######## design 1 ########
**Design 1: placed standard cells**

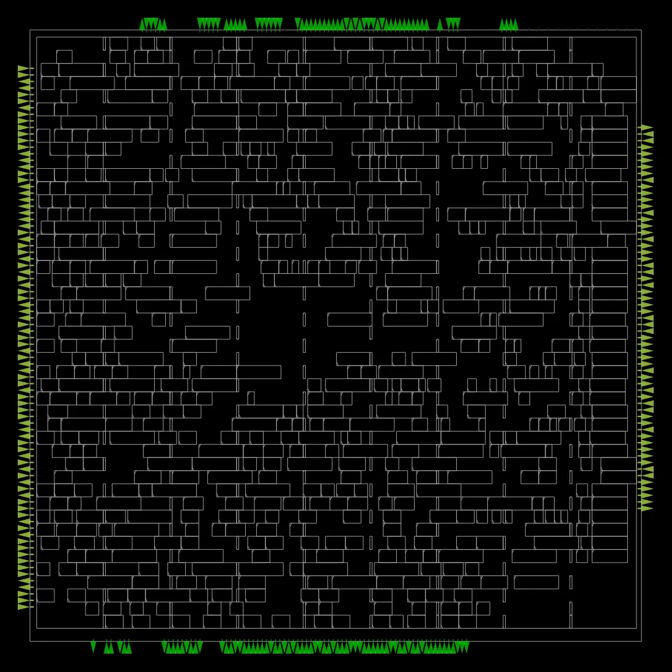

===== src/rtl/mem_port_arbiter.sv =====
`default_nettype none
// ============================================================================
// Module      : mem_port_arbiter
// Description : Shares one memory port between instruction fetch (if_*) and
//               the load/store path (dm_*). One transaction in flight at a
//               time. The winning command is latched and held on mem_* until
//               mem_ack. The read data then returns to the owning requester
//               as a one-cycle rvalid pulse.
//
// Ports       : clock, reset_n            clock / async active-low reset
//               if_req/if_addr            fetch request (held until if_gnt)
//               if_gnt/if_rvalid/if_rdata fetch grant and response
//               dm_req/addr/we/size/wdata data request (held until dm_gnt)
//               dm_gnt/dm_rvalid/dm_rdata data grant and response
//                                         (dm_rdata = 0 for stores)
//               mem_req/addr/we/size/wdata registered memory command
//               mem_ack/mem_rdata         memory completion and read data
//               busy                      high whenever not IDLE
//
// Options     : ARB_ROUND_ROBIN_EN - when defined, a contention goes to the
//               requester that was not the last owner. Otherwise dm always
//               has priority.
//
// Revision    : 1.0 - initial release
// ============================================================================
module mem_port_arbiter #(
    parameter int ADDR_WIDTH = 32,
    parameter int DATA_WIDTH = 32
) (
    input  logic                  clock,
    input  logic                  reset_n,
    input  logic                  if_req,
    input  logic [ADDR_WIDTH-1:0] if_addr,
    output logic                  if_gnt,
    output logic                  if_rvalid,
    output logic [DATA_WIDTH-1:0] if_rdata,
    input  logic                  dm_req,
    input  logic [ADDR_WIDTH-1:0] dm_addr,
    input  logic                  dm_we,
    input  logic [1:0]            dm_size,
    input  logic [DATA_WIDTH-1:0] dm_wdata,
    output logic                  dm_gnt,
    output logic                  dm_rvalid,
    output logic [DATA_WIDTH-1:0] dm_rdata,
    output logic                  mem_req,
    output logic [ADDR_WIDTH-1:0] mem_addr,
    output logic                  mem_we,
    output logic [1:0]            mem_size,
    output logic [DATA_WIDTH-1:0] mem_wdata,
    input  logic                  mem_ack,
    input  logic [DATA_WIDTH-1:0] mem_rdata,
    output logic                  busy
);

    typedef enum logic [1:0] {
        IDLE   = 2'd0,
        ACCESS = 2'd1,
        RESP   = 2'd2
    } state_t;

    localparam logic       c_OWNER_IF  = 1'b0;
    localparam logic       c_OWNER_DM  = 1'b1;
    localparam logic [1:0] c_SIZE_WORD = 2'd3;

    state_t                r_state;
    state_t                w_next_state;
    logic                  r_owner;
    logic [ADDR_WIDTH-1:0] r_addr;
    logic                  r_we;
    logic [1:0]            r_size;
    logic [DATA_WIDTH-1:0] r_wdata;
    logic [DATA_WIDTH-1:0] r_rdata;
    logic                  w_dm_wins;
    logic                  w_grant;

`ifdef ARB_ROUND_ROBIN_EN
    logic r_last_owner;

    // A lone request always wins. On contention, the side that did not own
    // the previous grant wins. Reset value is fetch, so dm wins the first tie.
    assign w_dm_wins = dm_req & (~if_req | (r_last_owner == c_OWNER_IF));

    always_ff @(posedge clock or negedge reset_n) begin
        if (!reset_n) begin
            r_last_owner <= c_OWNER_IF;
        end else if (w_grant) begin
            r_last_owner <= w_dm_wins ? c_OWNER_DM : c_OWNER_IF;
        end
    end
`else
    // Fixed priority: dm wins every contention.
    assign w_dm_wins = dm_req;
`endif

    assign w_grant = (r_state == IDLE) & (if_req | dm_req);

    // State register
    always_ff @(posedge clock or negedge reset_n) begin
        if (!reset_n) begin
            r_state <= IDLE;
        end else begin
            r_state <= w_next_state;
        end
    end

    // Next state and outputs
    always_comb begin
        w_next_state = r_state;
        if_gnt       = 1'b0;
        dm_gnt       = 1'b0;
        if_rvalid    = 1'b0;
        dm_rvalid    = 1'b0;
        if_rdata     = '0;
        dm_rdata     = '0;
        mem_req      = 1'b0;
        busy         = 1'b1;
        case (r_state)
            IDLE: begin
                busy   = 1'b0;
                dm_gnt = w_dm_wins;
                if_gnt = if_req & ~w_dm_wins;
                if (w_grant) begin
                    w_next_state = ACCESS;
                end
            end
            ACCESS: begin
                mem_req = 1'b1;
                if (mem_ack) begin
                    w_next_state = RESP;
                end
            end
            RESP: begin
                if (r_owner == c_OWNER_DM) begin
                    dm_rvalid = 1'b1;
                    dm_rdata  = r_rdata;
                end else begin
                    if_rvalid = 1'b1;
                    if_rdata  = r_rdata;
                end
                w_next_state = IDLE;
            end
            default: begin
                w_next_state = IDLE;
            end
        endcase
    end

    // Command latch and response register. The mem_* outputs come straight
    // from these registers so they stay stable for the whole ACCESS phase.
    always_ff @(posedge clock or negedge reset_n) begin
        if (!reset_n) begin
            r_owner <= c_OWNER_IF;
            r_addr  <= '0;
            r_we    <= 1'b0;
            r_size  <= '0;
            r_wdata <= '0;
            r_rdata <= '0;
        end else begin
            if (w_grant) begin
                if (w_dm_wins) begin
                    r_owner <= c_OWNER_DM;
                    r_addr  <= dm_addr;
                    r_we    <= dm_we;
                    r_size  <= dm_size;
                    r_wdata <= dm_wdata;
                end else begin
                    // A fetch is always a word read.
                    r_owner <= c_OWNER_IF;
                    r_addr  <= if_addr;
                    r_we    <= 1'b0;
                    r_size  <= c_SIZE_WORD;
                    r_wdata <= '0;
                end
            end
            if ((r_state == ACCESS) && mem_ack) begin
                r_rdata <= r_we ? '0 : mem_rdata;
            end
        end
    end

    assign mem_addr  = r_addr;
    assign mem_we    = r_we;
    assign mem_size  = r_size;
    assign mem_wdata = r_wdata;

endmodule
`default_nettype wire


===== config.mk =====
export PLATFORM = sky130hd
export DESIGN_NAME = mem_port_arbiter
export DESIGN_NICKNAME = d
export VERILOG_FILES = /design/src/rtl/mem_port_arbiter.sv
export SDC_FILE = /design/constraint.sdc
export NUM_CORES = 1
export LEC_CHECK = 0
export CAP_MARGIN = 20
export CELL_PAD_IN_SITES_DETAIL_PLACEMENT = 0
export CELL_PAD_IN_SITES_GLOBAL_PLACEMENT = 1
export CORE_UTILIZATION = 31
export CTS_CLUSTER_SIZE = 16
export DETAILED_ROUTE_END_ITERATION = 12
export PLACE_DENSITY_LB_ADDON = 0.1
export SLEW_MARGIN = 10
export SYNTH_ARGS = -nofsm -noshare
export SYNTH_HDL_FRONTEND = slang
export SYNTH_SLANG_ARGS = --single-unit

===== constraint.sdc =====
create_clock -name clock -period 2.7 [get_ports clock]
set_clock_uncertainty 0.05 [all_clocks]
set_input_delay 0.54 -clock clock [delete_from_list [all_inputs] [get_ports clock]]
set_output_delay 0.54 -clock clock [all_outputs]
set_load 0.1 [all_outputs]

######## design 2 ########
## src/rtl/nn_sng_pkg.sv

```systemverilog
// Shared types and LFSR helpers for the stochastic number generators.
// The tap table and the step function are used by nn_lfsr so every SNG
// in the datapath walks the same maximal-length sequences.
package nn_sng_pkg;

  // Gradient SNG control states.
  typedef enum logic [1:0] {
    ST_IDLE   = 2'd0,
    ST_STREAM = 2'd1,
    ST_DONE   = 2'd2
  } sng_state_e;

  // Fibonacci feedback masks (bit i set = tap on stage i) for
  // maximal-length LFSRs. Width 8 is x^8+x^6+x^5+x^4+1.
  function automatic logic [31:0] lfsr_taps(input int unsigned w);
    logic [31:0] taps;
    case (w)
      32'd2:   taps = 32'h0000_0003;
      32'd3:   taps = 32'h0000_0006;
      32'd4:   taps = 32'h0000_000C;
      32'd5:   taps = 32'h0000_0014;
      32'd6:   taps = 32'h0000_0030;
      32'd7:   taps = 32'h0000_0060;
      32'd8:   taps = 32'h0000_00B8;
      32'd16:  taps = 32'h0000_D008;
      default: taps = 32'h0000_00B8;
    endcase
    return taps;
  endfunction

  // One Fibonacci step: shift toward the MSB, XOR of the tapped stages
  // enters at bit 0, result trimmed to the register width.
  function automatic logic [31:0] lfsr_next(input logic [31:0]   s,
                                            input logic [31:0]   taps,
                                            input int unsigned   w);
    logic [31:0] mask;
    logic        fb;
    mask = (32'h0000_0001 << w) - 32'h0000_0001;
    fb   = ^(s & taps);
    return ((s << 1) | {31'h0000_0000, fb}) & mask;
  endfunction

endpackage

```

## src/rtl/nn_lfsr.sv

```systemverilog
// Loadable maximal-length Fibonacci LFSR shared by the stochastic number
// generators. Load has priority over step; reset returns to the seed.
module nn_lfsr
  import nn_sng_pkg::*;
#(
  parameter int          W    = 8,
  parameter logic [31:0] TAPS = 32'h0000_00B8
) (
  input  logic         CLK,
  input  logic         INITn,
  input  logic         load,
  input  logic         step,
  input  logic [W-1:0] seed,
  output logic [W-1:0] state
);

  logic [W-1:0] state_r;
  logic [W-1:0] state_nxt_s;

  // Select reload, advance or hold for the next register value.
  always_comb begin
    state_nxt_s = state_r;
    if (load) begin
      state_nxt_s = seed;
    end else if (step) begin
      state_nxt_s = W'(lfsr_next(32'(state_r), TAPS, W));
    end else begin
      state_nxt_s = state_r;
    end
  end

  // LFSR state register with synchronous reset to the seed.
  always_ff @(posedge CLK) begin
    if (!INITn) begin
      state_r <= seed;
    end else begin
      state_r <= state_nxt_s;
    end
  end

  assign state = state_r;

endmodule

```

## src/rtl/nn_grad_sng.sv

```systemverilog
// Signed stochastic gradient generator. Accepts one sign/magnitude word,
// then emits STREAM_LEN enabled bits whose 1-density encodes the magnitude,
// followed by a one-cycle DONE pulse. PAUSE freezes the stream losslessly.
module nn_grad_sng
  import nn_sng_pkg::*;
#(
  parameter int N          = 8,
  parameter int STREAM_LEN = (2 ** N) - 1,
  parameter int SEED       = 1
) (
  input  logic         CLK,
  input  logic         INITn,
  input  logic [N-1:0] GRAD_MAG,
  input  logic         GRAD_SIGN,
  input  logic         GRAD_VALID,
  output logic         GRAD_READY,
  input  logic         PAUSE,
  output logic         SS_OUT,
  output logic         SIGN_OUT,
  output logic         EN_OUT,
  output logic         DONE
);

  localparam int             CW       = $clog2(STREAM_LEN + 1);
  localparam logic [CW-1:0]  CNT_LAST = CW'(STREAM_LEN - 1);
  localparam logic [CW-1:0]  CNT_ONE  = CW'(1);
  localparam logic [N-1:0]   SEED_V   = N'(SEED);
  localparam logic [31:0]    TAPS     = lfsr_taps(N);

  sng_state_e     state_r, state_nxt_s;
  logic [CW-1:0]  cnt_r, cnt_nxt_s;
  logic [N-1:0]   mag_r, mag_nxt_s;
  logic           sign_r, sign_nxt_s;
  logic           ss_r, ss_nxt_s;
  logic           en_r, en_nxt_s;
  logic           done_r, done_nxt_s;
  logic           ready_s;
  logic           lfsr_load_s;
  logic           lfsr_step_s;
  logic [N-1:0]   lfsr_s;

  // Ready is decoded straight from the state so a word can be taken in
  // the same cycle DONE is presented.
  assign ready_s = (state_r == ST_IDLE) & INITn;

  nn_lfsr #(
    .W    (N),
    .TAPS (TAPS)
  ) u_lfsr (
    .CLK   (CLK),
    .INITn (INITn),
    .load  (lfsr_load_s),
    .step  (lfsr_step_s),
    .seed  (SEED_V),
    .state (lfsr_s)
  );

  // Next-state and next-output decode; outputs default to idle values.
  always_comb begin
    state_nxt_s = state_r;
    cnt_nxt_s   = cnt_r;
    mag_nxt_s   = mag_r;
    sign_nxt_s  = sign_r;
    ss_nxt_s    = 1'b0;
    en_nxt_s    = 1'b0;
    done_nxt_s  = 1'b0;
    lfsr_load_s = 1'b0;
    lfsr_step_s = 1'b0;
    case (state_r)
      ST_IDLE: begin
        if (GRAD_VALID && ready_s) begin
          mag_nxt_s   = GRAD_MAG;
          sign_nxt_s  = GRAD_SIGN;
          cnt_nxt_s   = '0;
          lfsr_load_s = 1'b1;
          state_nxt_s = ST_STREAM;
        end else begin
          state_nxt_s = ST_IDLE;
        end
      end
      ST_STREAM: begin
        if (!PAUSE) begin
          // Unsigned compare against a full-period LFSR gives exactly
          // mag_r ones over a 2^N-1 stream.
          ss_nxt_s    = (lfsr_s <= mag_r);
          en_nxt_s    = 1'b1;
          lfsr_step_s = 1'b1;
          cnt_nxt_s   = cnt_r + CNT_ONE;
          if (cnt_r == CNT_LAST) begin
            state_nxt_s = ST_DONE;
          end else begin
            state_nxt_s = ST_STREAM;
          end
        end else begin
          state_nxt_s = ST_STREAM;
        end
      end
      ST_DONE: begin
        done_nxt_s  = 1'b1;
        state_nxt_s = ST_IDLE;
      end
      default: begin
        state_nxt_s = ST_IDLE;
      end
    endcase
  end

  // State, datapath and output registers with synchronous active-low reset.
  always_ff @(posedge CLK) begin
    if (!INITn) begin
      state_r <= ST_IDLE;
      cnt_r   <= '0;
      mag_r   <= '0;
      sign_r  <= 1'b0;
      ss_r    <= 1'b0;
      en_r    <= 1'b0;
      done_r  <= 1'b0;
    end else begin
      state_r <= state_nxt_s;
      cnt_r   <= cnt_nxt_s;
      mag_r   <= mag_nxt_s;
      sign_r  <= sign_nxt_s;
      ss_r    <= ss_nxt_s;
      en_r    <= en_nxt_s;
      done_r  <= done_nxt_s;
    end
  end

  assign GRAD_READY = ready_s;
  assign SS_OUT     = ss_r;
  assign SIGN_OUT   = sign_r;
  assign EN_OUT     = en_r;
  assign DONE       = done_r;

endmodule

```

## config.mk

```make
export PLATFORM = sky130hd
export DESIGN_NAME = nn_grad_sng
export DESIGN_NICKNAME = d
export VERILOG_FILES = /design/src/rtl/nn_sng_pkg.sv /design/src/rtl/nn_lfsr.sv /design/src/rtl/nn_grad_sng.sv
export SDC_FILE = /design/constraint.sdc
export NUM_CORES = 1
export LEC_CHECK = 0
export CELL_PAD_IN_SITES_DETAIL_PLACEMENT = 0
export CELL_PAD_IN_SITES_GLOBAL_PLACEMENT = 1
export CORE_MARGIN = 10
export CORE_UTILIZATION = 40
export DETAILED_ROUTE_END_ITERATION = 8
export GPL_ROUTABILITY_DRIVEN = 0
export PLACE_DENSITY_LB_ADDON = 0.1
export SYNTH_ARGS = -nofsm -noshare
export SYNTH_HDL_FRONTEND = slang
export SYNTH_SLANG_ARGS = --single-unit
```

## constraint.sdc

```tcl
create_clock -name CLK -period 3.2 [get_ports CLK]
set_input_delay 0.32 -clock CLK [delete_from_list [all_inputs] [get_ports CLK]]
set_output_delay 0.32 -clock CLK [all_outputs]
set_load 0.01 [all_outputs]
```

######## design 3 ########
==> config.mk <==
export PLATFORM = sky130hd
export DESIGN_NAME = calc_operand_sequencer
export DESIGN_NICKNAME = d
export VERILOG_FILES = /design/src/rtl/calc_operand_sequencer.sv
export SDC_FILE = /design/constraint.sdc
export NUM_CORES = 1
export LEC_CHECK = 0
export ABC_CLOCK_PERIOD_IN_PS = 3500
export CAP_MARGIN = 20
export CORE_UTILIZATION = 40
export CTS_BUF_LIST = sky130_fd_sc_hd__clkbuf_2
export DETAILED_ROUTE_END_ITERATION = 16
export PLACE_DENSITY_LB_ADDON = 0.25
export SLEW_MARGIN = 40
export SYNTH_ARGS = -nofsm -noshare
export SYNTH_HDL_FRONTEND = slang
export SYNTH_SLANG_ARGS = --single-unit
==> constraint.sdc <==
create_clock -name clk -period 3.5 [get_ports clk]
set_input_delay 0.35 -clock clk [delete_from_list [all_inputs] [get_ports clk]]
set_output_delay 0.35 -clock clk [all_outputs]
set_load 0.02 [all_outputs]
==> src/rtl/calc_operand_sequencer.sv <==
// Panel sequencer for the 4-bit calculator: collects operand A, then operand B,
// writes both into the register file, starts the ALU and flags a valid result.
module calc_operand_sequencer #(
    parameter int DATA_W   = 4,
    parameter int EXEC_LAT = 2
) (
    input  logic              clk,
    input  logic              rst,
    input  logic              enter,
    input  logic              clear,
    input  logic [DATA_W-1:0] data_in,
    input  logic [1:0]        op_sel,
    output logic              write_addr,
    output logic              load,
    output logic [DATA_W-1:0] wdata,
    output logic [1:0]        alu_op,
    output logic              alu_start,
    output logic              result_valid,
    output logic [2:0]        state_code
);

    typedef enum logic [2:0] {
        WAIT_A = 3'd0,
        LOAD_A = 3'd1,
        WAIT_B = 3'd2,
        LOAD_B = 3'd3,
        EXEC   = 3'd4,
        DONE   = 3'd5
    } state_t;

    localparam int CNT_W = (EXEC_LAT > 1) ? $clog2(EXEC_LAT) : 1;

    state_t            state;
    state_t            state_nxt;
    logic              enter_q;
    logic              press;
    logic [CNT_W-1:0]  exec_cnt;
    logic [CNT_W-1:0]  exec_cnt_nxt;
    logic [DATA_W-1:0] wdata_nxt;
    logic              write_addr_nxt;
    logic [1:0]        alu_op_nxt;
    logic              load_nxt;
    logic              alu_start_nxt;
    logic              result_valid_nxt;

    // enter_q resets high so a button held through reset never reads as a press.
    assign press      = enter & ~enter_q;
    assign state_code = state;

    always_comb begin
        // NOTE: every signal gets a default first, so no path leaves one unassigned and no latch is inferred.
        state_nxt      = state;
        exec_cnt_nxt   = exec_cnt;
        wdata_nxt      = wdata;
        write_addr_nxt = write_addr;
        alu_op_nxt     = alu_op;

        if (clear) begin
            state_nxt = WAIT_A;
        end else begin
            case (state)
                WAIT_A: begin
                    if (press) begin
                        wdata_nxt      = data_in;
                        write_addr_nxt = 1'b0;
                        state_nxt      = LOAD_A;
                    end
                end
                LOAD_A: state_nxt = WAIT_B;
                WAIT_B: begin
                    if (press) begin
                        wdata_nxt      = data_in;
                        write_addr_nxt = 1'b1;
                        state_nxt      = LOAD_B;
                    end
                end
                LOAD_B: begin
                    alu_op_nxt   = op_sel;
                    exec_cnt_nxt = CNT_W'(EXEC_LAT - 1);
                    state_nxt    = EXEC;
                end
                EXEC: begin
                    if (exec_cnt == '0) begin
                        state_nxt = DONE;
                    end else begin
                        exec_cnt_nxt = exec_cnt - CNT_W'(1);
                    end
                end
                DONE: begin
                    if (press) begin
                        state_nxt = WAIT_A;
                    end
                end
                default: state_nxt = WAIT_A;
            endcase
        end

        // Strobes are decoded from the next state and registered, so they never glitch.
        load_nxt         = (state_nxt == LOAD_A) || (state_nxt == LOAD_B);
        alu_start_nxt    = (state_nxt == EXEC) && (state != EXEC);
        result_valid_nxt = (state_nxt == DONE);
    end

    always_ff @(posedge clk or posedge rst) begin
        // NOTE: sequential state uses non-blocking assignments so every flop samples pre-edge values.
        if (rst) begin
            state        <= WAIT_A;
            enter_q      <= 1'b1;
            exec_cnt     <= '0;
            wdata        <= '0;
            write_addr   <= 1'b0;
            alu_op       <= 2'b00;
            load         <= 1'b0;
            alu_start    <= 1'b0;
            result_valid <= 1'b0;
        end else begin
            state        <= state_nxt;
            enter_q      <= enter;
            exec_cnt     <= exec_cnt_nxt;
            wdata        <= wdata_nxt;
            write_addr   <= write_addr_nxt;
            alu_op       <= alu_op_nxt;
            load         <= load_nxt;
            alu_start    <= alu_start_nxt;
            result_valid <= result_valid_nxt;
        end
    end

endmodule

######## design 4 ########
==> config.mk <==
export PLATFORM = sky130hd
export DESIGN_NAME = fifo_wr_arbiter
export DESIGN_NICKNAME = d
export VERILOG_FILES = /design/src/rtl/fifo_arb_pkg.sv /design/src/rtl/rr_priority_picker.sv /design/src/rtl/fifo_wr_arbiter.sv
export SDC_FILE = /design/constraint.sdc
export NUM_CORES = 1
export LEC_CHECK = 0
export CORE_MARGIN = 1
export CORE_UTILIZATION = 40
export DETAILED_ROUTE_END_ITERATION = 16
export PLACE_DENSITY_LB_ADDON = 0.15
export SETUP_SLACK_MARGIN = 0.5
export SLEW_MARGIN = 20
export SYNTH_ARGS = -nofsm -noshare
export SYNTH_HDL_FRONTEND = slang
export SYNTH_SLANG_ARGS = --single-unit
==> constraint.sdc <==
create_clock -name CLK -period 2.9 [get_ports CLK]
set_input_delay 0.58 -clock CLK [delete_from_list [all_inputs] [get_ports CLK]]
set_output_delay 0.58 -clock CLK [all_outputs]
set_load 0.01 [all_outputs]
==> src/rtl/fifo_arb_pkg.sv <==
// Shared definitions for the FIFO write-port arbiter: state encoding,
// the default watchdog length and a constant-foldable clog2.
package fifo_arb_pkg;

   localparam logic [0:0] ARB_IDLE = 1'b0;
   localparam logic [0:0] ARB_LOCK = 1'b1;

   localparam int ARB_TIMEOUT_DEF = 16;

   function automatic int clog2(input int n);
      int r;
      r = 0;
      for (int i = 0; i < 31; i++) begin
         if ((1 << i) < n) r = i + 1;
      end
      return r;
   endfunction

endpackage

==> src/rtl/rr_priority_picker.sv <==
// Combinational round-robin picker: first asserted request after rr_ptr,
// wrapping modulo NUM_REQ.
module rr_priority_picker #(
   parameter int NUM_REQ = 2,
   parameter int IDW     = 1
) (
   input  logic [NUM_REQ-1:0] req,
   input  logic [IDW-1:0]     rr_ptr,
   output logic [NUM_REQ-1:0] gnt,
   output logic [IDW-1:0]     idx,
   output logic               any
);

   // Scan farthest offset first so the nearest valid requester overwrites it.
   always_comb begin
      gnt = '0;
      idx = '0;
      any = 1'b0;
      for (int i = NUM_REQ; i >= 1; i--) begin
         int j;
         j = int'(rr_ptr) + i;
         if (j >= NUM_REQ) j = j - NUM_REQ;
         if (req[j]) begin
            gnt = NUM_REQ'(1) << j;
            idx = IDW'(j);
            any = 1'b1;
         end
      end
   end

endmodule

==> src/rtl/fifo_wr_arbiter.sv <==
// Round-robin arbiter sharing one async-FIFO write port between producers,
// with frame locking and an owner-stall watchdog.
//
// state    | meaning
// ARB_IDLE | arbitrate every cycle; single-beat frames complete here
// ARB_LOCK | grant held by owner until its LAST beat or watchdog release
module fifo_wr_arbiter
   import fifo_arb_pkg::*;
#(
   parameter int NUM_REQ    = 2,
   parameter int DATA_WIDTH = 8,
   parameter int TIMEOUT    = ARB_TIMEOUT_DEF,
   localparam int IDW       = (NUM_REQ > 1) ? clog2(NUM_REQ) : 1
) (
   input  logic                          CLK,
   input  logic                          RST,
   input  logic [NUM_REQ-1:0]            REQ_VALID,
   input  logic [NUM_REQ*DATA_WIDTH-1:0] REQ_DATA,
   input  logic [NUM_REQ-1:0]            REQ_LAST,
   output logic [NUM_REQ-1:0]            REQ_READY,
   input  logic                          W_full,
   output logic                          W_INC,
   output logic [DATA_WIDTH-1:0]         WR_DATA,
   output logic [IDW-1:0]                GRANT_ID,
   output logic                          BUSY,
   output logic                          TIMEOUT_ERR
);

   localparam int CW = clog2(TIMEOUT + 1);

   logic [0:0]         state;
   logic [IDW-1:0]     rr_ptr;
   logic [IDW-1:0]     owner;
   logic [CW-1:0]      idle_cnt;
   logic [IDW-1:0]     last_gid;
   logic               timeout_err_q;

   logic [NUM_REQ-1:0] pick_gnt;
   logic [IDW-1:0]     pick_idx;
   logic               pick_any;
   logic               lock;
   logic [IDW-1:0]     win_idx;
   logic               win_valid;
   logic               win_last;
   logic               accept;
   logic [IDW-1:0]     gid_int;

   rr_priority_picker #(
      .NUM_REQ (NUM_REQ),
      .IDW     (IDW)
   ) u_picker (
      .req    (REQ_VALID),
      .rr_ptr (rr_ptr),
      .gnt    (pick_gnt),
      .idx    (pick_idx),
      .any    (pick_any)
   );

   assign lock      = (state == ARB_LOCK);
   assign win_idx   = lock ? owner : pick_idx;
   assign win_valid = lock ? REQ_VALID[owner] : pick_any;
   assign win_last  = REQ_LAST[win_idx];
   // Outputs are forced quiet while the async reset is held, not just after it.
   assign accept    = win_valid & ~W_full & RST;
   assign gid_int   = lock ? owner : (pick_any ? pick_idx : last_gid);

   assign W_INC       = accept;
   assign WR_DATA     = REQ_DATA[win_idx*DATA_WIDTH +: DATA_WIDTH];
   assign REQ_READY   = (RST && !W_full) ? (lock ? (NUM_REQ'(1) << owner) : pick_gnt) : '0;
   assign GRANT_ID    = RST ? gid_int : '0;
   assign BUSY        = lock;
   assign TIMEOUT_ERR = timeout_err_q;

   always_ff @(posedge CLK or negedge RST) begin
      if (!RST) begin
         state         <= ARB_IDLE;
         rr_ptr        <= IDW'(NUM_REQ - 1);
         owner         <= '0;
         idle_cnt      <= '0;
         last_gid      <= '0;
         timeout_err_q <= 1'b0;
      end else begin
         timeout_err_q <= 1'b0;
         last_gid      <= gid_int;
         if (!lock) begin
            if (accept) begin
               if (win_last) begin
                  rr_ptr <= pick_idx;
               end else begin
                  state    <= ARB_LOCK;
                  owner    <= pick_idx;
                  idle_cnt <= '0;
               end
            end
         end else if (accept) begin
            idle_cnt <= '0;
            if (win_last) begin
               state  <= ARB_IDLE;
               rr_ptr <= owner;
            end
         end else if (REQ_VALID[owner]) begin
            // Stalled only by W_full: the owner is still alive.
            idle_cnt <= '0;
         end else if (idle_cnt >= CW'(TIMEOUT - 2)) begin
            state         <= ARB_IDLE;
            rr_ptr        <= owner;
            idle_cnt      <= '0;
            timeout_err_q <= 1'b1;
         end else if (idle_cnt != {CW{1'b1}}) begin
            idle_cnt <= idle_cnt + 1'b1;
         end
      end
   end

endmodule

######## design 5 ########
## config.mk

```make
export PLATFORM = sky130hd
export DESIGN_NAME = mux_scan_ctrl
export DESIGN_NICKNAME = d
export VERILOG_FILES = /design/src/rtl/mux_scan_ctrl.sv
export SDC_FILE = /design/constraint.sdc
export NUM_CORES = 1
export LEC_CHECK = 0
export CORE_AREA = 5 5 53 55
export CTS_BUF_LIST = sky130_fd_sc_hd__clkbuf_16
export DETAILED_ROUTE_END_ITERATION = 7
export DIE_AREA = 0 0 58 60
export PLACE_DENSITY_LB_ADDON = 0.25
export RECOVER_POWER = 25
export SKIP_LAST_GASP = 1
export SLEW_MARGIN = 20
export SYNTH_ARGS = -nofsm -noshare
export SYNTH_HDL_FRONTEND = slang
export SYNTH_SLANG_ARGS = --single-unit
```

## constraint.sdc

```tcl
create_clock -name clk -period 2.55 [get_ports clk]
set_input_delay 0.51 -clock clk [delete_from_list [all_inputs] [get_ports clk]]
set_output_delay 0.51 -clock clk [all_outputs]
set_load 0.005 [all_outputs]
```

## src/rtl/mux_scan_ctrl.sv

```systemverilog
// rtl/mux_scan_ctrl.sv - 4:1 mux scan sequencer, serial-to-parallel capture with valid/ready output
// Optional MUX_SCAN_AUTO_EN: HOLD exits straight into a fresh scan on ready, so scans run back-to-back.
module mux_scan_ctrl #(
    parameter int unsigned SETTLE = 2
) (
    input  logic       clk,
    input  logic       rst,
    input  logic       start,
    input  logic       abort,
    output logic [1:0] sel,
    input  logic       mux_dout,
    output logic [3:0] data,
    output logic       valid,
    input  logic       ready,
    output logic       busy
);

    typedef enum logic [1:0] {
        IDLE = 2'd0,
        SCAN = 2'd1,
        HOLD = 2'd2
    } state_t;

    localparam logic [7:0] SETTLE_CNT = 8'(SETTLE);

    state_t     state, state_n;
    logic [7:0] cnt, cnt_n;
    logic [3:0] shadow, shadow_n;
    logic [3:0] data_n;
    logic [1:0] sel_n;
    logic       valid_n, busy_n;

    always_ff @(posedge clk or posedge rst) begin
        if (rst) begin
            state  <= IDLE;
            cnt    <= 8'd0;
            shadow <= 4'd0;
            sel    <= 2'd0;
            data   <= 4'd0;
            valid  <= 1'b0;
            busy   <= 1'b0;
        end else begin
            state  <= state_n;
            cnt    <= cnt_n;
            shadow <= shadow_n;
            sel    <= sel_n;
            data   <= data_n;
            valid  <= valid_n;
            busy   <= busy_n;
        end
    end

    always_comb begin
        state_n  = state;
        cnt_n    = cnt;
        shadow_n = shadow;
        sel_n    = sel;
        data_n   = data;
        case (state)
            IDLE: begin
                if (start) begin
                    state_n  = SCAN;
                    sel_n    = 2'd0;
                    cnt_n    = SETTLE_CNT;
                    shadow_n = 4'd0;
                end
            end
            SCAN: begin
                // abort wins over a sample landing on the same edge
                if (abort) begin
                    state_n = IDLE;
                    sel_n   = 2'd0;
                end else if (cnt != 8'd0) begin
                    cnt_n = cnt - 8'd1;
                end else begin
                    shadow_n[sel] = mux_dout;
                    if (sel != 2'd3) begin
                        sel_n = sel + 2'd1;
                        cnt_n = SETTLE_CNT;
                    end else begin
                        data_n  = {mux_dout, shadow[2:0]};
                        state_n = HOLD;
                    end
                end
            end
            HOLD: begin
                if (ready) begin
                    sel_n = 2'd0;
`ifdef MUX_SCAN_AUTO_EN
                    state_n  = SCAN;
                    cnt_n    = SETTLE_CNT;
                    shadow_n = 4'd0;
`else
                    state_n = IDLE;
`endif
                end
            end
            default: begin
                state_n = IDLE;
                sel_n   = 2'd0;
            end
        endcase
        // flags registered from the next state so they line up with it
        valid_n = (state_n == HOLD);
        busy_n  = (state_n != IDLE);
    end

endmodule

```

**Design 1: zoomed window**

Region (85, 85) to (105, 105) um. Cells in gray, sequential cells in the stronger gray; small squares are vias.
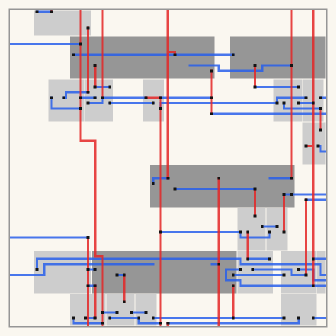
Key: met1 = blue; met2 = red
Sequential cells in the window: 4. Netlist names of flops here include r_rdata (4). 20 logic cells have their middle in the window.

About 'placed standard cells' of design 1:
# Taps: 188
CORE AREA: 15200 um^2

==> flow_metrics.py, design 1 <==
# Auto-generated metrics
metrics = {
    "sta": {
        "fin_crit_sh_pct": 86.8,
        "setup_slack_ns": 0.356,
    },
    "min_path": {
        "hold_class": "in -> async",
    },
    "place": {
        "globalplace.congestion": 0.727,
    },
    "synth": {
        "simple_gate_share_pct": 16.1,
        "synth_cell_types": 23,
        "top_logic_kind": "multiplexers",
        "top_cells_by_count": "dfrtp_1, and2_1, mux2_2",
    },
    "floorplanning": {
        "ioPinCount": 273,
    },
    "clock_network": {
        "clockBufferDepth": 2,
    },
    "final_layout": {
        "dominant_cells": "buffers",
        "flops": 102,
    },
    "setup_path": {
        "crit_start": "r_state[0]",
        "crit-reg2reg-launch": "r_state[0]",
    },
    "job": {
        "drv_cap": 0,
    },
    "run_status": {
        "status": "complete, no violations",
    },
    "detailed_routing": {
        "wl_per_cell_um": 16.4,
    },
}
**Design 2: pin placement**

Scale bar: 20 um. Pins as bars across the die edge, other pins in gray.
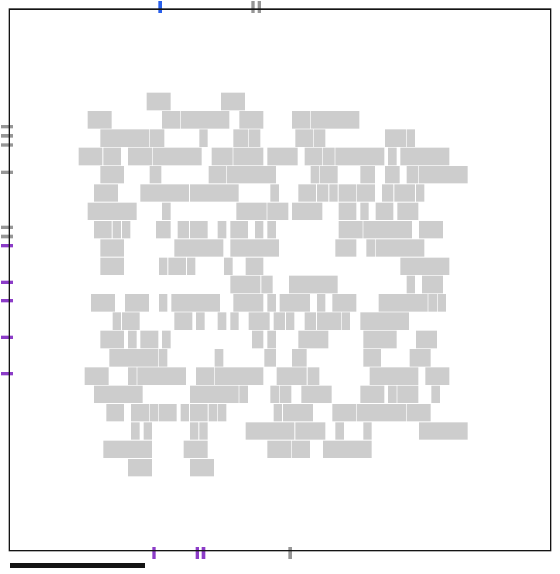
Key: DONE = blue [pins 1, direction output, edge top]; GRAD_MAG = purple [pins 8, direction input, edge 5 left, 3 bottom]
All pins by edge: 11 left, 4 bottom, 3 top.

**Design 2: cell density map**

The die is cut into 8 by 8 equal tiles; white is low, dark blue is high, 0 to 100% covered.
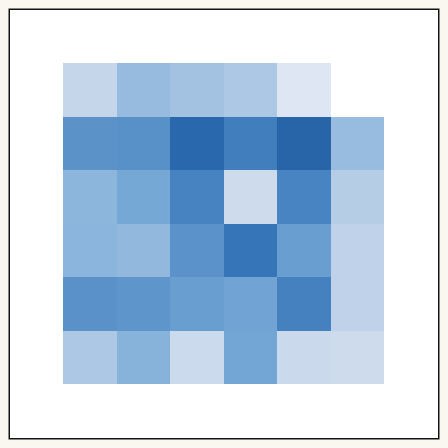
The mean over all tiles is 26%. The emptiest ninth of the die: top right. 3.1% of the tiles are over 75% full. The densest ninth of the die: middle. The fullest tile reaches 79%.

==> flow_metrics.py, design 2 <==
# Auto-generated metrics
metrics = {
    "final_layout": {
        "area_delta_synth_final_pct": 17.5,
        "clock_buffer_count": 6,
        "n_antenna_cell": 0,
        "flops": 30,
        "fin_nets": 204,
    },
    "setup_path": {
        "r2r-end": "u_lfsr.state[0]",
        "crit-reg2reg-launch": "state_r[0]",
        "cpMostUsedCell": "clkdlybuf4s50_1",
        "crit_start": "INITn",
        "critPathRequiredTime_ns": 2.88,
    },
    "sta": {
        "finalSetupViolCount": 0,
        "hold_viol_final": 0,
        "max_freq_ghz": 0.441,
    },
    "floorplanning": {
        "fp.dieW_um": 80.2,
        "die_h_um": 80.2,
        "rows": 21,
    },
    "job": {
        "warning_count": 27,
    },
    "run_status": {
        "status": "complete, no violations",
    },
    "global_route": {
        "grt_busiest_layer": "met2",
        "groute.layer.met2.usage_pct": 13.6,
    },
    "synth": {
        "yosys_area_um2": 1450,
        "synth_flops": 30,
        "simple_gate_share_pct": 21.8,
        "ys_sh_mux_pct": 4.83,
        "synth-async-reset-ratio_pct": 0,
        "yosysTopAreaCell": "dfxtp_1",
        "syn_area_um2": 1450,
    },
    "clock_network": {
        "clockBufferDepth": 2,
        "clock-root-buffer": "clkbuf_4",
        "clkSinkCount": 30,
    },
    "detailed_routing": {
        "wl_met1_um": 1490,
        "met2RoutedLength_um": 1100,
    },
    "min_path": {
        "min_to": "mag_r[4]",
    },
}
**Design 5: pin placement**

Scale bar: 20 um. Pins as bars across the die edge, other pins in gray.
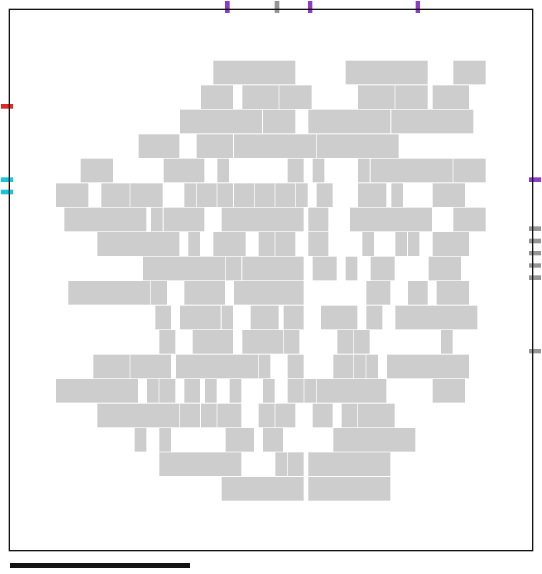
Key: clk = red [pins 1, direction input, edge left]; sel = cyan [pins 2, direction output, edge left]; data = purple [pins 4, direction output, edge 3 top, 1 right]
All pins by edge: 7 right, 4 top, 3 left.

==> flow_metrics.py, design 5 <==
# Auto-generated metrics
metrics = {
    "run_status": {
        "status": "complete, no violations",
    },
    "synth": {
        "ys_cells": 108,
        "syn_area_um2": 1140,
        "edf_count": 0,
        "yosysTopAreaCell": "dfrtp_1",
        "top_cell": "dfrtp_1",
        "simple_gate_share_pct": 24.1,
        "yosys_area_um2": 1140,
    },
    "final_layout": {
        "fin_util_pct": 59.2,
        "buf_share_pct": 9.93,
        "drive_gt1_share_pct": 16.8,
        "max_flop_register": "cnt",
    },
    "sta": {
        "tightest_slew_ns": 0.792,
        "slew_viol_final": 0,
    },
    "clock_network": {
        "path_clk_slew_ns": 0.06,
    },
    "detailed_routing": {
        "drc": 0,
        "viasPerCell": 5.95,
        "route.met3.wl_um": 115,
    },
    "setup_path": {
        "ff2ff_setup_slack_ns": 0.51,
        "slowest_stage": "dlygate4sd3_1",
        "crit_arrival_ns": 2.24,
    },
    "global_route": {
        "grt_usage_pct": 16.4,
    },
    "floorplanning": {
        "die_h_um": 60,
        "ioPinCount": 14,
    },
}
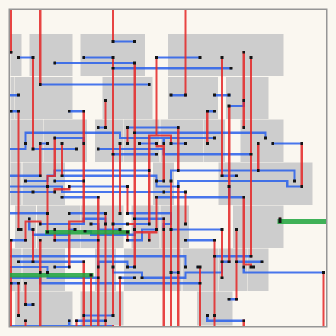
**Above:** design 4 (zoomed window).
Region (25, 25) to (45, 45) um. Cells in gray, sequential cells in the stronger gray; small squares are vias.
Key: met1 = blue; met3 = green; met2 = red
31 logic cells have their middle in the window. Most frequent: buf_4 (4), a21oi_1 (3), dlygate4sd2_1 (3). Sequential cells in the window: 0.

**Design 4: pin placement**

Scale bar: 10 um. Pins as bars across the die edge, other pins in gray.
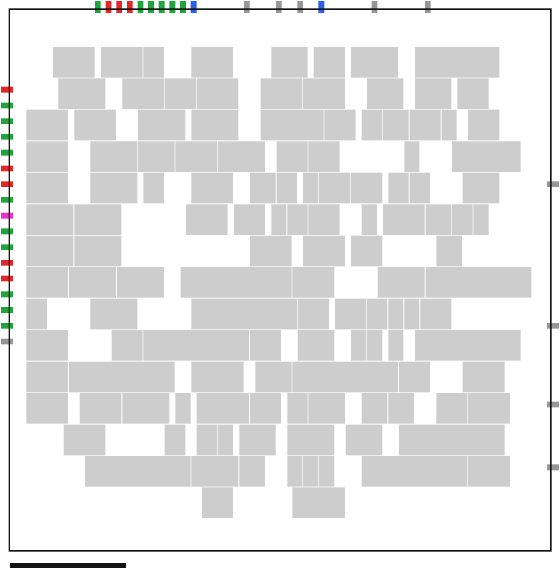
Key: W_full = magenta [pins 1, direction input, edge left]; REQ_READY = blue [pins 2, direction output, edge top]; WR_DATA = red [pins 8, direction output, edge 5 left, 3 top]; REQ_DATA = green [pins 16, direction input, edge 10 left, 6 top]
All pins by edge: 17 left, 16 top, 4 right.

==> flow_metrics.py, design 4 <==
# Auto-generated metrics
metrics = {
    "sta": {
        "skew_ns": 0.00929,
        "finalSetupViolCount": 0,
        "whs_ns": 0.500,
        "hold_viol_final": 0,
        "grt_setup_unrepaired": "false",
    },
    "final_layout": {
        "max_flop_register": "idle_cnt",
        "largest_register_ffs": 5,
        "flops": 10,
        "clock_buffer_count": 4,
    },
    "setup_path": {
        "critPathLaunchType": "input port",
        "ff2ff_path_depth": 7,
        "ff2ff_setup_slack_ns": 0.89,
    },
    "detailed_routing": {
        "drc": 0,
    },
    "global_route": {
        "grt_max_degree": 12,
        "grt_usage_pct": 21.1,
        "grt_pass1_wl_um": 3210,
    },
    "synth": {
        "ys_sh_xor_pct": 0,
        "top_cell": "mux2_2",
        "ys_sh_mux_pct": 20.7,
        "area_leaders": "dfrtp_1, mux2_2, ha_1, a21oi_1, mux2i_1",
    },
    "min_path": {
        "hold_start": "rr_ptr",
    },
    "clock_network": {
        "clkSinkCount": 10,
        "post-cts-setup-buffer-count": 1,
    },
    "run_status": {
        "status": "complete, no violations",
    },
}
**Design 3: pin placement**

Scale bar: 10 um. Pins as bars across the die edge, other pins in gray.
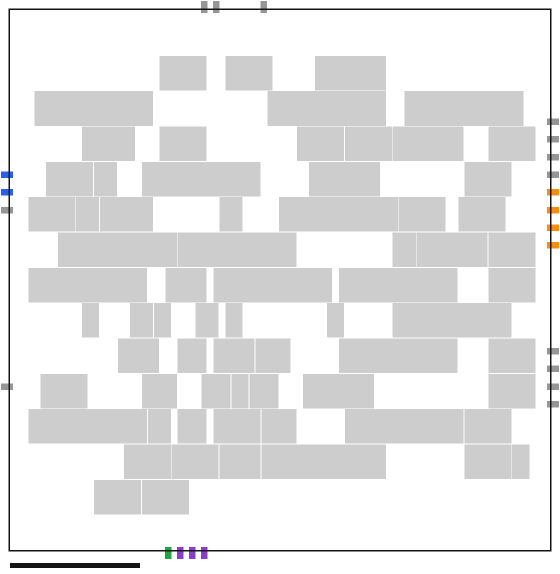
Key: state_code = purple [pins 3, direction output, edge bottom]; op_sel = blue [pins 2, direction input, edge left]; enter = green [pins 1, direction input, edge bottom]; wdata = orange [pins 4, direction output, edge right]
All pins by edge: 12 right, 4 left, 4 bottom, 3 top.

**Design 3: cell density map**

The die is cut into 8 by 8 equal tiles; white is low, dark blue is high, 0 to 100% covered.
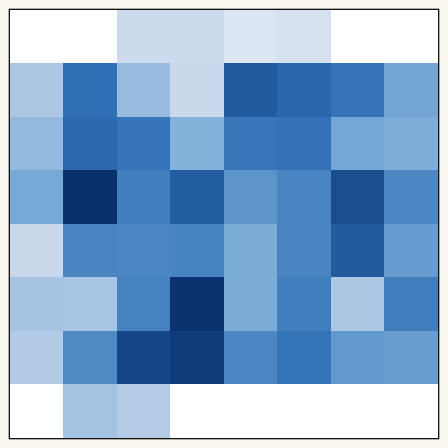
The mean over all tiles is 49%. The fullest tile reaches 100%. 16% of the tiles are over 75% full. 16% of the tiles are nearly empty.

==> flow_metrics.py, design 3 <==
# Auto-generated metrics
metrics = {
    "floorplanning": {
        "fp-utilization_pct": 45.3,
    },
    "synth": {
        "avgSynthCellArea_um2": 13.9,
        "synth-async-reset-ratio_pct": 100,
        "synth_cell_types": 21,
        "synth_flops": 15,
        "ys_sh_xor_pct": 1.40,
        "synth_nets": 55,
        "yosys_area_um2": 627,
    },
    "job": {
        "warning_count": 26,
    },
    "global_route": {
        "grt_overflow_total": 0,
    },
    "detailed_routing": {
        "initialDrtViolationCount": 3,
        "wl_per_cell_um": 12.7,
        "viasPerCell": 5.05,
    },
    "sta": {
        "tns_ns": 0,
        "skew_ns": 0.0106,
        "tightest_slew_ns": 0.553,
    },
    "clock_network": {
        "cts_made_buffers": 3,
    },
    "setup_path": {
        "crit-reg2reg-launch": "state_code[2]",
        "critPathLaunchType": "input port",
        "cp_max_fo": 8,
        "critPathRequiredTime_ns": 3.68,
        "ff2ff_setup_slack_ns": 1.83,
    },
    "min_path": {
        "hold_class": "in -> async",
    },
    "final_layout": {
        "seq_share_pct": 43.6,
        "logic_area_um2": 220,
    },
    "place": {
        "globalplace.congestion": 0.765,
    },
    "run_status": {
        "status": "complete, no violations",
    },
}

==> notes/layouts.md <==
Pictures saved along the way, in no particular order.

Cells by drive strength.
image #1
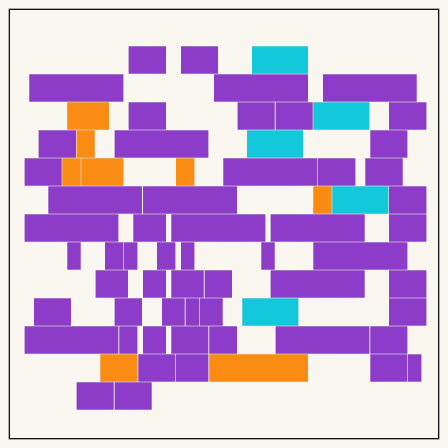
image #2
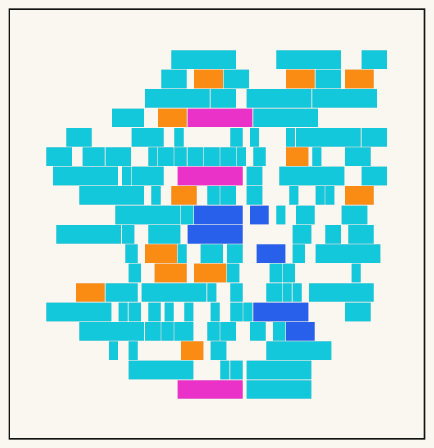
image #3
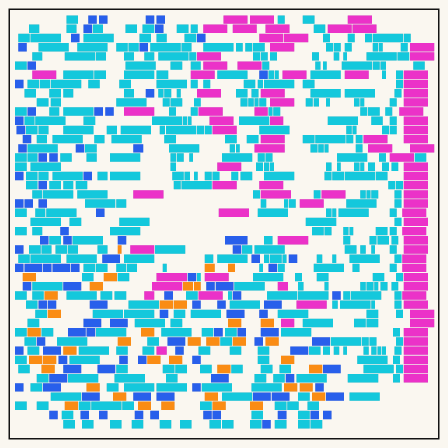
image #4
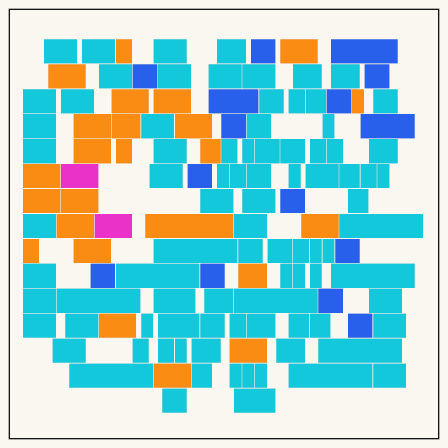
image #5
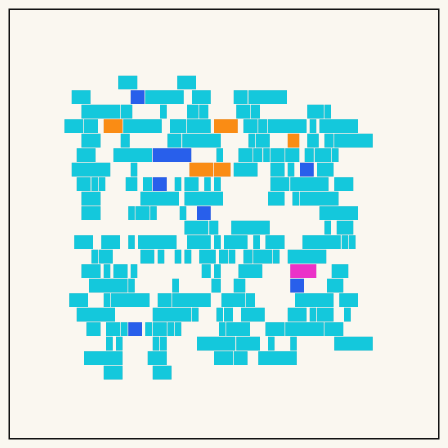
Of these, fewest cells: image #1
Of these, most cells: image #3
Design 3 is image #1.
Design 5 is image #2.
Design 4 is image #4.
Design 2 is image #5.
Design 1 is image #3.


######## design 6 ########
**Design 6: cells by drive strength**

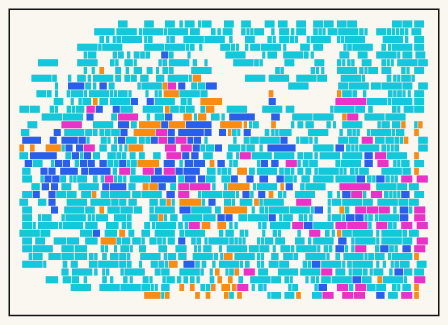

File: config.mk
export PLATFORM = sky130hd
export DESIGN_NAME = vram_scanout_arbiter
export DESIGN_NICKNAME = d
export VERILOG_FILES = /design/src/rtl/vid_pkg.sv /design/src/rtl/vram_scanout_arbiter.sv
export SDC_FILE = /design/constraint.sdc
export NUM_CORES = 1
export LEC_CHECK = 0
export CORE_ASPECT_RATIO = 0.7
export CORE_MARGIN = 3
export CORE_UTILIZATION = 46
export CTS_BUF_LIST = sky130_fd_sc_hd__clkbuf_2
export DETAILED_ROUTE_END_ITERATION = 6
export GPL_TIMING_DRIVEN = 1
export PLACE_DENSITY = 0.76
export SLEW_MARGIN = 20
export SYNTH_ARGS = -nofsm -noshare
export SYNTH_HDL_FRONTEND = slang
export SYNTH_SLANG_ARGS = --single-unit
File: constraint.sdc
create_clock -name clk -period 2.8 [get_ports clk]
set_input_delay 0.7 -clock clk [delete_from_list [all_inputs] [get_ports clk]]
set_output_delay 0.7 -clock clk [all_outputs]
set_load 0.01 [all_outputs]
File: src/rtl/vid_pkg.sv
// Shared video constants, arbiter state encoding and the pixel type.
package vid_pkg;

    localparam int unsigned H_ACTIVE_DEF = 1280;
    localparam int unsigned V_ACTIVE_DEF = 720;
    localparam int unsigned PIX_W        = 24;

    typedef logic [PIX_W-1:0] pixel_t;

    typedef enum logic [2:0] {
        ST_IDLE  = 3'd0,
        ST_BASE  = 3'd1,
        ST_FETCH = 3'd2,
        ST_WRITE = 3'd3,
        ST_DRAIN = 3'd4
    } arb_state_e;

endpackage

File: src/rtl/vram_scanout_arbiter.sv
// Shares one pixel-memory port between scanout line prefetch (priority)
// and a pixel-drawing requester whose writes slot in between read bursts.
module vram_scanout_arbiter
    import vid_pkg::*;
#(
    parameter int unsigned H_ACTIVE = H_ACTIVE_DEF,
    parameter int unsigned V_ACTIVE = V_ACTIVE_DEF,
    parameter int unsigned ADDR_W   = 20,
    parameter int unsigned BURST    = 16,
    parameter int unsigned MAX_OUT  = 8
) (
    input  logic              clk,
    input  logic              rst,
    input  logic              line_req,
    input  logic [11:0]       line_num,
    output logic              lb_we,
    output logic [11:0]       lb_addr,
    output pixel_t            lb_data,
    output logic              fetch_busy,
    output logic              underrun,
    input  logic              draw_valid,
    output logic              draw_ready,
    input  logic [ADDR_W-1:0] draw_addr,
    input  pixel_t            draw_data,
    output logic              draw_oob,
    output logic              mem_req,
    output logic              mem_we,
    output logic [ADDR_W-1:0] mem_addr,
    output pixel_t            mem_wdata,
    input  logic              mem_gnt,
    input  logic              mem_rvalid,
    input  pixel_t            mem_rdata
);

    localparam int unsigned XW = $clog2(H_ACTIVE + 1);
    localparam int unsigned OW = $clog2(MAX_OUT + 1);
    localparam int unsigned BW = $clog2(BURST + 1);
    localparam logic [ADDR_W:0] PIX_TOTAL = (ADDR_W+1)'(H_ACTIVE * V_ACTIVE);

    arb_state_e        state_q, state_d;
    logic [ADDR_W-1:0] base_q, base_d;
    logic [11:0]       line_q, line_d;
    logic              pend_q, pend_d;
    logic              abort_q, abort_d;
    logic              in_fetch_q, in_fetch_d;
    logic [XW-1:0]     x_issue_q, x_issue_d;
    logic [XW-1:0]     x_recv_q, x_recv_d;
    logic [OW-1:0]     out_q, out_d;
    logic [BW-1:0]     burst_q, burst_d;
    logic [ADDR_W-1:0] wr_addr_q, wr_addr_d;
    pixel_t            wr_data_q, wr_data_d;
    logic              wr_oob_q, wr_oob_d;
    logic              lb_we_q, lb_we_d;
    logic [11:0]       lb_addr_q, lb_addr_d;
    pixel_t            lb_data_q, lb_data_d;

    logic req_ok;
    logic burst_take;
    logic rd_gnt;
    logic wr_gnt;
    logic rv;

    assign req_ok = line_req && (32'(line_num) < V_ACTIVE);
    assign rd_gnt = mem_req && !mem_we && mem_gnt;
    assign wr_gnt = mem_req && mem_we && mem_gnt;
    assign rv     = mem_rvalid && (out_q != '0);

    assign lb_we   = lb_we_q;
    assign lb_addr = lb_addr_q;
    assign lb_data = lb_data_q;

    // State register.
    always_ff @(posedge clk) begin
        if (rst) state_q <= ST_IDLE;
        else     state_q <= state_d;
    end

    // Datapath registers: counters, latched request, captured draw, line-buffer port.
    always_ff @(posedge clk) begin
        if (rst) begin
            base_q     <= '0;
            line_q     <= '0;
            pend_q     <= 1'b0;
            abort_q    <= 1'b0;
            in_fetch_q <= 1'b0;
            x_issue_q  <= '0;
            x_recv_q   <= '0;
            out_q      <= '0;
            burst_q    <= '0;
            wr_addr_q  <= '0;
            wr_data_q  <= '0;
            wr_oob_q   <= 1'b0;
            lb_we_q    <= 1'b0;
            lb_addr_q  <= '0;
            lb_data_q  <= '0;
        end else begin
            base_q     <= base_d;
            line_q     <= line_d;
            pend_q     <= pend_d;
            abort_q    <= abort_d;
            in_fetch_q <= in_fetch_d;
            x_issue_q  <= x_issue_d;
            x_recv_q   <= x_recv_d;
            out_q      <= out_d;
            burst_q    <= burst_d;
            wr_addr_q  <= wr_addr_d;
            wr_data_q  <= wr_data_d;
            wr_oob_q   <= wr_oob_d;
            lb_we_q    <= lb_we_d;
            lb_addr_q  <= lb_addr_d;
            lb_data_q  <= lb_data_d;
        end
    end

    // Next-state and datapath update.
    always_comb begin
        state_d    = state_q;
        base_d     = base_q;
        line_d     = line_q;
        pend_d     = pend_q;
        abort_d    = abort_q;
        in_fetch_d = in_fetch_q;
        x_issue_d  = x_issue_q;
        x_recv_d   = x_recv_q;
        out_d      = out_q;
        burst_d    = burst_q;
        wr_addr_d  = wr_addr_q;
        wr_data_d  = wr_data_q;
        wr_oob_d   = wr_oob_q;
        lb_we_d    = 1'b0;
        lb_addr_d  = lb_addr_q;
        lb_data_d  = lb_data_q;

        unique case ({rd_gnt, rv})
            2'b10:   out_d = out_q + 1'b1;
            2'b01:   out_d = out_q - 1'b1;
            default: out_d = out_q;
        endcase

        if (rd_gnt) begin
            x_issue_d = x_issue_q + 1'b1;
            if (burst_q != BW'(BURST)) burst_d = burst_q + 1'b1;
        end
        if (rv) x_recv_d = x_recv_q + 1'b1;

        // A new line arriving mid-fetch abandons the current one; the
        // in-flight reads still have to be retired before restarting.
        if (underrun) begin
            line_d  = line_num;
            abort_d = 1'b1;
        end

        case (state_q)
            ST_IDLE: begin
                if (req_ok) begin
                    line_d  = line_num;
                    state_d = ST_BASE;
                end else if (draw_ready) begin
                    wr_addr_d = draw_addr;
                    wr_data_d = draw_data;
                    wr_oob_d  = ({1'b0, draw_addr} >= PIX_TOTAL);
                    state_d   = ST_WRITE;
                end
            end
            ST_BASE: begin
                base_d     = ADDR_W'(line_q) * ADDR_W'(H_ACTIVE);
                x_issue_d  = '0;
                x_recv_d   = '0;
                burst_d    = '0;
                in_fetch_d = 1'b1;
                state_d    = abort_d ? ST_DRAIN : ST_FETCH;
            end
            ST_FETCH: begin
                if (underrun) begin
                    state_d = ST_DRAIN;
                end else if (burst_take) begin
                    wr_addr_d = draw_addr;
                    wr_data_d = draw_data;
                    wr_oob_d  = ({1'b0, draw_addr} >= PIX_TOTAL);
                    burst_d   = '0;
                    state_d   = ST_WRITE;
                end else if (rd_gnt && (x_issue_q == XW'(H_ACTIVE - 1))) begin
                    state_d = ST_DRAIN;
                end
            end
            ST_WRITE: begin
                if (req_ok && !in_fetch_q) begin
                    line_d = line_num;
                    pend_d = 1'b1;
                end
                if (wr_oob_q || wr_gnt) begin
                    if (abort_d) begin
                        state_d = ST_DRAIN;
                    end else if (in_fetch_q) begin
                        state_d = ST_FETCH;
                    end else if (pend_d) begin
                        pend_d  = 1'b0;
                        state_d = ST_BASE;
                    end else begin
                        state_d = ST_IDLE;
                    end
                end
            end
            ST_DRAIN: begin
                if (abort_d) begin
                    if (out_q == '0) begin
                        abort_d = 1'b0;
                        state_d = ST_BASE;
                    end
                end else if (x_recv_q == XW'(H_ACTIVE)) begin
                    in_fetch_d = 1'b0;
                    state_d    = ST_IDLE;
                end
            end
            default: state_d = ST_IDLE;
        endcase

        // Reads belonging to an abandoned line never reach the line buffer.
        lb_we_d = rv && !abort_d;
        if (lb_we_d) begin
            lb_addr_d = 12'(x_recv_q);
            lb_data_d = mem_rdata;
        end
    end

    // Outputs decoded from state: memory request, draw handshake, status pulses.
    always_comb begin
        mem_req    = 1'b0;
        mem_we     = 1'b0;
        mem_addr   = '0;
        mem_wdata  = '0;
        draw_ready = 1'b0;
        draw_oob   = 1'b0;
        burst_take = 1'b0;
        fetch_busy = (state_q == ST_BASE) || (state_q == ST_FETCH) ||
                     (state_q == ST_DRAIN) || ((state_q == ST_WRITE) && in_fetch_q);
        underrun   = req_ok && fetch_busy;

        case (state_q)
            ST_IDLE: begin
                draw_ready = draw_valid && !req_ok && !rst;
            end
            ST_FETCH: begin
                burst_take = (burst_q == BW'(BURST)) && draw_valid && !req_ok;
                draw_ready = burst_take;
                if (!burst_take && (out_q < OW'(MAX_OUT))) begin
                    mem_req  = 1'b1;
                    mem_addr = base_q + ADDR_W'(x_issue_q);
                end
            end
            ST_WRITE: begin
                if (wr_oob_q) begin
                    draw_oob = 1'b1;
                end else begin
                    mem_req   = 1'b1;
                    mem_we    = 1'b1;
                    mem_addr  = wr_addr_q;
                    mem_wdata = wr_data_q;
                end
            end
            default: ;
        endcase
    end

endmodule

######## design 7 ########
--- src/rtl/mct_scheduler.sv ---
// Memory-cycle-time scheduler: one-hot timing-pulse ring with per-MCT arbitration
// among counter, interrupt and instruction cycles. Define MCT_COUNT_EN to add mct_count.
module mct_scheduler #(
  parameter int NUM_PULSES  = 12,
  parameter int NUM_CNT_REQ = 4,
  parameter int NUM_INT     = 5
) (
  input  logic                   clk,
  input  logic                   reset,
  input  logic                   run,
  input  logic                   step,
  input  logic [NUM_CNT_REQ-1:0] cnt_req,
  input  logic [NUM_INT-1:0]     int_req,
  input  logic                   int_inhibit,
  output logic [NUM_PULSES-1:0]  tp,
  output logic                   mct_start,
  output logic [1:0]             cycle_type,
  output logic [2:0]             grant_id,
  output logic [NUM_CNT_REQ-1:0] cnt_ack,
  output logic [NUM_INT-1:0]     int_ack,
  output logic                   busy
`ifdef MCT_COUNT_EN
  ,
  output logic [15:0]            mct_count
`endif
);

  typedef enum logic {ST_STOPPED, ST_RUN} state_t;

  localparam int IDX_W = (NUM_PULSES > 2) ? $clog2(NUM_PULSES) : 1;
  localparam logic [IDX_W-1:0]       LAST    = IDX_W'(NUM_PULSES - 1);
  localparam logic [NUM_PULSES-1:0]  TP_ONE  = 1;
  localparam logic [NUM_CNT_REQ-1:0] CNT_ONE = 1;
  localparam logic [NUM_INT-1:0]     INT_ONE = 1;

  localparam logic [1:0] CT_IDLE = 2'b00;
  localparam logic [1:0] CT_INSN = 2'b01;
  localparam logic [1:0] CT_CNT  = 2'b10;
  localparam logic [1:0] CT_INT  = 2'b11;

  state_t                 state_q, state_d;
  logic [IDX_W-1:0]       idx_q, idx_d;
  logic [NUM_PULSES-1:0]  tp_q, tp_d;
  logic                   mct_start_q, mct_start_d;
  logic [1:0]             ctype_q, ctype_d;
  logic [2:0]             gid_q, gid_d;
  logic [NUM_CNT_REQ-1:0] cnt_ack_q, cnt_ack_d;
  logic [NUM_INT-1:0]     int_ack_q, int_ack_d;
  logic                   busy_q, busy_d;

  logic [NUM_CNT_REQ-1:0] cnt_m;
  logic [NUM_INT-1:0]     int_m;
  logic                   last_pulse;
  logic                   start_mct;

  // Lowest set bit wins; callers guarantee at least one bit is set.
  function automatic logic [2:0] lowest_set(input logic [7:0] v);
    lowest_set = 3'd0;
    for (int i = 7; i >= 0; i--) begin
      if (v[i]) lowest_set = 3'(i);
    end
  endfunction

  always_comb begin
    // The line being acked this clk is still requesting; hide it from arbitration.
    cnt_m       = cnt_req & ~cnt_ack_q;
    int_m       = int_req & ~int_ack_q;
    last_pulse  = (state_q == ST_RUN) && (idx_q == LAST);
    start_mct   = 1'b0;
    state_d     = state_q;
    idx_d       = idx_q;
    ctype_d     = ctype_q;
    gid_d       = gid_q;
    busy_d      = busy_q;
    cnt_ack_d   = '0;
    int_ack_d   = '0;
    mct_start_d = 1'b0;

    case (state_q)
      ST_STOPPED: begin
        if (run || step) start_mct = 1'b1;
      end
      ST_RUN: begin
        if (last_pulse) begin
          if (run) begin
            start_mct = 1'b1;
          end else begin
            state_d = ST_STOPPED;
            idx_d   = '0;
            ctype_d = CT_IDLE;
            gid_d   = 3'd0;
            busy_d  = 1'b0;
          end
        end else begin
          idx_d = idx_q + 1'b1;
          if (idx_d == LAST) begin
            if (ctype_q == CT_CNT) cnt_ack_d = CNT_ONE << gid_q;
            if (ctype_q == CT_INT) int_ack_d = INT_ONE << gid_q;
          end
        end
      end
      default: state_d = ST_STOPPED;
    endcase

    if (start_mct) begin
      state_d     = ST_RUN;
      idx_d       = '0;
      busy_d      = 1'b1;
      mct_start_d = 1'b1;
      if (|cnt_m) begin
        ctype_d = CT_CNT;
        gid_d   = lowest_set(8'(cnt_m));
      end else if (!int_inhibit && |int_m) begin
        ctype_d = CT_INT;
        gid_d   = lowest_set(8'(int_m));
      end else begin
        ctype_d = CT_INSN;
        gid_d   = 3'd0;
      end
    end

    tp_d = (state_d == ST_RUN) ? (TP_ONE << idx_d) : '0;
  end

  always_ff @(posedge clk or posedge reset) begin
    if (reset) begin
      state_q     <= ST_STOPPED;
      idx_q       <= '0;
      tp_q        <= '0;
      mct_start_q <= 1'b0;
      ctype_q     <= CT_IDLE;
      gid_q       <= 3'd0;
      cnt_ack_q   <= '0;
      int_ack_q   <= '0;
      busy_q      <= 1'b0;
    end else begin
      state_q     <= state_d;
      idx_q       <= idx_d;
      tp_q        <= tp_d;
      mct_start_q <= mct_start_d;
      ctype_q     <= ctype_d;
      gid_q       <= gid_d;
      cnt_ack_q   <= cnt_ack_d;
      int_ack_q   <= int_ack_d;
      busy_q      <= busy_d;
    end
  end

`ifdef MCT_COUNT_EN
  logic [15:0] count_q;

  always_ff @(posedge clk or posedge reset) begin
    if (reset)           count_q <= 16'd0;
    else if (last_pulse) count_q <= count_q + 16'd1;
  end

  assign mct_count = count_q;
`endif

  assign tp         = tp_q;
  assign mct_start  = mct_start_q;
  assign cycle_type = ctype_q;
  assign grant_id   = gid_q;
  assign cnt_ack    = cnt_ack_q;
  assign int_ack    = int_ack_q;
  assign busy       = busy_q;

endmodule
--- config.mk ---
export PLATFORM = sky130hd
export DESIGN_NAME = mct_scheduler
export DESIGN_NICKNAME = d
export VERILOG_FILES = /design/src/rtl/mct_scheduler.sv
export SDC_FILE = /design/constraint.sdc
export NUM_CORES = 1
export LEC_CHECK = 0
export ABC_CLOCK_PERIOD_IN_PS = 2300
export CAP_MARGIN = 20
export CORE_MARGIN = 2
export CORE_UTILIZATION = 30
export DETAILED_ROUTE_END_ITERATION = 10
export HOLD_SLACK_MARGIN = 0.03
export PLACE_DENSITY_LB_ADDON = 0.05
export SYNTH_ARGS = -nofsm -noshare
export SYNTH_HDL_FRONTEND = slang
export SYNTH_SLANG_ARGS = --single-unit
--- constraint.sdc ---
create_clock -name clk -period 2.3 [get_ports clk]
set_clock_uncertainty 0.15 [all_clocks]
set_input_delay 0.46 -clock clk [delete_from_list [all_inputs] [get_ports clk]]
set_output_delay 0.46 -clock clk [all_outputs]
set_load 0.005 [all_outputs]
**Design 6: zoomed window**

Region (103, 70) to (123, 90) um. Cells in gray, sequential cells in the stronger gray; small squares are vias.
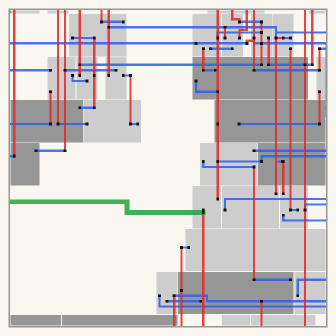
Key: met3 = green; met2 = red; met1 = blue
Sequential cells in the window: 5. 21 logic cells have their middle in the window. Netlist names of flops here include lb_data (4), lb_we (1). Most frequent: nand2_1 (5), clkdlybuf4s50_1 (5), dfxtp_1 (5).

**Design 6: pin placement**

Scale bar: 50 um. Pins as bars across the die edge, other pins in gray.
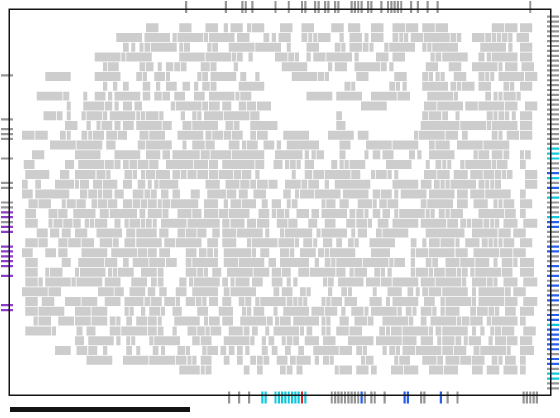
Key: mem_we = red [pins 1, direction output, edge bottom]; draw_data = blue [pins 24, direction input, edge 20 right, 4 bottom]; mem_addr = cyan [pins 20, direction output, edge 11 bottom, 9 right]; line_num = purple [pins 12, direction input, edge left]
All pins by edge: 77 right, 41 bottom, 32 top, 23 left.

About 'cells by drive strength' of design 6:
Key: drive 6 and up = magenta [cells 57, share 5.3%]; drive 2 = orange [cells 73, share 6.8%]; drive 3 to 4 = blue [cells 117, share 11%]; drive 1 or less = cyan [cells 828, share 77%]

==> flow_metrics.py, design 6 <==
# Auto-generated metrics
metrics = {
    "run_status": {
        "status": "complete, but fails checks",
        "violations": "setup timing",
    },
    "global_route": {
        "met1_usage_pct": 34.5,
        "antenna_found_initial": 0,
    },
    "detailed_routing": {
        "wl_per_cell_um": 15.6,
    },
    "sta": {
        "finalSetupViolCount": 47,
        "setup_slack_ns": -0.396,
        "maxSlewHeadroom_pct": 48.7,
        "whs_ns": 0.468,
    },
    "place": {
        "dpl.cell_count": 1199,
        "port_buffers": 171,
    },
    "synth": {
        "ys_cells": 828,
    },
    "floorplanning": {
        "fp-utilization_pct": 47.6,
    },
    "power": {
        "max-vdd-ir-drop_mv": 0.350,
        "power_leader": "registers",
    },
    "clock_network": {
        "clkSinkCount": 142,
    },
}
**Design 7: pin placement**

Scale bar: 20 um. Pins as bars across the die edge, other pins in gray.
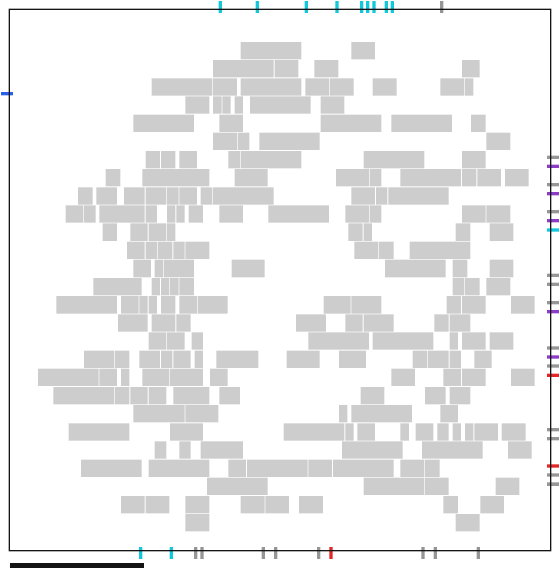
Key: tp = cyan [pins 12, direction output, edge 9 top, 2 bottom, 1 right]; clk = blue [pins 1, direction input, edge left]; grant_id = red [pins 3, direction output, edge 2 right, 1 bottom]; int_req = purple [pins 5, direction input, edge right]
All pins by edge: 20 right, 11 bottom, 10 top, 1 left.

**Design 7: placed standard cells**

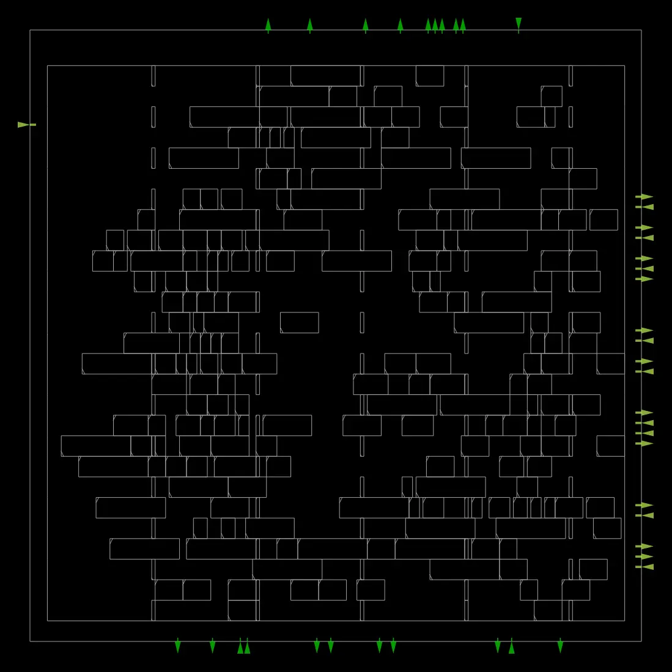
flop count: 33
Rows: 27
CORE AREA: 5610 um^2
fraction of area in registers: 34.9%
# Taps: 72

==> flow_metrics.py, design 7 <==
# Auto-generated metrics
metrics = {
    "run_status": {
        "status": "complete, no violations",
    },
    "min_path": {
        "hold_class": "reg -> reg",
    },
    "clock_network": {
        "hold_buffers": 0,
        "post-cts-setup-buffer-count": 0,
    },
    "job": {
        "drv_cap": 0,
    },
    "synth": {
        "syn_inst": 154,
        "flop_cell": "dfrtp_1",
        "top_logic_kind": "simple AND/OR/NAND/NOR gates",
        "simple_gate_share_pct": 28.9,
        "synth_flops": 33,
        "ys_sh_xor_pct": 0,
    },
    "sta": {
        "slew_viol_final": 0,
        "whs_ns": 0.326,
        "hold_viol_final": 0,
    },
    "power": {
        "comb_power_mw": 1.29,
        "power_mw": 2.59,
    },
    "setup_path": {
        "path_class": "reg -> reg",
        "crit_family": "simple AND/OR/NAND/NOR gates",
    },
    "place": {
        "globalplace.congestion": 0.786,
        "port_buffers": 41,
        "pre_cts_ws_ns": 0.117,
    },
    "global_route": {
        "met1_usage_pct": 16.8,
        "grt_max_degree": 34,
    },
    "final_layout": {
        "layout_top_cell": "clkdlybuf4s50_1",
        "area_delta_synth_final_pct": 33.3,
        "comb_area_share_pct": 35.7,
    },
    "floorplanning": {
        "ioPinCount": 42,
    },
    "detailed_routing": {
        "top_layer_used": "met4",
    },
}

######## design 8 ########
**Design 8: sequential cells grouped by signal name**

Scale bar: 20 um. Other sequential cells in the stronger gray, the rest of the logic in the fainter gray.
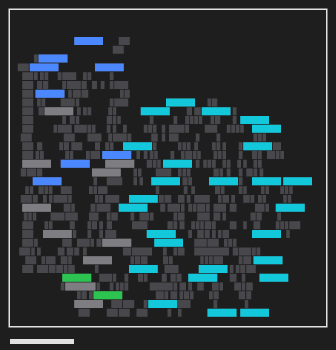

<file path="config.mk">
export PLATFORM = sky130hd
export DESIGN_NAME = game_controller
export DESIGN_NICKNAME = d
export VERILOG_FILES = /design/src/rtl/game_controller.sv
export SDC_FILE = /design/constraint.sdc
export NUM_CORES = 1
export LEC_CHECK = 0
export ABC_AREA = 1
export CORE_MARGIN = 1
export CORE_UTILIZATION = 32
export DETAILED_ROUTE_END_ITERATION = 12
export GPL_TIMING_DRIVEN = 0
export SETUP_SLACK_MARGIN = 0.02
export SYNTH_ARGS = -nofsm -noshare
export SYNTH_HDL_FRONTEND = slang
export SYNTH_SLANG_ARGS = --single-unit
</file>
<file path="constraint.sdc">
create_clock -name clk_i -period 5 [get_ports clk_i]
set_clock_uncertainty 0.05 [all_clocks]
set_input_delay 1.5 -clock clk_i [delete_from_list [all_inputs] [get_ports clk_i]]
set_output_delay 1.5 -clock clk_i [all_outputs]
set_load 0.005 [all_outputs]
</file>
<file path="src/rtl/game_controller.sv">
`default_nettype none
// ============================================================================
// Module      : game_controller
// Description : Top-level game sequencer for a flappy-bird style game.
//               Detects key presses, runs the IDLE / PLAYING / GAME_OVER
//               state machine, keeps a two-digit BCD score and high score,
//               and enforces a press lockout after the bird dies.
// Revision    : 1.0 - initial release
// ----------------------------------------------------------------------------
// Ports
//   clk_i            : system clock, all state updates on the rising edge
//   reset_i          : asynchronous active-high reset
//   btn_i            : flap/start key level (synchronous to clk_i)
//   bird_y_i[3:0]    : current bird row from the physics block, 0 = top
//   collision_i      : high while the bird overlaps a pipe
//   pipe_passed_i    : single-cycle pulse when a pipe is cleared
//   playing_o        : physics enable, high only in PLAYING
//   flap_o           : registered single-cycle flap pulse
//   physics_reset_o  : physics block reset level, high only in IDLE
//   game_over_o      : high only in GAME_OVER
//   score_o[7:0]     : current score, BCD tens in [7:4], units in [3:0]
//   high_score_o[7:0]: best score since reset, BCD
//   state_o[1:0]     : IDLE=00, PLAYING=01, GAME_OVER=10
// ============================================================================
module game_controller #(
  parameter int unsigned LOCKOUT  = 50_000_000,
  parameter logic [3:0]  GROUND_Y = 4'd15
) (
  input  logic       clk_i,
  input  logic       reset_i,
  input  logic       btn_i,
  input  logic [3:0] bird_y_i,
  input  logic       collision_i,
  input  logic       pipe_passed_i,
  output logic       playing_o,
  output logic       flap_o,
  output logic       physics_reset_o,
  output logic       game_over_o,
  output logic [7:0] score_o,
  output logic [7:0] high_score_o,
  output logic [1:0] state_o
);

  localparam logic [1:0] S_IDLE      = 2'b00;
  localparam logic [1:0] S_PLAYING   = 2'b01;
  localparam logic [1:0] S_GAME_OVER = 2'b10;

  localparam int unsigned       CNT_W    = $clog2(LOCKOUT);
  localparam logic [CNT_W-1:0]  LOCK_MAX = CNT_W'(LOCKOUT - 1);

  logic [1:0]       state_q, state_d;
  logic             btn_q;
  logic             flap_q, flap_d;
  logic [7:0]       score_q, score_d;
  logic [7:0]       high_q, high_d;
  logic [CNT_W-1:0] lock_q, lock_d;

  logic press;
  logic death;
  logic lock_done;

  // btn_q resets high so a key held through reset release is not a press.
  assign press     = btn_i & ~btn_q;
  assign death     = collision_i | (bird_y_i == GROUND_Y);
  assign lock_done = (lock_q == LOCK_MAX);

  // Two-digit BCD increment that saturates at 99.
  function automatic logic [7:0] bcd_inc(input logic [7:0] v);
    logic [7:0] r;
    if (v == 8'h99) begin
      r = v;
    end else if (v[3:0] == 4'd9) begin
      r = {v[7:4] + 4'd1, 4'd0};
    end else begin
      r = {v[7:4], v[3:0] + 4'd1};
    end
    return r;
  endfunction

  // --------------------------------------------------------------------------
  // State register
  // --------------------------------------------------------------------------
  always_ff @(posedge clk_i or posedge reset_i) begin
    if (reset_i) begin
      state_q <= S_IDLE;
    end else begin
      state_q <= state_d;
    end
  end

  // --------------------------------------------------------------------------
  // Next-state logic
  // --------------------------------------------------------------------------
  always_comb begin
    state_d = state_q;
    case (state_q)
      S_IDLE: begin
        if (press) state_d = S_PLAYING;
      end
      S_PLAYING: begin
        if (death) state_d = S_GAME_OVER;
      end
      S_GAME_OVER: begin
        if (press && lock_done) state_d = S_IDLE;
      end
      default: state_d = S_IDLE;
    endcase
  end

  // --------------------------------------------------------------------------
  // Output decode: state register only, no input-to-output paths
  // --------------------------------------------------------------------------
  always_comb begin
    playing_o       = (state_q == S_PLAYING);
    physics_reset_o = (state_q == S_IDLE);
    game_over_o     = (state_q == S_GAME_OVER);
    state_o         = state_q;
  end

  assign flap_o       = flap_q;
  assign score_o      = score_q;
  assign high_score_o = high_q;

  // --------------------------------------------------------------------------
  // Datapath next-state: flap, score, high score, lockout counter
  // --------------------------------------------------------------------------
  always_comb begin
    flap_d  = 1'b0;
    score_d = score_q;
    high_d  = high_q;
    lock_d  = '0;

    case (state_q)
      S_IDLE: begin
        if (press) score_d = 8'h00;
      end
      S_PLAYING: begin
        if (death) begin
          // Death takes priority over scoring and flapping this cycle.
          if (score_q > high_q) high_d = score_q;
        end else begin
          flap_d = press;
          if (pipe_passed_i) score_d = bcd_inc(score_q);
        end
      end
      S_GAME_OVER: begin
        // Counter is zero on entry (held at zero outside GAME_OVER).
        lock_d = lock_done ? lock_q : lock_q + 1'b1;
      end
      default: begin
        flap_d = 1'b0;
      end
    endcase
  end

  always_ff @(posedge clk_i or posedge reset_i) begin
    if (reset_i) begin
      btn_q   <= 1'b1;
      flap_q  <= 1'b0;
      score_q <= 8'h00;
      high_q  <= 8'h00;
      lock_q  <= '0;
    end else begin
      btn_q   <= btn_i;
      flap_q  <= flap_d;
      score_q <= score_d;
      high_q  <= high_d;
      lock_q  <= lock_d;
    end
  end

endmodule
`default_nettype wire

</file>
######## design 9 ########
**config.mk**
```make
export PLATFORM = sky130hd
export DESIGN_NAME = lcd1602_writer_flat
export DESIGN_NICKNAME = d
export VERILOG_FILES = /design/src/rtl/lcd1602_pkg.sv /design/src/rtl/lcd1602_writer_if.sv /design/src/rtl/lcd1602_tick.sv /design/src/rtl/lcd1602_writer.sv /design/src/flat_wrapper.sv
export SDC_FILE = /design/constraint.sdc
export NUM_CORES = 1
export LEC_CHECK = 0
export CAP_MARGIN = 0
export CORE_MARGIN = 3
export CORE_UTILIZATION = 25
export CTS_BUF_LIST = sky130_fd_sc_hd__clkbuf_4 sky130_fd_sc_hd__clkbuf_8
export DETAILED_ROUTE_END_ITERATION = 8
export GPL_ROUTABILITY_DRIVEN = 0
export PLACE_DENSITY = 0.49
export SLEW_MARGIN = 20
export SYNTH_ARGS = -nofsm -noshare
export SYNTH_HDL_FRONTEND = slang
export SYNTH_HIERARCHICAL = 1
export SYNTH_SLANG_ARGS = --single-unit
```
**constraint.sdc**
```tcl
create_clock -name clk_48M -period 2.15 [get_ports clk_48M]
set_input_delay 0.215 -clock clk_48M [delete_from_list [all_inputs] [get_ports clk_48M]]
set_output_delay 0.215 -clock clk_48M [all_outputs]
set_load 0.02 [all_outputs]
```
**src/rtl/lcd1602_pkg.sv**
```systemverilog
// Shared types and constants for the LCD1602 8-bit write-only driver.
package lcd1602_pkg;

  localparam int unsigned LINE_LEN  = 16;
  localparam int unsigned ADDR_W    = 5;
  localparam int unsigned INIT_CMDS = 4;

  localparam logic [7:0] FUNC_SET   = 8'h38;
  localparam logic [7:0] DISP_ON    = 8'h0C;
  localparam logic [7:0] ENTRY_MODE = 8'h06;
  localparam logic [7:0] CLEAR      = 8'h01;
  localparam logic [7:0] LINE1_ADDR = 8'h80;
  localparam logic [7:0] LINE2_ADDR = 8'hC0;

  typedef enum logic [2:0] {
    S_PWR   = 3'd0,
    S_INIT  = 3'd1,
    S_IDLE  = 3'd2,
    S_ADDR1 = 3'd3,
    S_LINE1 = 3'd4,
    S_ADDR2 = 3'd5,
    S_LINE2 = 3'd6,
    S_DONE  = 3'd7
  } state_t;

  typedef enum logic [1:0] {
    PH_0 = 2'd0,
    PH_1 = 2'd1,
    PH_2 = 2'd2
  } phase_t;

  // One byte as presented on the panel bus: register select plus DB7..DB0.
  typedef struct packed {
    logic       rs;
    logic [7:0] data;
  } lcd_byte_t;

  function automatic lcd_byte_t cmd_byte(input logic [7:0] code);
    lcd_byte_t b;
    b.rs   = 1'b0;
    b.data = code;
    return b;
  endfunction

  function automatic lcd_byte_t init_cmd(input logic [1:0] idx);
    lcd_byte_t b;
    case (idx)
      2'd0:    b = cmd_byte(FUNC_SET);
      2'd1:    b = cmd_byte(DISP_ON);
      2'd2:    b = cmd_byte(ENTRY_MODE);
      default: b = cmd_byte(CLEAR);
    endcase
    return b;
  endfunction

endpackage

```
**src/rtl/lcd1602_writer_if.sv**
```systemverilog
// Host-side buffer port plus LCD pin bundle for lcd1602_writer.
interface lcd1602_writer_if;
  import lcd1602_pkg::*;

  logic              frame_req;
  logic [ADDR_W-1:0] char_addr;
  logic [7:0]        char_data;
  logic              lcd_rs;
  logic              lcd_rw;
  logic              lcd_en;
  logic [7:0]        lcd_data;
  logic              init_done;
  logic              busy;
  logic              frame_done;

  // Host / character buffer side.
  modport master (
    output frame_req, char_data,
    input  char_addr, lcd_rs, lcd_rw, lcd_en, lcd_data, init_done, busy, frame_done
  );

  // Writer side.
  modport slave (
    input  frame_req, char_data,
    output char_addr, lcd_rs, lcd_rw, lcd_en, lcd_data, init_done, busy, frame_done
  );
endinterface

```
**src/rtl/lcd1602_tick.sv**
```systemverilog
// Free-running divider producing a one-clock step tick every TICK_DIV clocks.
module lcd1602_tick #(
  parameter int unsigned TICK_DIV = 96000
) (
  input  logic clk_48M,
  input  logic rst,
  output logic tick_c
);

  localparam int unsigned CNT_W = (TICK_DIV < 2) ? 1 : $clog2(TICK_DIV);

  logic [CNT_W-1:0] count_q;

  assign tick_c = (count_q == CNT_W'(TICK_DIV - 1));

  always_ff @(posedge clk_48M or negedge rst) begin
    if (!rst) begin
      count_q <= '0;
    end else if (tick_c) begin
      count_q <= '0;
    end else begin
      count_q <= count_q + CNT_W'(1);
    end
  end

endmodule

```
**src/rtl/lcd1602_writer.sv**
```systemverilog
// HD44780/LCD1602 8-bit write-only driver: power-up init, then 2x16 frames from a buffer.
// Optional build macro LCD1602_AUTO_REFRESH_EN: repeat frames forever, ignore frame_req.
module lcd1602_writer
  import lcd1602_pkg::*;
#(
  parameter int unsigned TICK_DIV      = 96000,
  parameter int unsigned POWERUP_TICKS = 20
) (
  input  logic               clk_48M,
  input  logic               rst,
  lcd1602_writer_if.slave    bus
);

  localparam int unsigned PWR_W = (POWERUP_TICKS < 2) ? 1 : $clog2(POWERUP_TICKS + 1);

  logic              tick_c;
  logic              req_any;
  lcd_byte_t         cur_byte;

  state_t            state_q,     state_d;
  phase_t            phase_q,     phase_d;
  logic [PWR_W-1:0]  pwr_cnt_q,   pwr_cnt_d;
  logic [1:0]        init_idx_q,  init_idx_d;
  logic              pending_q,   pending_d;
  logic [ADDR_W-1:0] char_addr_q, char_addr_d;
  logic              lcd_rs_q,    lcd_rs_d;
  logic [7:0]        lcd_data_q,  lcd_data_d;
  logic              lcd_en_q,    lcd_en_d;
  logic              init_done_q, init_done_d;
  logic              busy_q,      busy_d;
  logic              frame_done_q, frame_done_d;

  lcd1602_tick #(.TICK_DIV(TICK_DIV)) u_tick (
    .clk_48M (clk_48M),
    .rst     (rst),
    .tick_c  (tick_c)
  );

`ifdef LCD1602_AUTO_REFRESH_EN
  logic unused_frame_req;
  assign unused_frame_req = bus.frame_req;
  assign req_any          = 1'b1;
`else
  // A request seen this very cycle counts, so a pulse during S_DONE chains the next frame.
  assign req_any = pending_q | bus.frame_req;
`endif

  // Byte that the current byte-transfer state puts on the bus at P0.
  always_comb begin
    cur_byte = cmd_byte(8'h00);
    case (state_q)
      S_INIT:           cur_byte = init_cmd(init_idx_q);
      S_ADDR1:          cur_byte = cmd_byte(LINE1_ADDR);
      S_ADDR2:          cur_byte = cmd_byte(LINE2_ADDR);
      S_LINE1, S_LINE2: begin
        cur_byte.rs   = 1'b1;
        cur_byte.data = bus.char_data;
      end
      default: ;
    endcase
  end

  always_comb begin
    state_d      = state_q;
    phase_d      = phase_q;
    pwr_cnt_d    = pwr_cnt_q;
    init_idx_d   = init_idx_q;
    char_addr_d  = char_addr_q;
    lcd_rs_d     = lcd_rs_q;
    lcd_data_d   = lcd_data_q;
    lcd_en_d     = lcd_en_q;
    init_done_d  = init_done_q;
    frame_done_d = 1'b0;

    case (state_q)
      S_PWR: begin
        if (tick_c) begin
          if (pwr_cnt_q == PWR_W'(POWERUP_TICKS - 1)) begin
            state_d = S_INIT;
            phase_d = PH_0;
          end else begin
            pwr_cnt_d = pwr_cnt_q + PWR_W'(1);
          end
        end
      end

      S_IDLE: begin
        if (tick_c && req_any) begin
          state_d = S_ADDR1;
        end
      end

      // Lasts one clock only, so a chained frame loses no tick.
      S_DONE: begin
        state_d = req_any ? S_ADDR1 : S_IDLE;
      end

      default: begin
        if (tick_c) begin
          case (phase_q)
            PH_0: begin
              lcd_rs_d   = cur_byte.rs;
              lcd_data_d = cur_byte.data;
              lcd_en_d   = 1'b0;
              phase_d    = PH_1;
            end
            PH_1: begin
              lcd_en_d = 1'b1;
              phase_d  = PH_2;
            end
            default: begin
              lcd_en_d = 1'b0;
              phase_d  = PH_0;
              case (state_q)
                S_INIT: begin
                  if (init_idx_q == 2'(INIT_CMDS - 1)) begin
                    init_done_d = 1'b1;
                    state_d     = req_any ? S_ADDR1 : S_IDLE;
                  end else begin
                    init_idx_d = init_idx_q + 2'd1;
                  end
                end
                S_ADDR1: begin
                  char_addr_d = '0;
                  state_d     = S_LINE1;
                end
                S_LINE1: begin
                  if (char_addr_q == ADDR_W'(LINE_LEN - 1)) begin
                    state_d = S_ADDR2;
                  end else begin
                    char_addr_d = char_addr_q + ADDR_W'(1);
                  end
                end
                S_ADDR2: begin
                  char_addr_d = ADDR_W'(LINE_LEN);
                  state_d     = S_LINE2;
                end
                S_LINE2: begin
                  if (char_addr_q == ADDR_W'(2 * LINE_LEN - 1)) begin
                    frame_done_d = 1'b1;
                    state_d      = S_DONE;
                  end else begin
                    char_addr_d = char_addr_q + ADDR_W'(1);
                  end
                end
                default: ;
              endcase
            end
          endcase
        end
      end
    endcase

`ifdef LCD1602_AUTO_REFRESH_EN
    pending_d = 1'b0;
    busy_d    = 1'b1;
`else
    // Pending is consumed when a frame starts; extra requests collapse into it.
    if (state_d == S_ADDR1 && state_q != S_ADDR1) begin
      pending_d = 1'b0;
    end else begin
      pending_d = pending_q | bus.frame_req;
    end
    busy_d = (state_d != S_IDLE) || pending_d;
`endif
  end

  always_ff @(posedge clk_48M or negedge rst) begin
    if (!rst) begin
      state_q      <= S_PWR;
      phase_q      <= PH_0;
      pwr_cnt_q    <= '0;
      init_idx_q   <= '0;
      pending_q    <= 1'b0;
      char_addr_q  <= '0;
      lcd_rs_q     <= 1'b0;
      lcd_data_q   <= 8'h00;
      lcd_en_q     <= 1'b0;
      init_done_q  <= 1'b0;
      busy_q       <= 1'b1;
      frame_done_q <= 1'b0;
    end else begin
      state_q      <= state_d;
      phase_q      <= phase_d;
      pwr_cnt_q    <= pwr_cnt_d;
      init_idx_q   <= init_idx_d;
      pending_q    <= pending_d;
      char_addr_q  <= char_addr_d;
      lcd_rs_q     <= lcd_rs_d;
      lcd_data_q   <= lcd_data_d;
      lcd_en_q     <= lcd_en_d;
      init_done_q  <= init_done_d;
      busy_q       <= busy_d;
      frame_done_q <= frame_done_d;
    end
  end

  assign bus.char_addr  = char_addr_q;
  assign bus.lcd_rs     = lcd_rs_q;
  assign bus.lcd_rw     = 1'b0;
  assign bus.lcd_en     = lcd_en_q;
  assign bus.lcd_data   = lcd_data_q;
  assign bus.init_done  = init_done_q;
  assign bus.busy       = busy_q;
  assign bus.frame_done = frame_done_q;

endmodule

```
**src/flat_wrapper.sv**
```systemverilog
// flat-port wrapper written by rule: the top's interface ports become plain ports
module lcd1602_writer_flat import lcd1602_pkg::*;
#(
  parameter int unsigned TICK_DIV      = 96000,
  parameter int unsigned POWERUP_TICKS = 20
)
  (clk_48M, rst, bus_frame_req, bus_char_data, bus_char_addr, bus_lcd_rs, bus_lcd_rw, bus_lcd_en, bus_lcd_data, bus_init_done, bus_busy, bus_frame_done);
  lcd1602_writer_if bus_i ();
  input  logic clk_48M;
  input  logic rst;
  input wire logic [$bits(bus_i.frame_req)-1:0] bus_frame_req;
  input wire logic [$bits(bus_i.char_data)-1:0] bus_char_data;
  output wire logic [$bits(bus_i.char_addr)-1:0] bus_char_addr;
  output wire logic [$bits(bus_i.lcd_rs)-1:0] bus_lcd_rs;
  output wire logic [$bits(bus_i.lcd_rw)-1:0] bus_lcd_rw;
  output wire logic [$bits(bus_i.lcd_en)-1:0] bus_lcd_en;
  output wire logic [$bits(bus_i.lcd_data)-1:0] bus_lcd_data;
  output wire logic [$bits(bus_i.init_done)-1:0] bus_init_done;
  output wire logic [$bits(bus_i.busy)-1:0] bus_busy;
  output wire logic [$bits(bus_i.frame_done)-1:0] bus_frame_done;
  assign bus_i.frame_req = bus_frame_req;
  assign bus_i.char_data = bus_char_data;
  assign bus_char_addr = bus_i.char_addr;
  assign bus_lcd_rs = bus_i.lcd_rs;
  assign bus_lcd_rw = bus_i.lcd_rw;
  assign bus_lcd_en = bus_i.lcd_en;
  assign bus_lcd_data = bus_i.lcd_data;
  assign bus_init_done = bus_i.init_done;
  assign bus_busy = bus_i.busy;
  assign bus_frame_done = bus_i.frame_done;
  lcd1602_writer #(.TICK_DIV(TICK_DIV), .POWERUP_TICKS(POWERUP_TICKS)) u_core (.clk_48M(clk_48M), .rst(rst), .bus(bus_i));
endmodule
```
######## design 10 ########
==> config.mk <==
export PLATFORM = sky130hd
export DESIGN_NAME = delay_timer_arbiter
export DESIGN_NICKNAME = d
export VERILOG_FILES = /design/src/rtl/delay_arb_pkg.sv /design/src/rtl/delay_timer_arbiter_down_cnt.sv /design/src/rtl/delay_timer_arbiter.sv
export SDC_FILE = /design/constraint.sdc
export NUM_CORES = 1
export LEC_CHECK = 0
export ABC_AREA = 0
export CAP_MARGIN = 15
export CORE_UTILIZATION = 44
export DETAILED_ROUTE_END_ITERATION = 12
export MAX_ROUTING_LAYER = met4
export PLACE_DENSITY = 0.76
export REMOVE_ABC_BUFFERS = 1
export SYNTH_ARGS = -nofsm -noshare
export SYNTH_HDL_FRONTEND = slang
export SYNTH_SLANG_ARGS = --single-unit
export TNS_END_PERCENT = 50
==> constraint.sdc <==
create_clock -name clk -period 2.2 [get_ports clk]
set_clock_uncertainty 0.15 [all_clocks]
set_input_delay 0.55 -clock clk [delete_from_list [all_inputs] [get_ports clk]]
set_output_delay 0.55 -clock clk [all_outputs]
set_load 0.05 [all_outputs]
==> src/rtl/delay_arb_pkg.sv <==
// Shared types and constants for the delay timer arbiter.
package delay_arb_pkg;

  localparam int DEFAULT_WIDTH = 4;

  typedef enum logic [1:0] {
    IDLE  = 2'd0,
    COUNT = 2'd1,
    DONE  = 2'd2
  } state_t;

endpackage

==> src/rtl/delay_timer_arbiter_down_cnt.sv <==
// Loadable down counter that saturates at zero; resets to all ones.
module down_cnt #(
  parameter int WIDTH = 4
) (
  input  logic             clk,
  input  logic             rst,
  input  logic             load,
  input  logic             en,
  input  logic [WIDTH-1:0] din,
  output logic [WIDTH-1:0] count,
  output logic             zero
);

  logic [WIDTH-1:0] count_reg;

  always_ff @(posedge clk or posedge rst) begin
    if (rst)
      count_reg <= '1;
    else if (load)
      count_reg <= din;
    else if (en && (count_reg != '0))
      count_reg <= count_reg - WIDTH'(1);
  end

  assign count = count_reg;
  assign zero  = (count_reg == '0);

endmodule

==> src/rtl/delay_timer_arbiter.sv <==
// Two-requester arbiter sharing one prescaled delay counter.
// Optional DELAY_ARB_ABORT_EN: granted requester may cancel by dropping req.
module delay_timer_arbiter
  import delay_arb_pkg::*;
#(
  parameter int WIDTH = DEFAULT_WIDTH
) (
  input  logic             clk,
  input  logic             rst,
  input  logic [1:0]       req,
  input  logic [WIDTH-1:0] val0,
  input  logic [WIDTH-1:0] val1,
  input  logic             tick,
  output logic [1:0]       gnt,
  output logic [1:0]       done,
  output logic [WIDTH-1:0] count,
  output logic             busy
);

  state_t           state_reg, state_next;
  logic [1:0]       gnt_reg, gnt_next;
  logic [1:0]       done_reg, done_next;
  logic             ptr_reg, ptr_next;
  logic             win_idx;
  logic [1:0]       win_onehot;
  logic [WIDTH-1:0] vals [2];
  logic             served_idx;
  logic             cnt_load, cnt_en, cnt_zero;

  // Single requester wins outright; a tie goes to the round-robin pointer.
  assign win_idx    = req[1] & (~req[0] | ptr_reg);
  assign served_idx = gnt_reg[1];
  assign vals[0]    = val0;
  assign vals[1]    = val1;

  generate
    for (genvar gi = 0; gi < 2; gi++) begin : g_win
      assign win_onehot[gi] = (gi == 1) ? win_idx : ~win_idx;
    end
  endgenerate

  down_cnt #(.WIDTH(WIDTH)) u_cnt (
    .clk   (clk),
    .rst   (rst),
    .load  (cnt_load),
    .en    (cnt_en),
    .din   (vals[win_idx]),
    .count (count),
    .zero  (cnt_zero)
  );

  always_ff @(posedge clk or posedge rst) begin
    if (rst) begin
      state_reg <= IDLE;
      gnt_reg   <= '0;
      done_reg  <= '0;
      ptr_reg   <= 1'b0;
    end else begin
      state_reg <= state_next;
      gnt_reg   <= gnt_next;
      done_reg  <= done_next;
      ptr_reg   <= ptr_next;
    end
  end

  always_comb begin
    state_next = state_reg;
    case (state_reg)
      IDLE:  if (req != 2'b00) state_next = COUNT;
      COUNT: begin
`ifdef DELAY_ARB_ABORT_EN
        if (!req[served_idx]) state_next = IDLE;
        else
`endif
        if (tick && cnt_zero) state_next = DONE;
      end
      DONE:    state_next = IDLE;
      default: state_next = IDLE;
    endcase
  end

  // Leaving COUNT or DONE for IDLE always hands priority to the other requester.
  always_comb begin
    gnt_next  = gnt_reg;
    done_next = 2'b00;
    ptr_next  = ptr_reg;
    cnt_load  = 1'b0;
    cnt_en    = 1'b0;
    case (state_reg)
      IDLE: begin
        if (req != 2'b00) begin
          gnt_next = win_onehot;
          cnt_load = 1'b1;
        end
      end
      COUNT: begin
        if (state_next == IDLE) begin
          gnt_next = 2'b00;
          ptr_next = ~served_idx;
        end else if (state_next == DONE) begin
          done_next = gnt_reg;
        end else begin
          cnt_en = tick;
        end
      end
      DONE: begin
        gnt_next = 2'b00;
        ptr_next = ~served_idx;
      end
      default: gnt_next = 2'b00;
    endcase
  end

  assign gnt  = gnt_reg;
  assign done = done_reg;
  assign busy = (state_reg != IDLE);

endmodule
######## design 11 ########
===== src/rtl/rv32_lsu_pkg.sv =====
// rv32_lsu_pkg: shared definitions for the RV32I load/store initiator.
//   - funct3 width/sign codes for loads and stores
//   - LSU state encoding
//   - default memory response timeout
//   - f3_legal(): whether a funct3 value is a legal load or store code
package rv32_lsu_pkg;

  localparam logic [2:0] F3_LB  = 3'd0;
  localparam logic [2:0] F3_LH  = 3'd1;
  localparam logic [2:0] F3_LW  = 3'd2;
  localparam logic [2:0] F3_LBU = 3'd4;
  localparam logic [2:0] F3_LHU = 3'd5;
  localparam logic [2:0] F3_SB  = 3'd0;
  localparam logic [2:0] F3_SH  = 3'd1;
  localparam logic [2:0] F3_SW  = 3'd2;

  localparam int DEF_TIMEOUT = 15;

  typedef enum logic [1:0] {
    ST_IDLE = 2'd0,
    ST_REQ  = 2'd1,
    ST_WAIT = 2'd2,
    ST_DONE = 2'd3
  } lsu_state_e;

  function automatic logic f3_legal(input logic is_store, input logic [2:0] f3);
    if (is_store)
      return (f3 == F3_SB) || (f3 == F3_SH) || (f3 == F3_SW);
    else
      return (f3 == F3_LB) || (f3 == F3_LH) || (f3 == F3_LW) ||
             (f3 == F3_LBU) || (f3 == F3_LHU);
  endfunction

endpackage


===== src/rtl/lsu_load_align.sv =====
// lsu_load_align: combinational lane select and extension of a RAM read word.
//   i_rdata    [31:0] raw word from the data RAM
//   i_byte_off [1:0]  byte offset of the access (addr[1:0])
//   i_funct3   [2:0]  load width/sign code
//   o_ldata    [31:0] sign/zero-extended load result
// Half loads select the lane with i_byte_off[1] only, so a misaligned half
// is aligned down; LW and any unknown code pass the word through.
module lsu_load_align
  import rv32_lsu_pkg::*;
(
  input  logic [31:0] i_rdata,
  input  logic [1:0]  i_byte_off,
  input  logic [2:0]  i_funct3,
  output logic [31:0] o_ldata
);

  logic [7:0]  w_byte;
  logic [15:0] w_half;

  always_comb begin
    w_byte = i_rdata[8*i_byte_off +: 8];
    w_half = i_byte_off[1] ? i_rdata[31:16] : i_rdata[15:0];
    case (i_funct3)
      F3_LB:   o_ldata = {{24{w_byte[7]}}, w_byte};
      F3_LH:   o_ldata = {{16{w_half[15]}}, w_half};
      F3_LBU:  o_ldata = {24'd0, w_byte};
      F3_LHU:  o_ldata = {16'd0, w_half};
      default: o_ldata = i_rdata;
    endcase
  end

endmodule


===== src/rtl/lsu_mem_master.sv =====
// lsu_mem_master: load/store initiator between the RV32I execute stage and a
// word-addressed data RAM with a registered valid response.
// Parameters: ADDR_W (RAM word-address width), TIMEOUT (max WAIT cycles).
// Ports:
//   clk, rst (async, active-low)
//   core side: i_start, i_is_store, i_funct3, i_addr, i_store_data
//              o_busy, o_done, o_err, o_load_data
//   RAM side:  o_mem_request, o_mem_w_en, o_mem_address, o_mem_write_data,
//              o_mem_masking, i_mem_valid, i_mem_read_data
// Build option: LSU_MISALIGN_TRAP_EN rejects misaligned half/word accesses
// with err; without it they are aligned down and issued normally.
module lsu_mem_master
  import rv32_lsu_pkg::*;
#(
  parameter int ADDR_W  = 8,
  parameter int TIMEOUT = DEF_TIMEOUT
) (
  input  logic              clk,
  input  logic              rst,
  input  logic              i_start,
  input  logic              i_is_store,
  input  logic [2:0]        i_funct3,
  input  logic [31:0]       i_addr,
  input  logic [31:0]       i_store_data,
  output logic              o_busy,
  output logic              o_done,
  output logic              o_err,
  output logic [31:0]       o_load_data,
  output logic              o_mem_request,
  output logic              o_mem_w_en,
  output logic [ADDR_W-1:0] o_mem_address,
  output logic [31:0]       o_mem_write_data,
  output logic [3:0]        o_mem_masking,
  input  logic              i_mem_valid,
  input  logic [31:0]       i_mem_read_data
);

  localparam int CNT_W = (TIMEOUT < 2) ? 1 : $clog2(TIMEOUT + 1);

  lsu_state_e        r_state, w_state_nxt;
  logic [CNT_W-1:0]  r_cnt;
  logic              r_is_store;
  logic [2:0]        r_funct3;
  logic [1:0]        r_byte_off;
  logic              r_err;
  logic [31:0]       r_load_data;
  logic [ADDR_W-1:0] r_mem_address;
  logic [31:0]       r_mem_write_data;
  logic [3:0]        r_mem_masking;

  logic        w_can_accept, w_f3_ok, w_misalign, w_accept_ok, w_accept_rej;
  logic        w_timeout, w_in_flight;
  logic [3:0]  w_mask;
  logic [31:0] w_wdata, w_load_ext;
  logic        w_unused_addr;

  assign w_unused_addr = ^i_addr[31:ADDR_W+2];

  // A new access is only sampled while nothing is in flight.
  assign w_can_accept = i_start && ((r_state == ST_IDLE) || (r_state == ST_DONE));
  assign w_f3_ok      = f3_legal(i_is_store, i_funct3);

`ifdef LSU_MISALIGN_TRAP_EN
  always_comb begin
    case (i_funct3[1:0])
      2'b01:   w_misalign = i_addr[0];
      2'b10:   w_misalign = |i_addr[1:0];
      default: w_misalign = 1'b0;
    endcase
  end
`else
  assign w_misalign = 1'b0;
`endif

  assign w_accept_ok  = w_can_accept && w_f3_ok && !w_misalign;
  assign w_accept_rej = w_can_accept && !(w_f3_ok && !w_misalign);
  assign w_timeout    = (r_cnt == CNT_W'(TIMEOUT));
  assign w_in_flight  = (r_state == ST_REQ) || (r_state == ST_WAIT);

  // funct3[1:0] encodes the access width for both loads and stores.
  always_comb begin
    case (i_funct3[1:0])
      2'b00: begin
        w_mask  = 4'b0001 << i_addr[1:0];
        w_wdata = {4{i_store_data[7:0]}};
      end
      2'b01: begin
        w_mask  = 4'b0011 << {i_addr[1], 1'b0};
        w_wdata = {2{i_store_data[15:0]}};
      end
      default: begin
        w_mask  = 4'b1111;
        w_wdata = i_store_data;
      end
    endcase
  end

  lsu_load_align u_align (
    .i_rdata    (i_mem_read_data),
    .i_byte_off (r_byte_off),
    .i_funct3   (r_funct3),
    .o_ldata    (w_load_ext)
  );

  always_ff @(posedge clk or negedge rst) begin
    if (!rst) r_state <= ST_IDLE;
    else      r_state <= w_state_nxt;
  end

  always_comb begin
    w_state_nxt = r_state;
    case (r_state)
      ST_IDLE, ST_DONE: begin
        if (w_accept_ok)       w_state_nxt = ST_REQ;
        else if (w_accept_rej) w_state_nxt = ST_DONE;
        else                   w_state_nxt = ST_IDLE;
      end
      ST_REQ:  w_state_nxt = i_mem_valid ? ST_DONE : ST_WAIT;
      ST_WAIT: if (i_mem_valid || w_timeout) w_state_nxt = ST_DONE;
      default: w_state_nxt = ST_IDLE;
    endcase
  end

  always_ff @(posedge clk or negedge rst) begin
    if (!rst) begin
      r_cnt            <= '0;
      r_is_store       <= 1'b0;
      r_funct3         <= '0;
      r_byte_off       <= '0;
      r_err            <= 1'b0;
      r_load_data      <= '0;
      r_mem_address    <= '0;
      r_mem_write_data <= '0;
      r_mem_masking    <= '0;
    end else begin
      if (w_accept_ok) begin
        r_is_store       <= i_is_store;
        r_funct3         <= i_funct3;
        r_byte_off       <= i_addr[1:0];
        r_err            <= 1'b0;
        r_mem_address    <= i_addr[ADDR_W+1:2];
        r_mem_write_data <= w_wdata;
        r_mem_masking    <= w_mask;
      end else if (w_accept_rej) begin
        r_err <= 1'b1;
        if (!i_is_store) r_load_data <= '0;
      end

      if (r_state == ST_REQ) r_cnt <= '0;

      // Stores leave load_data untouched; a timeout always clears it.
      if (w_in_flight && i_mem_valid) begin
        if (!r_is_store) r_load_data <= w_load_ext;
      end else if (r_state == ST_WAIT) begin
        if (w_timeout) begin
          r_err       <= 1'b1;
          r_load_data <= '0;
        end else begin
          r_cnt <= r_cnt + 1'b1;
        end
      end
    end
  end

  assign o_busy           = w_in_flight;
  assign o_done           = (r_state == ST_DONE);
  assign o_err            = r_err && (r_state == ST_DONE);
  assign o_load_data      = r_load_data;
  assign o_mem_request    = (r_state == ST_REQ);
  assign o_mem_w_en       = r_is_store && w_in_flight;
  assign o_mem_address    = r_mem_address;
  assign o_mem_write_data = r_mem_write_data;
  assign o_mem_masking    = r_mem_masking;

endmodule


===== config.mk =====
export PLATFORM = sky130hd
export DESIGN_NAME = lsu_mem_master
export DESIGN_NICKNAME = d
export VERILOG_FILES = /design/src/rtl/rv32_lsu_pkg.sv /design/src/rtl/lsu_load_align.sv /design/src/rtl/lsu_mem_master.sv
export SDC_FILE = /design/constraint.sdc
export NUM_CORES = 1
export LEC_CHECK = 0
export ABC_CLOCK_PERIOD_IN_PS = 3050
export CORE_MARGIN = 4
export CORE_UTILIZATION = 45
export DETAILED_ROUTE_END_ITERATION = 16
export GPL_ROUTABILITY_DRIVEN = 0
export PLACE_DENSITY = 0.91
export REMOVE_ABC_BUFFERS = 1
export SETUP_SLACK_MARGIN = 0.15
export SLEW_MARGIN = 25
export SYNTH_ARGS = -nofsm -noshare
export SYNTH_HDL_FRONTEND = slang
export SYNTH_SLANG_ARGS = --single-unit

===== constraint.sdc =====
create_clock -name clk -period 3.05 [get_ports clk]
set_clock_uncertainty 0.15 [all_clocks]
set_input_delay 0.61 -clock clk [delete_from_list [all_inputs] [get_ports clk]]
set_output_delay 0.61 -clock clk [all_outputs]
set_load 0.005 [all_outputs]


==> notes/layouts.md <==
Pictures saved along the way, in no particular order.

Cells by drive strength.
picture 1
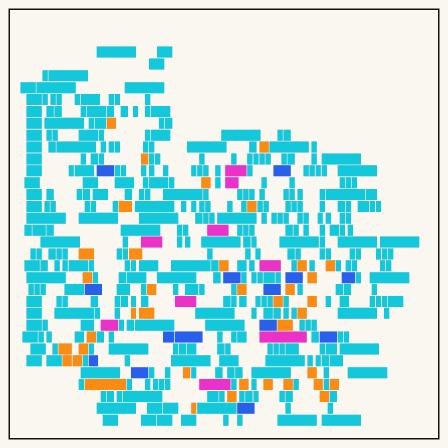
picture 2
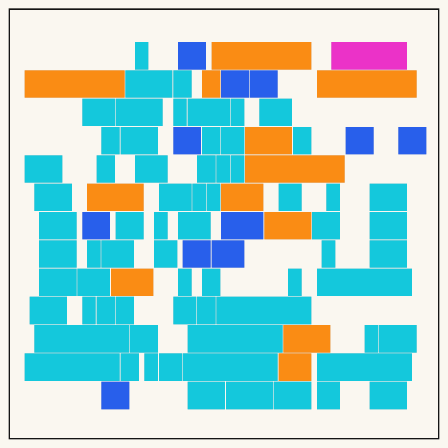
picture 3
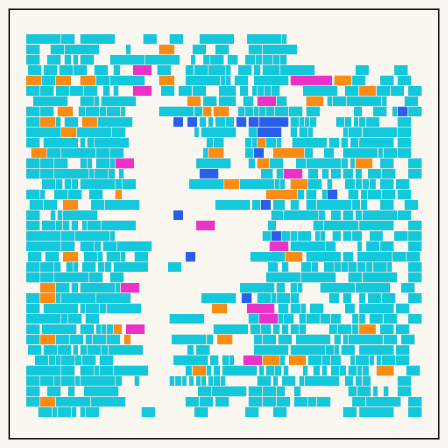
picture 4
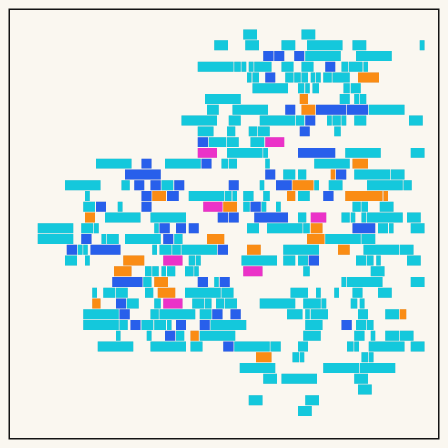
picture 3: design 11
picture 4: design 9
picture 1: design 8
picture 2: design 10
- fewest cells: picture 2
- most cells: picture 3

**Design 8: cell density map**

The die is cut into 10 by 10 equal tiles; white is low, dark blue is high, 0 to 100% covered.
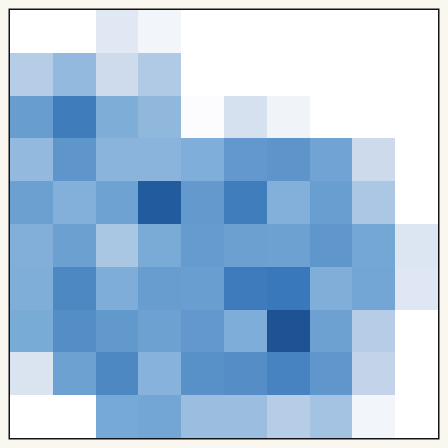
25% of the tiles are nearly empty. The densest ninth of the die: middle. The fullest tile reaches 86%. The mean over all tiles is 35%.

About 'sequential cells grouped by signal name' of design 8:
Key: lock_q = cyan [placed flops 26]; state_o = green [placed flops 2]; high_score_o = blue [placed flops 8]

==> flow_metrics.py, design 8 <==
# Auto-generated metrics
metrics = {
    "sta": {
        "maxSlewHeadroom_pct": 62.0,
        "tightest_slew_ns": 0.570,
    },
    "global_route": {
        "grt_pass1_vias": 2555,
        "grt_overflow_total": 0,
        "grt_pass1_wl_um": 11900,
        "groute.layer.met2.usage_pct": 26.4,
    },
    "place": {
        "placed_cell_area_um2": 3410,
        "globalplace.congestion": 0.833,
    },
    "final_layout": {
        "dominant_cells": "multi-input combinational cells",
        "drive_gt1_share_pct": 13.7,
        "buf_share_pct": 9.88,
        "logic_area_um2": 1600,
        "comb_area_share_pct": 45.5,
    },
    "min_path": {
        "hold_class": "reg -> reg",
    },
    "power": {
        "powerDensity_nw_per_um2": 300,
        "power_mw": 1.06,
        "leakagePower_nw": 1.58,
    },
    "detailed_routing": {
        "top_layer_used": "met4",
    },
    "floorplanning": {
        "fp-utilization_pct": 33.5,
        "die_h_um": 98.0,
    },
    "synth": {
        "ys_sh_mux_pct": 0,
        "ys_sh_aoi_pct": 3.94,
        "synth-async-reset-ratio_pct": 100,
        "edf_count": 0,
        "top_cells_by_count": "nand2_1, nor2_1, dfrtp_1",
        "ys_seq_share_pct": 39.0,
    },
    "setup_path": {
        "cp.depth": 5,
    },
    "clock_network": {
        "clock-root-buffer": "clkbuf_8",
        "clk_latency_ns": 0.30,
    },
    "run_status": {
        "status": "complete, no violations",
    },
}
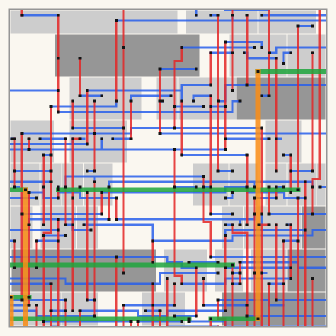
**Above:** design 11 (zoomed window).
Region (74, 74) to (94, 94) um. Cells in gray, sequential cells in the stronger gray; small squares are vias.
Key: met1 = blue; met3 = green; met2 = red; met4 = orange
Sequential cells in the window: 4. Netlist names of flops here include o_load_data (4). 33 logic cells have their middle in the window. Most frequent: a221o_1 (5), nand2b_1 (5), a21oi_1 (5).

==> flow_metrics.py, design 11 <==
# Auto-generated metrics
metrics = {
    "run_status": {
        "status": "complete, no violations",
    },
    "final_layout": {
        "buf_share_pct": 25.3,
        "nNonClkBuffers": 174,
        "drive_gt1_share_pct": 10.7,
        "logic_gates": 339,
        "clock_buffer_count": 12,
        "dominant_cells": "multi-input combinational cells",
        "flops": 89,
        "area_delta_synth_final_pct": 38.7,
        "n_antenna_cell": 0,
        "lay_top_cells": "clkdlybuf4s50_1, dfrtp_1, nand2_1, o21ai_0, a21oi_1",
    },
    "synth": {
        "synthDominantCellAreaShare_pct": 45.5,
        "ys_cells": 493,
        "edf_count": 0,
        "top_cells_by_count": "dfrtp_1, nand2_1, o21ai_0",
        "top_cell": "dfrtp_1",
    },
    "place": {
        "placed_cell_area_um2": 6600,
        "hpwl_um": 11300,
    },
    "clock_network": {
        "clk_latency_ns": 0.36,
        "hold_buffers": 0,
        "cts_made_buffers": 9,
    },
    "sta": {
        "whs_ns": 0.0593,
        "fin_crit_ns": 2.72,
    },
    "detailed_routing": {
        "drt-total-wl_um": 15300,
        "viasPerCell": 5.91,
        "route.met3.wl_um": 1810,
        "vias": 4605,
    },
    "power": {
        "pwr-share-comb_pct": 55.1,
        "pg_clk_mw": 0.829,
        "swShare_pct": 38.3,
    },
    "setup_path": {
        "crit-reg2reg-launch": "r_state[0]",
        "critPathRequiredTime_ns": 2.29,
        "crit_start": "r_state[0]",
        "critPathMaxStageDelay_ns": 0.50,
    },
    "global_route": {
        "met1_usage_pct": 27.6,
        "use_met3_pct": 8.30,
    },
    "floorplanning": {
        "core_um2": 10500,
    },
    "min_path": {
        "hold_class": "in -> async",
    },
}
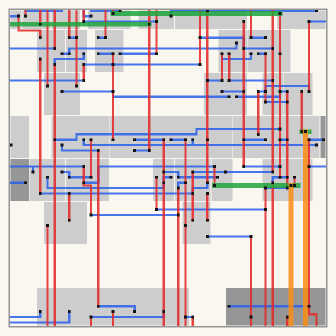
**Above:** design 9 (zoomed window).
Region (71, 71) to (91, 91) um. Cells in gray, sequential cells in the stronger gray; small squares are vias.
Key: met3 = green; met4 = orange; met2 = red; met1 = blue
Most frequent: a21oi_1 (3), nand2_1 (2), buf_4 (2). 22 logic cells have their middle in the window. Netlist names of flops here include u_core/state_q (1). Sequential cells in the window: 1.

==> flow_metrics.py, design 9 <==
# Auto-generated metrics
metrics = {
    "clock_network": {
        "post-cts-setup-buffer-count": 2,
        "clkSinkCount": 48,
    },
    "sta": {
        "tns_ns": 0,
        "fin_crit_sh_pct": 98.8,
        "whs_ns": -0.0200,
        "hold_viol_final": 31,
        "finalSetupViolCount": 0,
        "max_freq_ghz": 0.471,
    },
    "synth": {
        "area_leaders": "dfrtp_1, xnor2_1, ha_1, nand2_1, nor2_1",
        "ys_sh_aoi_pct": 12.6,
        "edf_count": 0,
        "top_cell": "dfrtp_1",
    },
    "setup_path": {
        "critPathRequiredTime_ns": 2.38,
        "setup.worst_path.end": "u_core/bus.busy",
    },
    "floorplanning": {
        "ioPinCount": 30,
        "rows": 36,
    },
    "global_route": {
        "groute.layer.met2.usage_pct": 15.9,
    },
    "power": {
        "leakagePower_nw": 1.46,
        "power_leader": "registers",
        "pwr-share-comb_pct": 2.6,
        "comb_power_mw": 0.0393,
    },
    "run_status": {
        "status": "complete, but fails checks",
        "violations": "hold timing",
    },
    "place": {
        "dpl.cell_count": 432,
    },
    "detailed_routing": {
        "route.met3.wl_um": 258,
    },
    "final_layout": {
        "comb_area_share_pct": 39.0,
    },
}
**Design 10: zoomed window**

Region (21, 21) to (41, 41) um. Cells in gray, sequential cells in the stronger gray; small squares are vias.
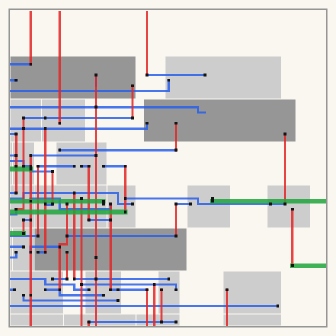
Key: met1 = blue; met2 = red; met3 = green
Most frequent: nor2_1 (3), buf_4 (3), dfstp_2 (3). Netlist names of flops here include u_cnt.count (3). 18 logic cells have their middle in the window. Sequential cells in the window: 3.

==> flow_metrics.py, design 10 <==
# Auto-generated metrics
metrics = {
    "final_layout": {
        "layout_top_cell": "clkdlybuf4s50_1",
    },
    "sta": {
        "grt_setup_unrepaired": "false",
        "maxSlewHeadroom_pct": 66.9,
    },
    "power": {
        "internal_power_mw": 0.656,
        "leakagePower_nw": 0.404,
    },
    "synth": {
        "ys_sh_aoi_pct": 27.5,
        "synthDominantCellAreaShare_pct": 26.0,
        "ys_cells": 68,
    },
    "min_path": {
        "hold_start": "gnt[1]",
        "min_to": "ptr_reg",
    },
    "setup_path": {
        "r2r-end": "u_cnt.count[3]",
        "ff2ff_setup_slack_ns": 0.40,
        "cp.depth": 1,
        "cp_max_fo": 1,
    },
    "detailed_routing": {
        "met2RoutedLength_um": 603,
    },
    "global_route": {
        "grt_max_degree": 12,
    },
    "place": {
        "globalplace.congestion": 0.761,
    },
    "run_status": {
        "status": "complete, no violations",
    },
}

######## design 12 ########
**Design 12: cells by drive strength**

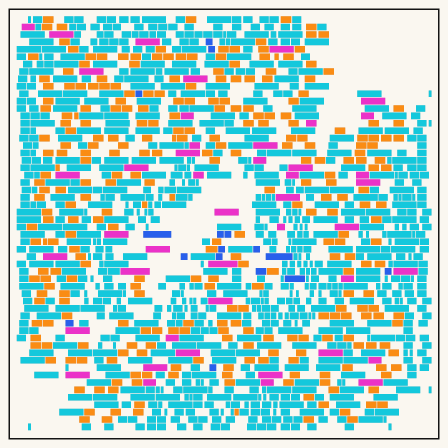
**Design 12: cell density map**

The die is cut into 16 by 16 equal tiles; white is low, dark blue is high, 0 to 100% covered.
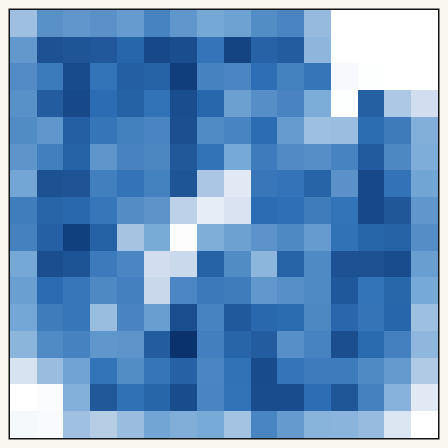
[config.mk]
export PLATFORM = sky130hd
export DESIGN_NAME = ifu_fetch
export DESIGN_NICKNAME = d
export VERILOG_FILES = /design/src/rtl/ifu_fetch.sv
export SDC_FILE = /design/constraint.sdc
export NUM_CORES = 1
export LEC_CHECK = 0
export ABC_CLOCK_PERIOD_IN_PS = 9350
export CAP_MARGIN = 15
export CORE_MARGIN = 2
export CORE_UTILIZATION = 49
export DETAILED_ROUTE_END_ITERATION = 16
export PLACE_DENSITY = 0.8
export SLEW_MARGIN = 40
export SYNTH_ARGS = -nofsm -noshare
export SYNTH_HDL_FRONTEND = slang
export SYNTH_SLANG_ARGS = --single-unit
[constraint.sdc]
create_clock -name clk -period 9.35 [get_ports clk]
set_clock_uncertainty 0.05 [all_clocks]
set_input_delay 1.4025 -clock clk [delete_from_list [all_inputs] [get_ports clk]]
set_output_delay 1.4025 -clock clk [all_outputs]
set_load 0.02 [all_outputs]
[src/rtl/ifu_fetch.sv]
// ifu_fetch: PC generation, single-outstanding imem fetch, pre-decode, IBUF.
// Optional macro IFU_PERF_CNT_EN adds fetch/drop performance counters.
`ifndef OPCODE_JAL
`define OPCODE_JAL 7'b1101111
`endif
`ifndef OPCODE_BREACH
`define OPCODE_BREACH 7'b1100011
`endif

module ifu_fetch #(
  parameter int              XLEN       = 32,
  parameter logic [XLEN-1:0] RESET_PC   = 32'h0000_0000,
  parameter int              IBUF_DEPTH = 2
) (
  input  logic            clk,
  input  logic            rst,
  output logic            imem_req_valid,
  input  logic            imem_req_ready,
  output logic [XLEN-1:0] imem_req_addr,
  input  logic            imem_rsp_valid,
  input  logic [31:0]     imem_rsp_data,
  output logic [XLEN-1:0] bpu_pc,
  output logic [31:0]     bpu_imm,
  output logic [6:0]      bpu_opcode,
  input  logic [XLEN-1:0] bpu_pc_pred,
  input  logic            redirect_valid,
  input  logic [XLEN-1:0] redirect_pc,
  output logic            if_valid,
  input  logic            if_ready,
  output logic [XLEN-1:0] if_pc,
  output logic [31:0]     if_instr,
  output logic            if_pred_taken,
  output logic [XLEN-1:0] if_pred_pc
`ifdef IFU_PERF_CNT_EN
  ,
  output logic [31:0]     perf_fetch_cnt,
  output logic [31:0]     perf_drop_cnt
`endif
);

  localparam int PW = $clog2(IBUF_DEPTH);
  localparam int CW = PW + 1;

  typedef enum logic [1:0] {
    S_REQ,
    S_WAIT,
    S_DROP
  } state_t;

  state_t state, state_nx;

  logic [XLEN-1:0] pc, pc_nx, pc_plus4;
  logic [31:0]     imm;
  logic [6:0]      opc;
  logic            pred_taken;
  logic            accept, push, pop, drop;

  logic [XLEN-1:0] q_pc   [IBUF_DEPTH];
  logic [31:0]     q_ins  [IBUF_DEPTH];
  logic            q_tk   [IBUF_DEPTH];
  logic [XLEN-1:0] q_pp   [IBUF_DEPTH];
  logic [PW-1:0]   wr_ptr, rd_ptr;
  logic [CW-1:0]   count;

  logic unused_ok;
  assign unused_ok = ^redirect_pc[1:0];

  assign opc      = imem_rsp_data[6:0];
  assign pc_plus4 = pc + XLEN'(4);

  always_comb begin
    imm = '0;
    unique case (1'b1)
      (opc == `OPCODE_JAL):
        imm = {{11{imem_rsp_data[31]}}, imem_rsp_data[31],
               imem_rsp_data[19:12], imem_rsp_data[20],
               imem_rsp_data[30:21], 1'b0};
      (opc == `OPCODE_BREACH):
        imm = {{19{imem_rsp_data[31]}}, imem_rsp_data[31],
               imem_rsp_data[7], imem_rsp_data[30:25],
               imem_rsp_data[11:8], 1'b0};
      default: imm = '0;
    endcase
  end

  assign bpu_pc     = pc;
  assign bpu_imm    = imm;
  assign bpu_opcode = opc;
  assign pred_taken = (bpu_pc_pred != pc_plus4);

  assign imem_req_valid = !rst && (state == S_REQ)
                          && (count < CW'(IBUF_DEPTH));
  assign imem_req_addr  = pc;
  assign accept = imem_req_valid && imem_req_ready;

  assign if_valid = (count != '0);
  assign pop  = if_valid && if_ready;
  assign push = (state == S_WAIT) && imem_rsp_valid && !redirect_valid;
  // A response is thrown away when stale or killed by a same-cycle redirect
  assign drop = imem_rsp_valid && ((state == S_DROP)
                || ((state == S_WAIT) && redirect_valid));

  assign if_pc         = q_pc[rd_ptr];
  assign if_instr      = q_ins[rd_ptr];
  assign if_pred_taken = q_tk[rd_ptr];
  assign if_pred_pc    = q_pp[rd_ptr];

  always_comb begin
    state_nx = state;
    pc_nx    = pc;
    unique case (state)
      S_REQ:  if (accept) state_nx = S_WAIT;
      S_WAIT: if (imem_rsp_valid) begin
        state_nx = S_REQ;
        pc_nx    = {bpu_pc_pred[XLEN-1:2], 2'b00};
      end
      S_DROP: if (imem_rsp_valid) state_nx = S_REQ;
      default: state_nx = S_REQ;
    endcase
    if (redirect_valid) begin
      pc_nx = {redirect_pc[XLEN-1:2], 2'b00};
      unique case (state)
        S_REQ:   state_nx = accept ? S_DROP : S_REQ;
        S_WAIT:  state_nx = imem_rsp_valid ? S_REQ : S_DROP;
        S_DROP:  state_nx = imem_rsp_valid ? S_REQ : S_DROP;
        default: state_nx = S_REQ;
      endcase
    end
  end

  always_ff @(posedge clk or posedge rst) begin
    if (rst) begin
      state <= S_REQ;
      pc    <= {RESET_PC[XLEN-1:2], 2'b00};
    end else begin
      state <= state_nx;
      pc    <= pc_nx;
    end
  end

  always_ff @(posedge clk or posedge rst) begin
    if (rst) begin
      count  <= '0;
      wr_ptr <= '0;
      rd_ptr <= '0;
      for (int i = 0; i < IBUF_DEPTH; i++) begin
        q_pc[i]  <= '0;
        q_ins[i] <= '0;
        q_tk[i]  <= 1'b0;
        q_pp[i]  <= '0;
      end
    end else if (redirect_valid) begin
      count  <= '0;
      wr_ptr <= '0;
      rd_ptr <= '0;
    end else begin
      if (push) begin
        q_pc[wr_ptr]  <= pc;
        q_ins[wr_ptr] <= imem_rsp_data;
        q_tk[wr_ptr]  <= pred_taken;
        q_pp[wr_ptr]  <= bpu_pc_pred;
        wr_ptr        <= wr_ptr + 1'b1;
      end
      if (pop) rd_ptr <= rd_ptr + 1'b1;
      if (push && !pop)      count <= count + 1'b1;
      else if (!push && pop) count <= count - 1'b1;
    end
  end

`ifdef IFU_PERF_CNT_EN
  always_ff @(posedge clk or posedge rst) begin
    if (rst) begin
      perf_fetch_cnt <= '0;
      perf_drop_cnt  <= '0;
    end else begin
      if (push) perf_fetch_cnt <= perf_fetch_cnt + 32'd1;
      if (drop) perf_drop_cnt  <= perf_drop_cnt + 32'd1;
    end
  end
`else
  logic unused_drop;
  assign unused_drop = drop;
`endif

endmodule

==> flow_metrics.py <==
# Auto-generated metrics
metrics = {
    "run_status": {
        "status": "complete, no violations",
    },
    "synth": {
        "synthDominantCellAreaShare_pct": 49.2,
        "synth_adder_area_share_pct": 0.435,
        "synth_flops": 226,
        "ys_seq_share_pct": 49.2,
        "simple_gate_share_pct": 6.29,
        "yosysTopAreaCell": "dfrtp_1",
        "area_leaders": "dfrtp_1, mux2_2, buf_4, mux2i_1, xor2_1",
    },
    "detailed_routing": {
        "top_layer_used": "met4",
        "wl_per_cell_um": 19.7,
        "wl_met1_um": 12600,
    },
    "clock_network": {
        "clock-root-buffer": "clkbuf_16",
        "clk_latency_ns": 0.54,
        "cts_resized": 0,
    },
    "power": {
        "power_mw": 3.81,
        "power_leader": "combinational cells",
        "internal_power_mw": 2.61,
        "pwr-share-clk_pct": 28.5,
    },
    "setup_path": {
        "end_kind": "output port",
        "path_class": "in -> out",
    },
    "sta": {
        "tns_ns": 0,
        "setup_slack_ns": 3.92,
    },
    "global_route": {
        "grt_usage_pct": 23.3,
    },
    "place": {
        "placed_cell_area_um2": 14300,
    },
    "final_layout": {
        "seqCellArea_um2": 5660,
        "drive_gt1_share_pct": 30.3,
        "fin_nets": 1258,
    },
}
## Picture notes: 'cells by drive strength' of design 12
Key: drive 6 and up = magenta [cells 44, share 3.8%]; drive 2 = orange [cells 296, share 25%]; drive 1 or less = cyan [cells 817, share 70%]; drive 3 to 4 = blue [cells 16, share 1.4%]

## Picture notes: 'cell density map' of design 12
The fullest tile reaches 99%. 6.2% of the tiles are nearly empty. The emptiest ninth of the die: top right.



==> notes/layouts.md <==
Pictures saved along the way, in no particular order.

Placed standard cells.
Plate I
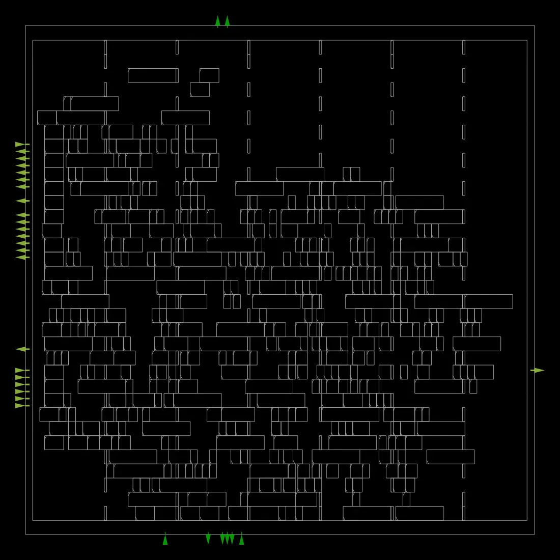
Plate II
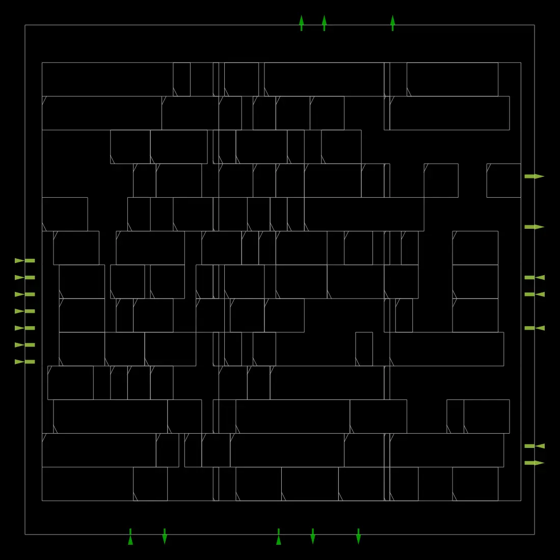
Plate III
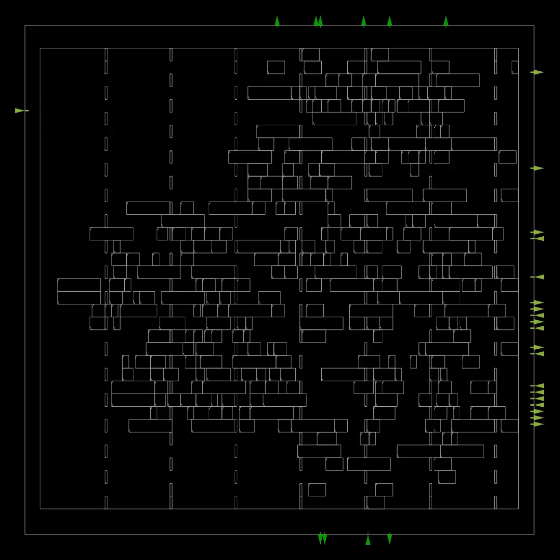
Plate IV
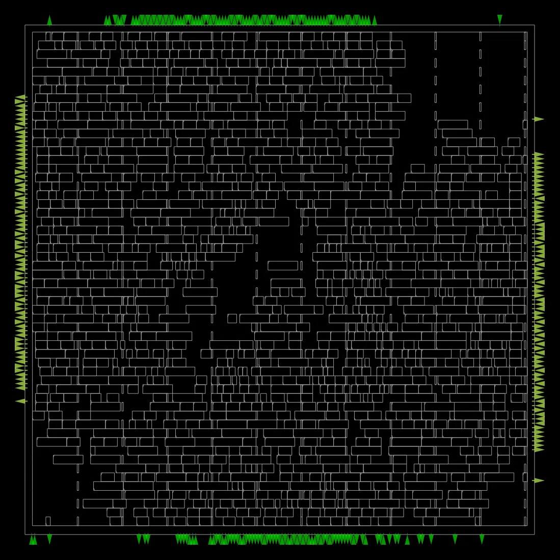
Plate V
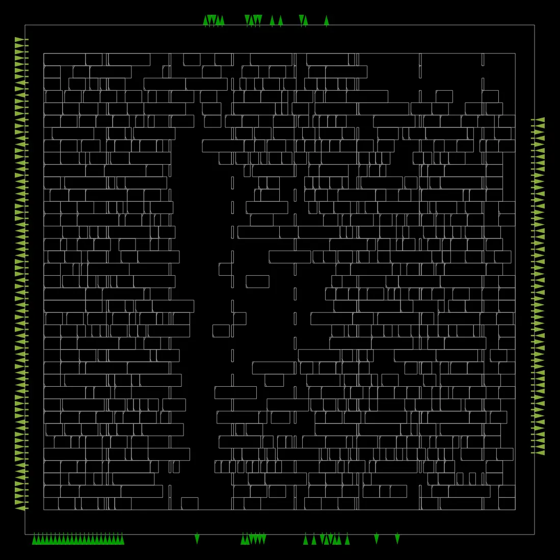
Plate VI
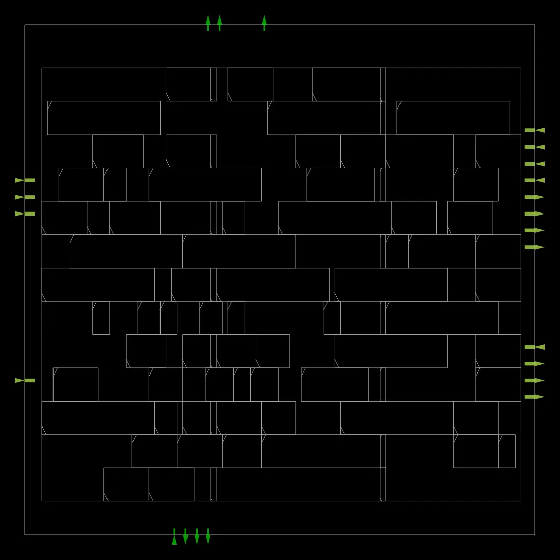
Plate V is design 11.
Plate III is design 9.
Plate VI is design 3.
Plate IV is design 12.
Plate I is design 8.
Plate II is design 10.


==> screenshots <==
Pin placement.
(a)
Scale bar: 20 um. Pins as bars across the die edge, other pins in gray.
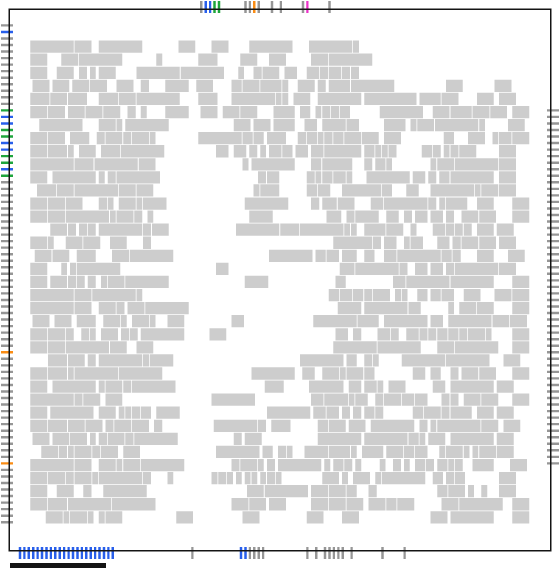
(b)
Scale bar: 20 um. Pins as bars across the die edge, other pins in gray.
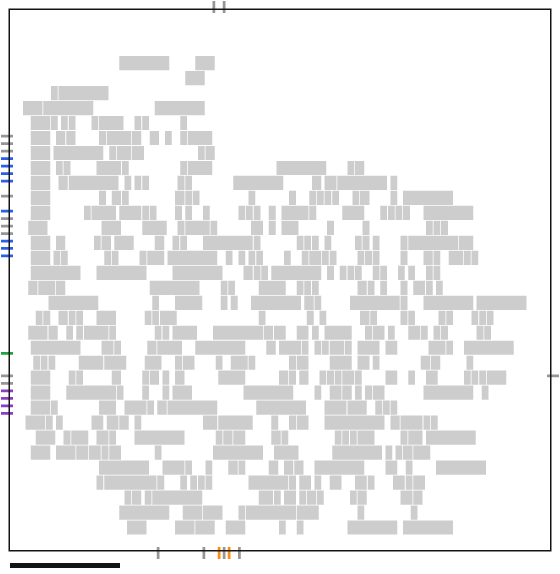
(c)
Scale bar: 50 um. Pins as bars across the die edge, other pins in gray.
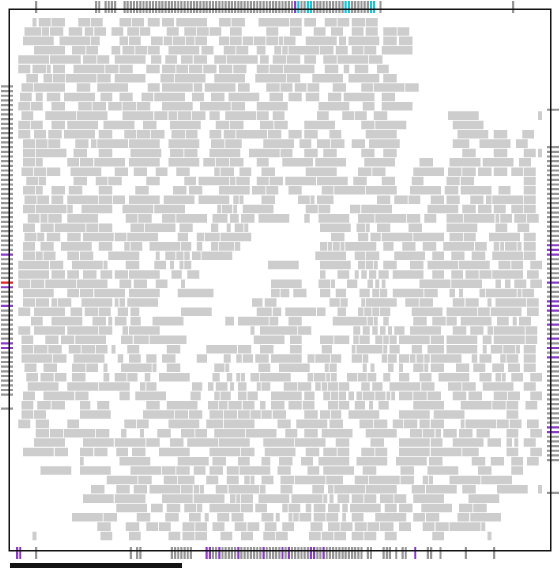
(d)
Scale bar: 50 um. Pins as bars across the die edge, other pins in gray.
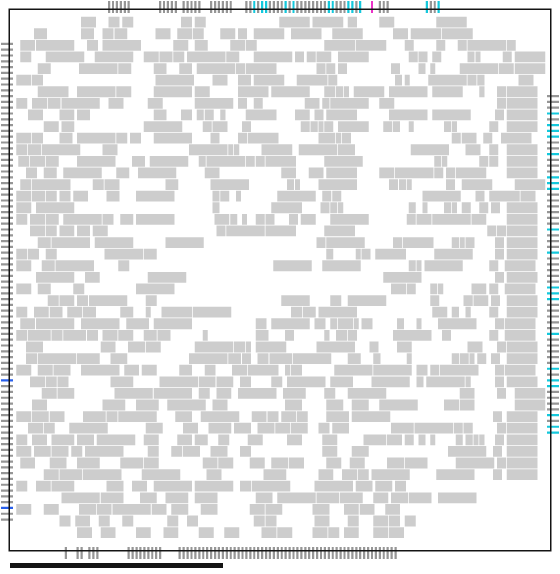
(e)
Scale bar: 10 um. Pins as bars across the die edge, other pins in gray.
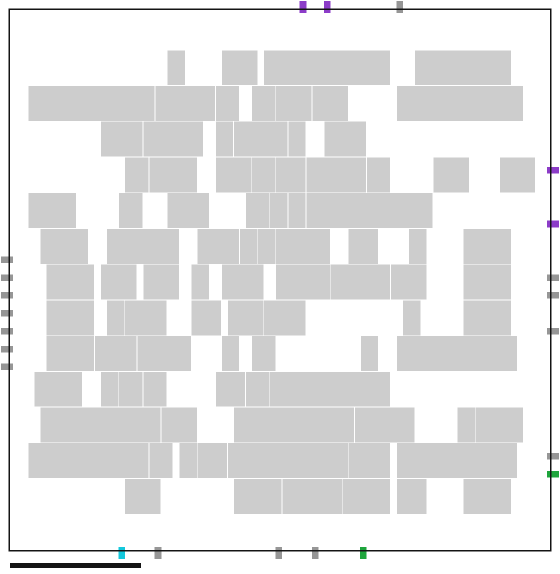
(e) -> design 10
(a) -> design 11
(c) -> design 12
(b) -> design 8
(d) -> design 1
The one with the largest die is (c).
The one with the smallest die is (e).

Power and IR drop assume default switching activity.
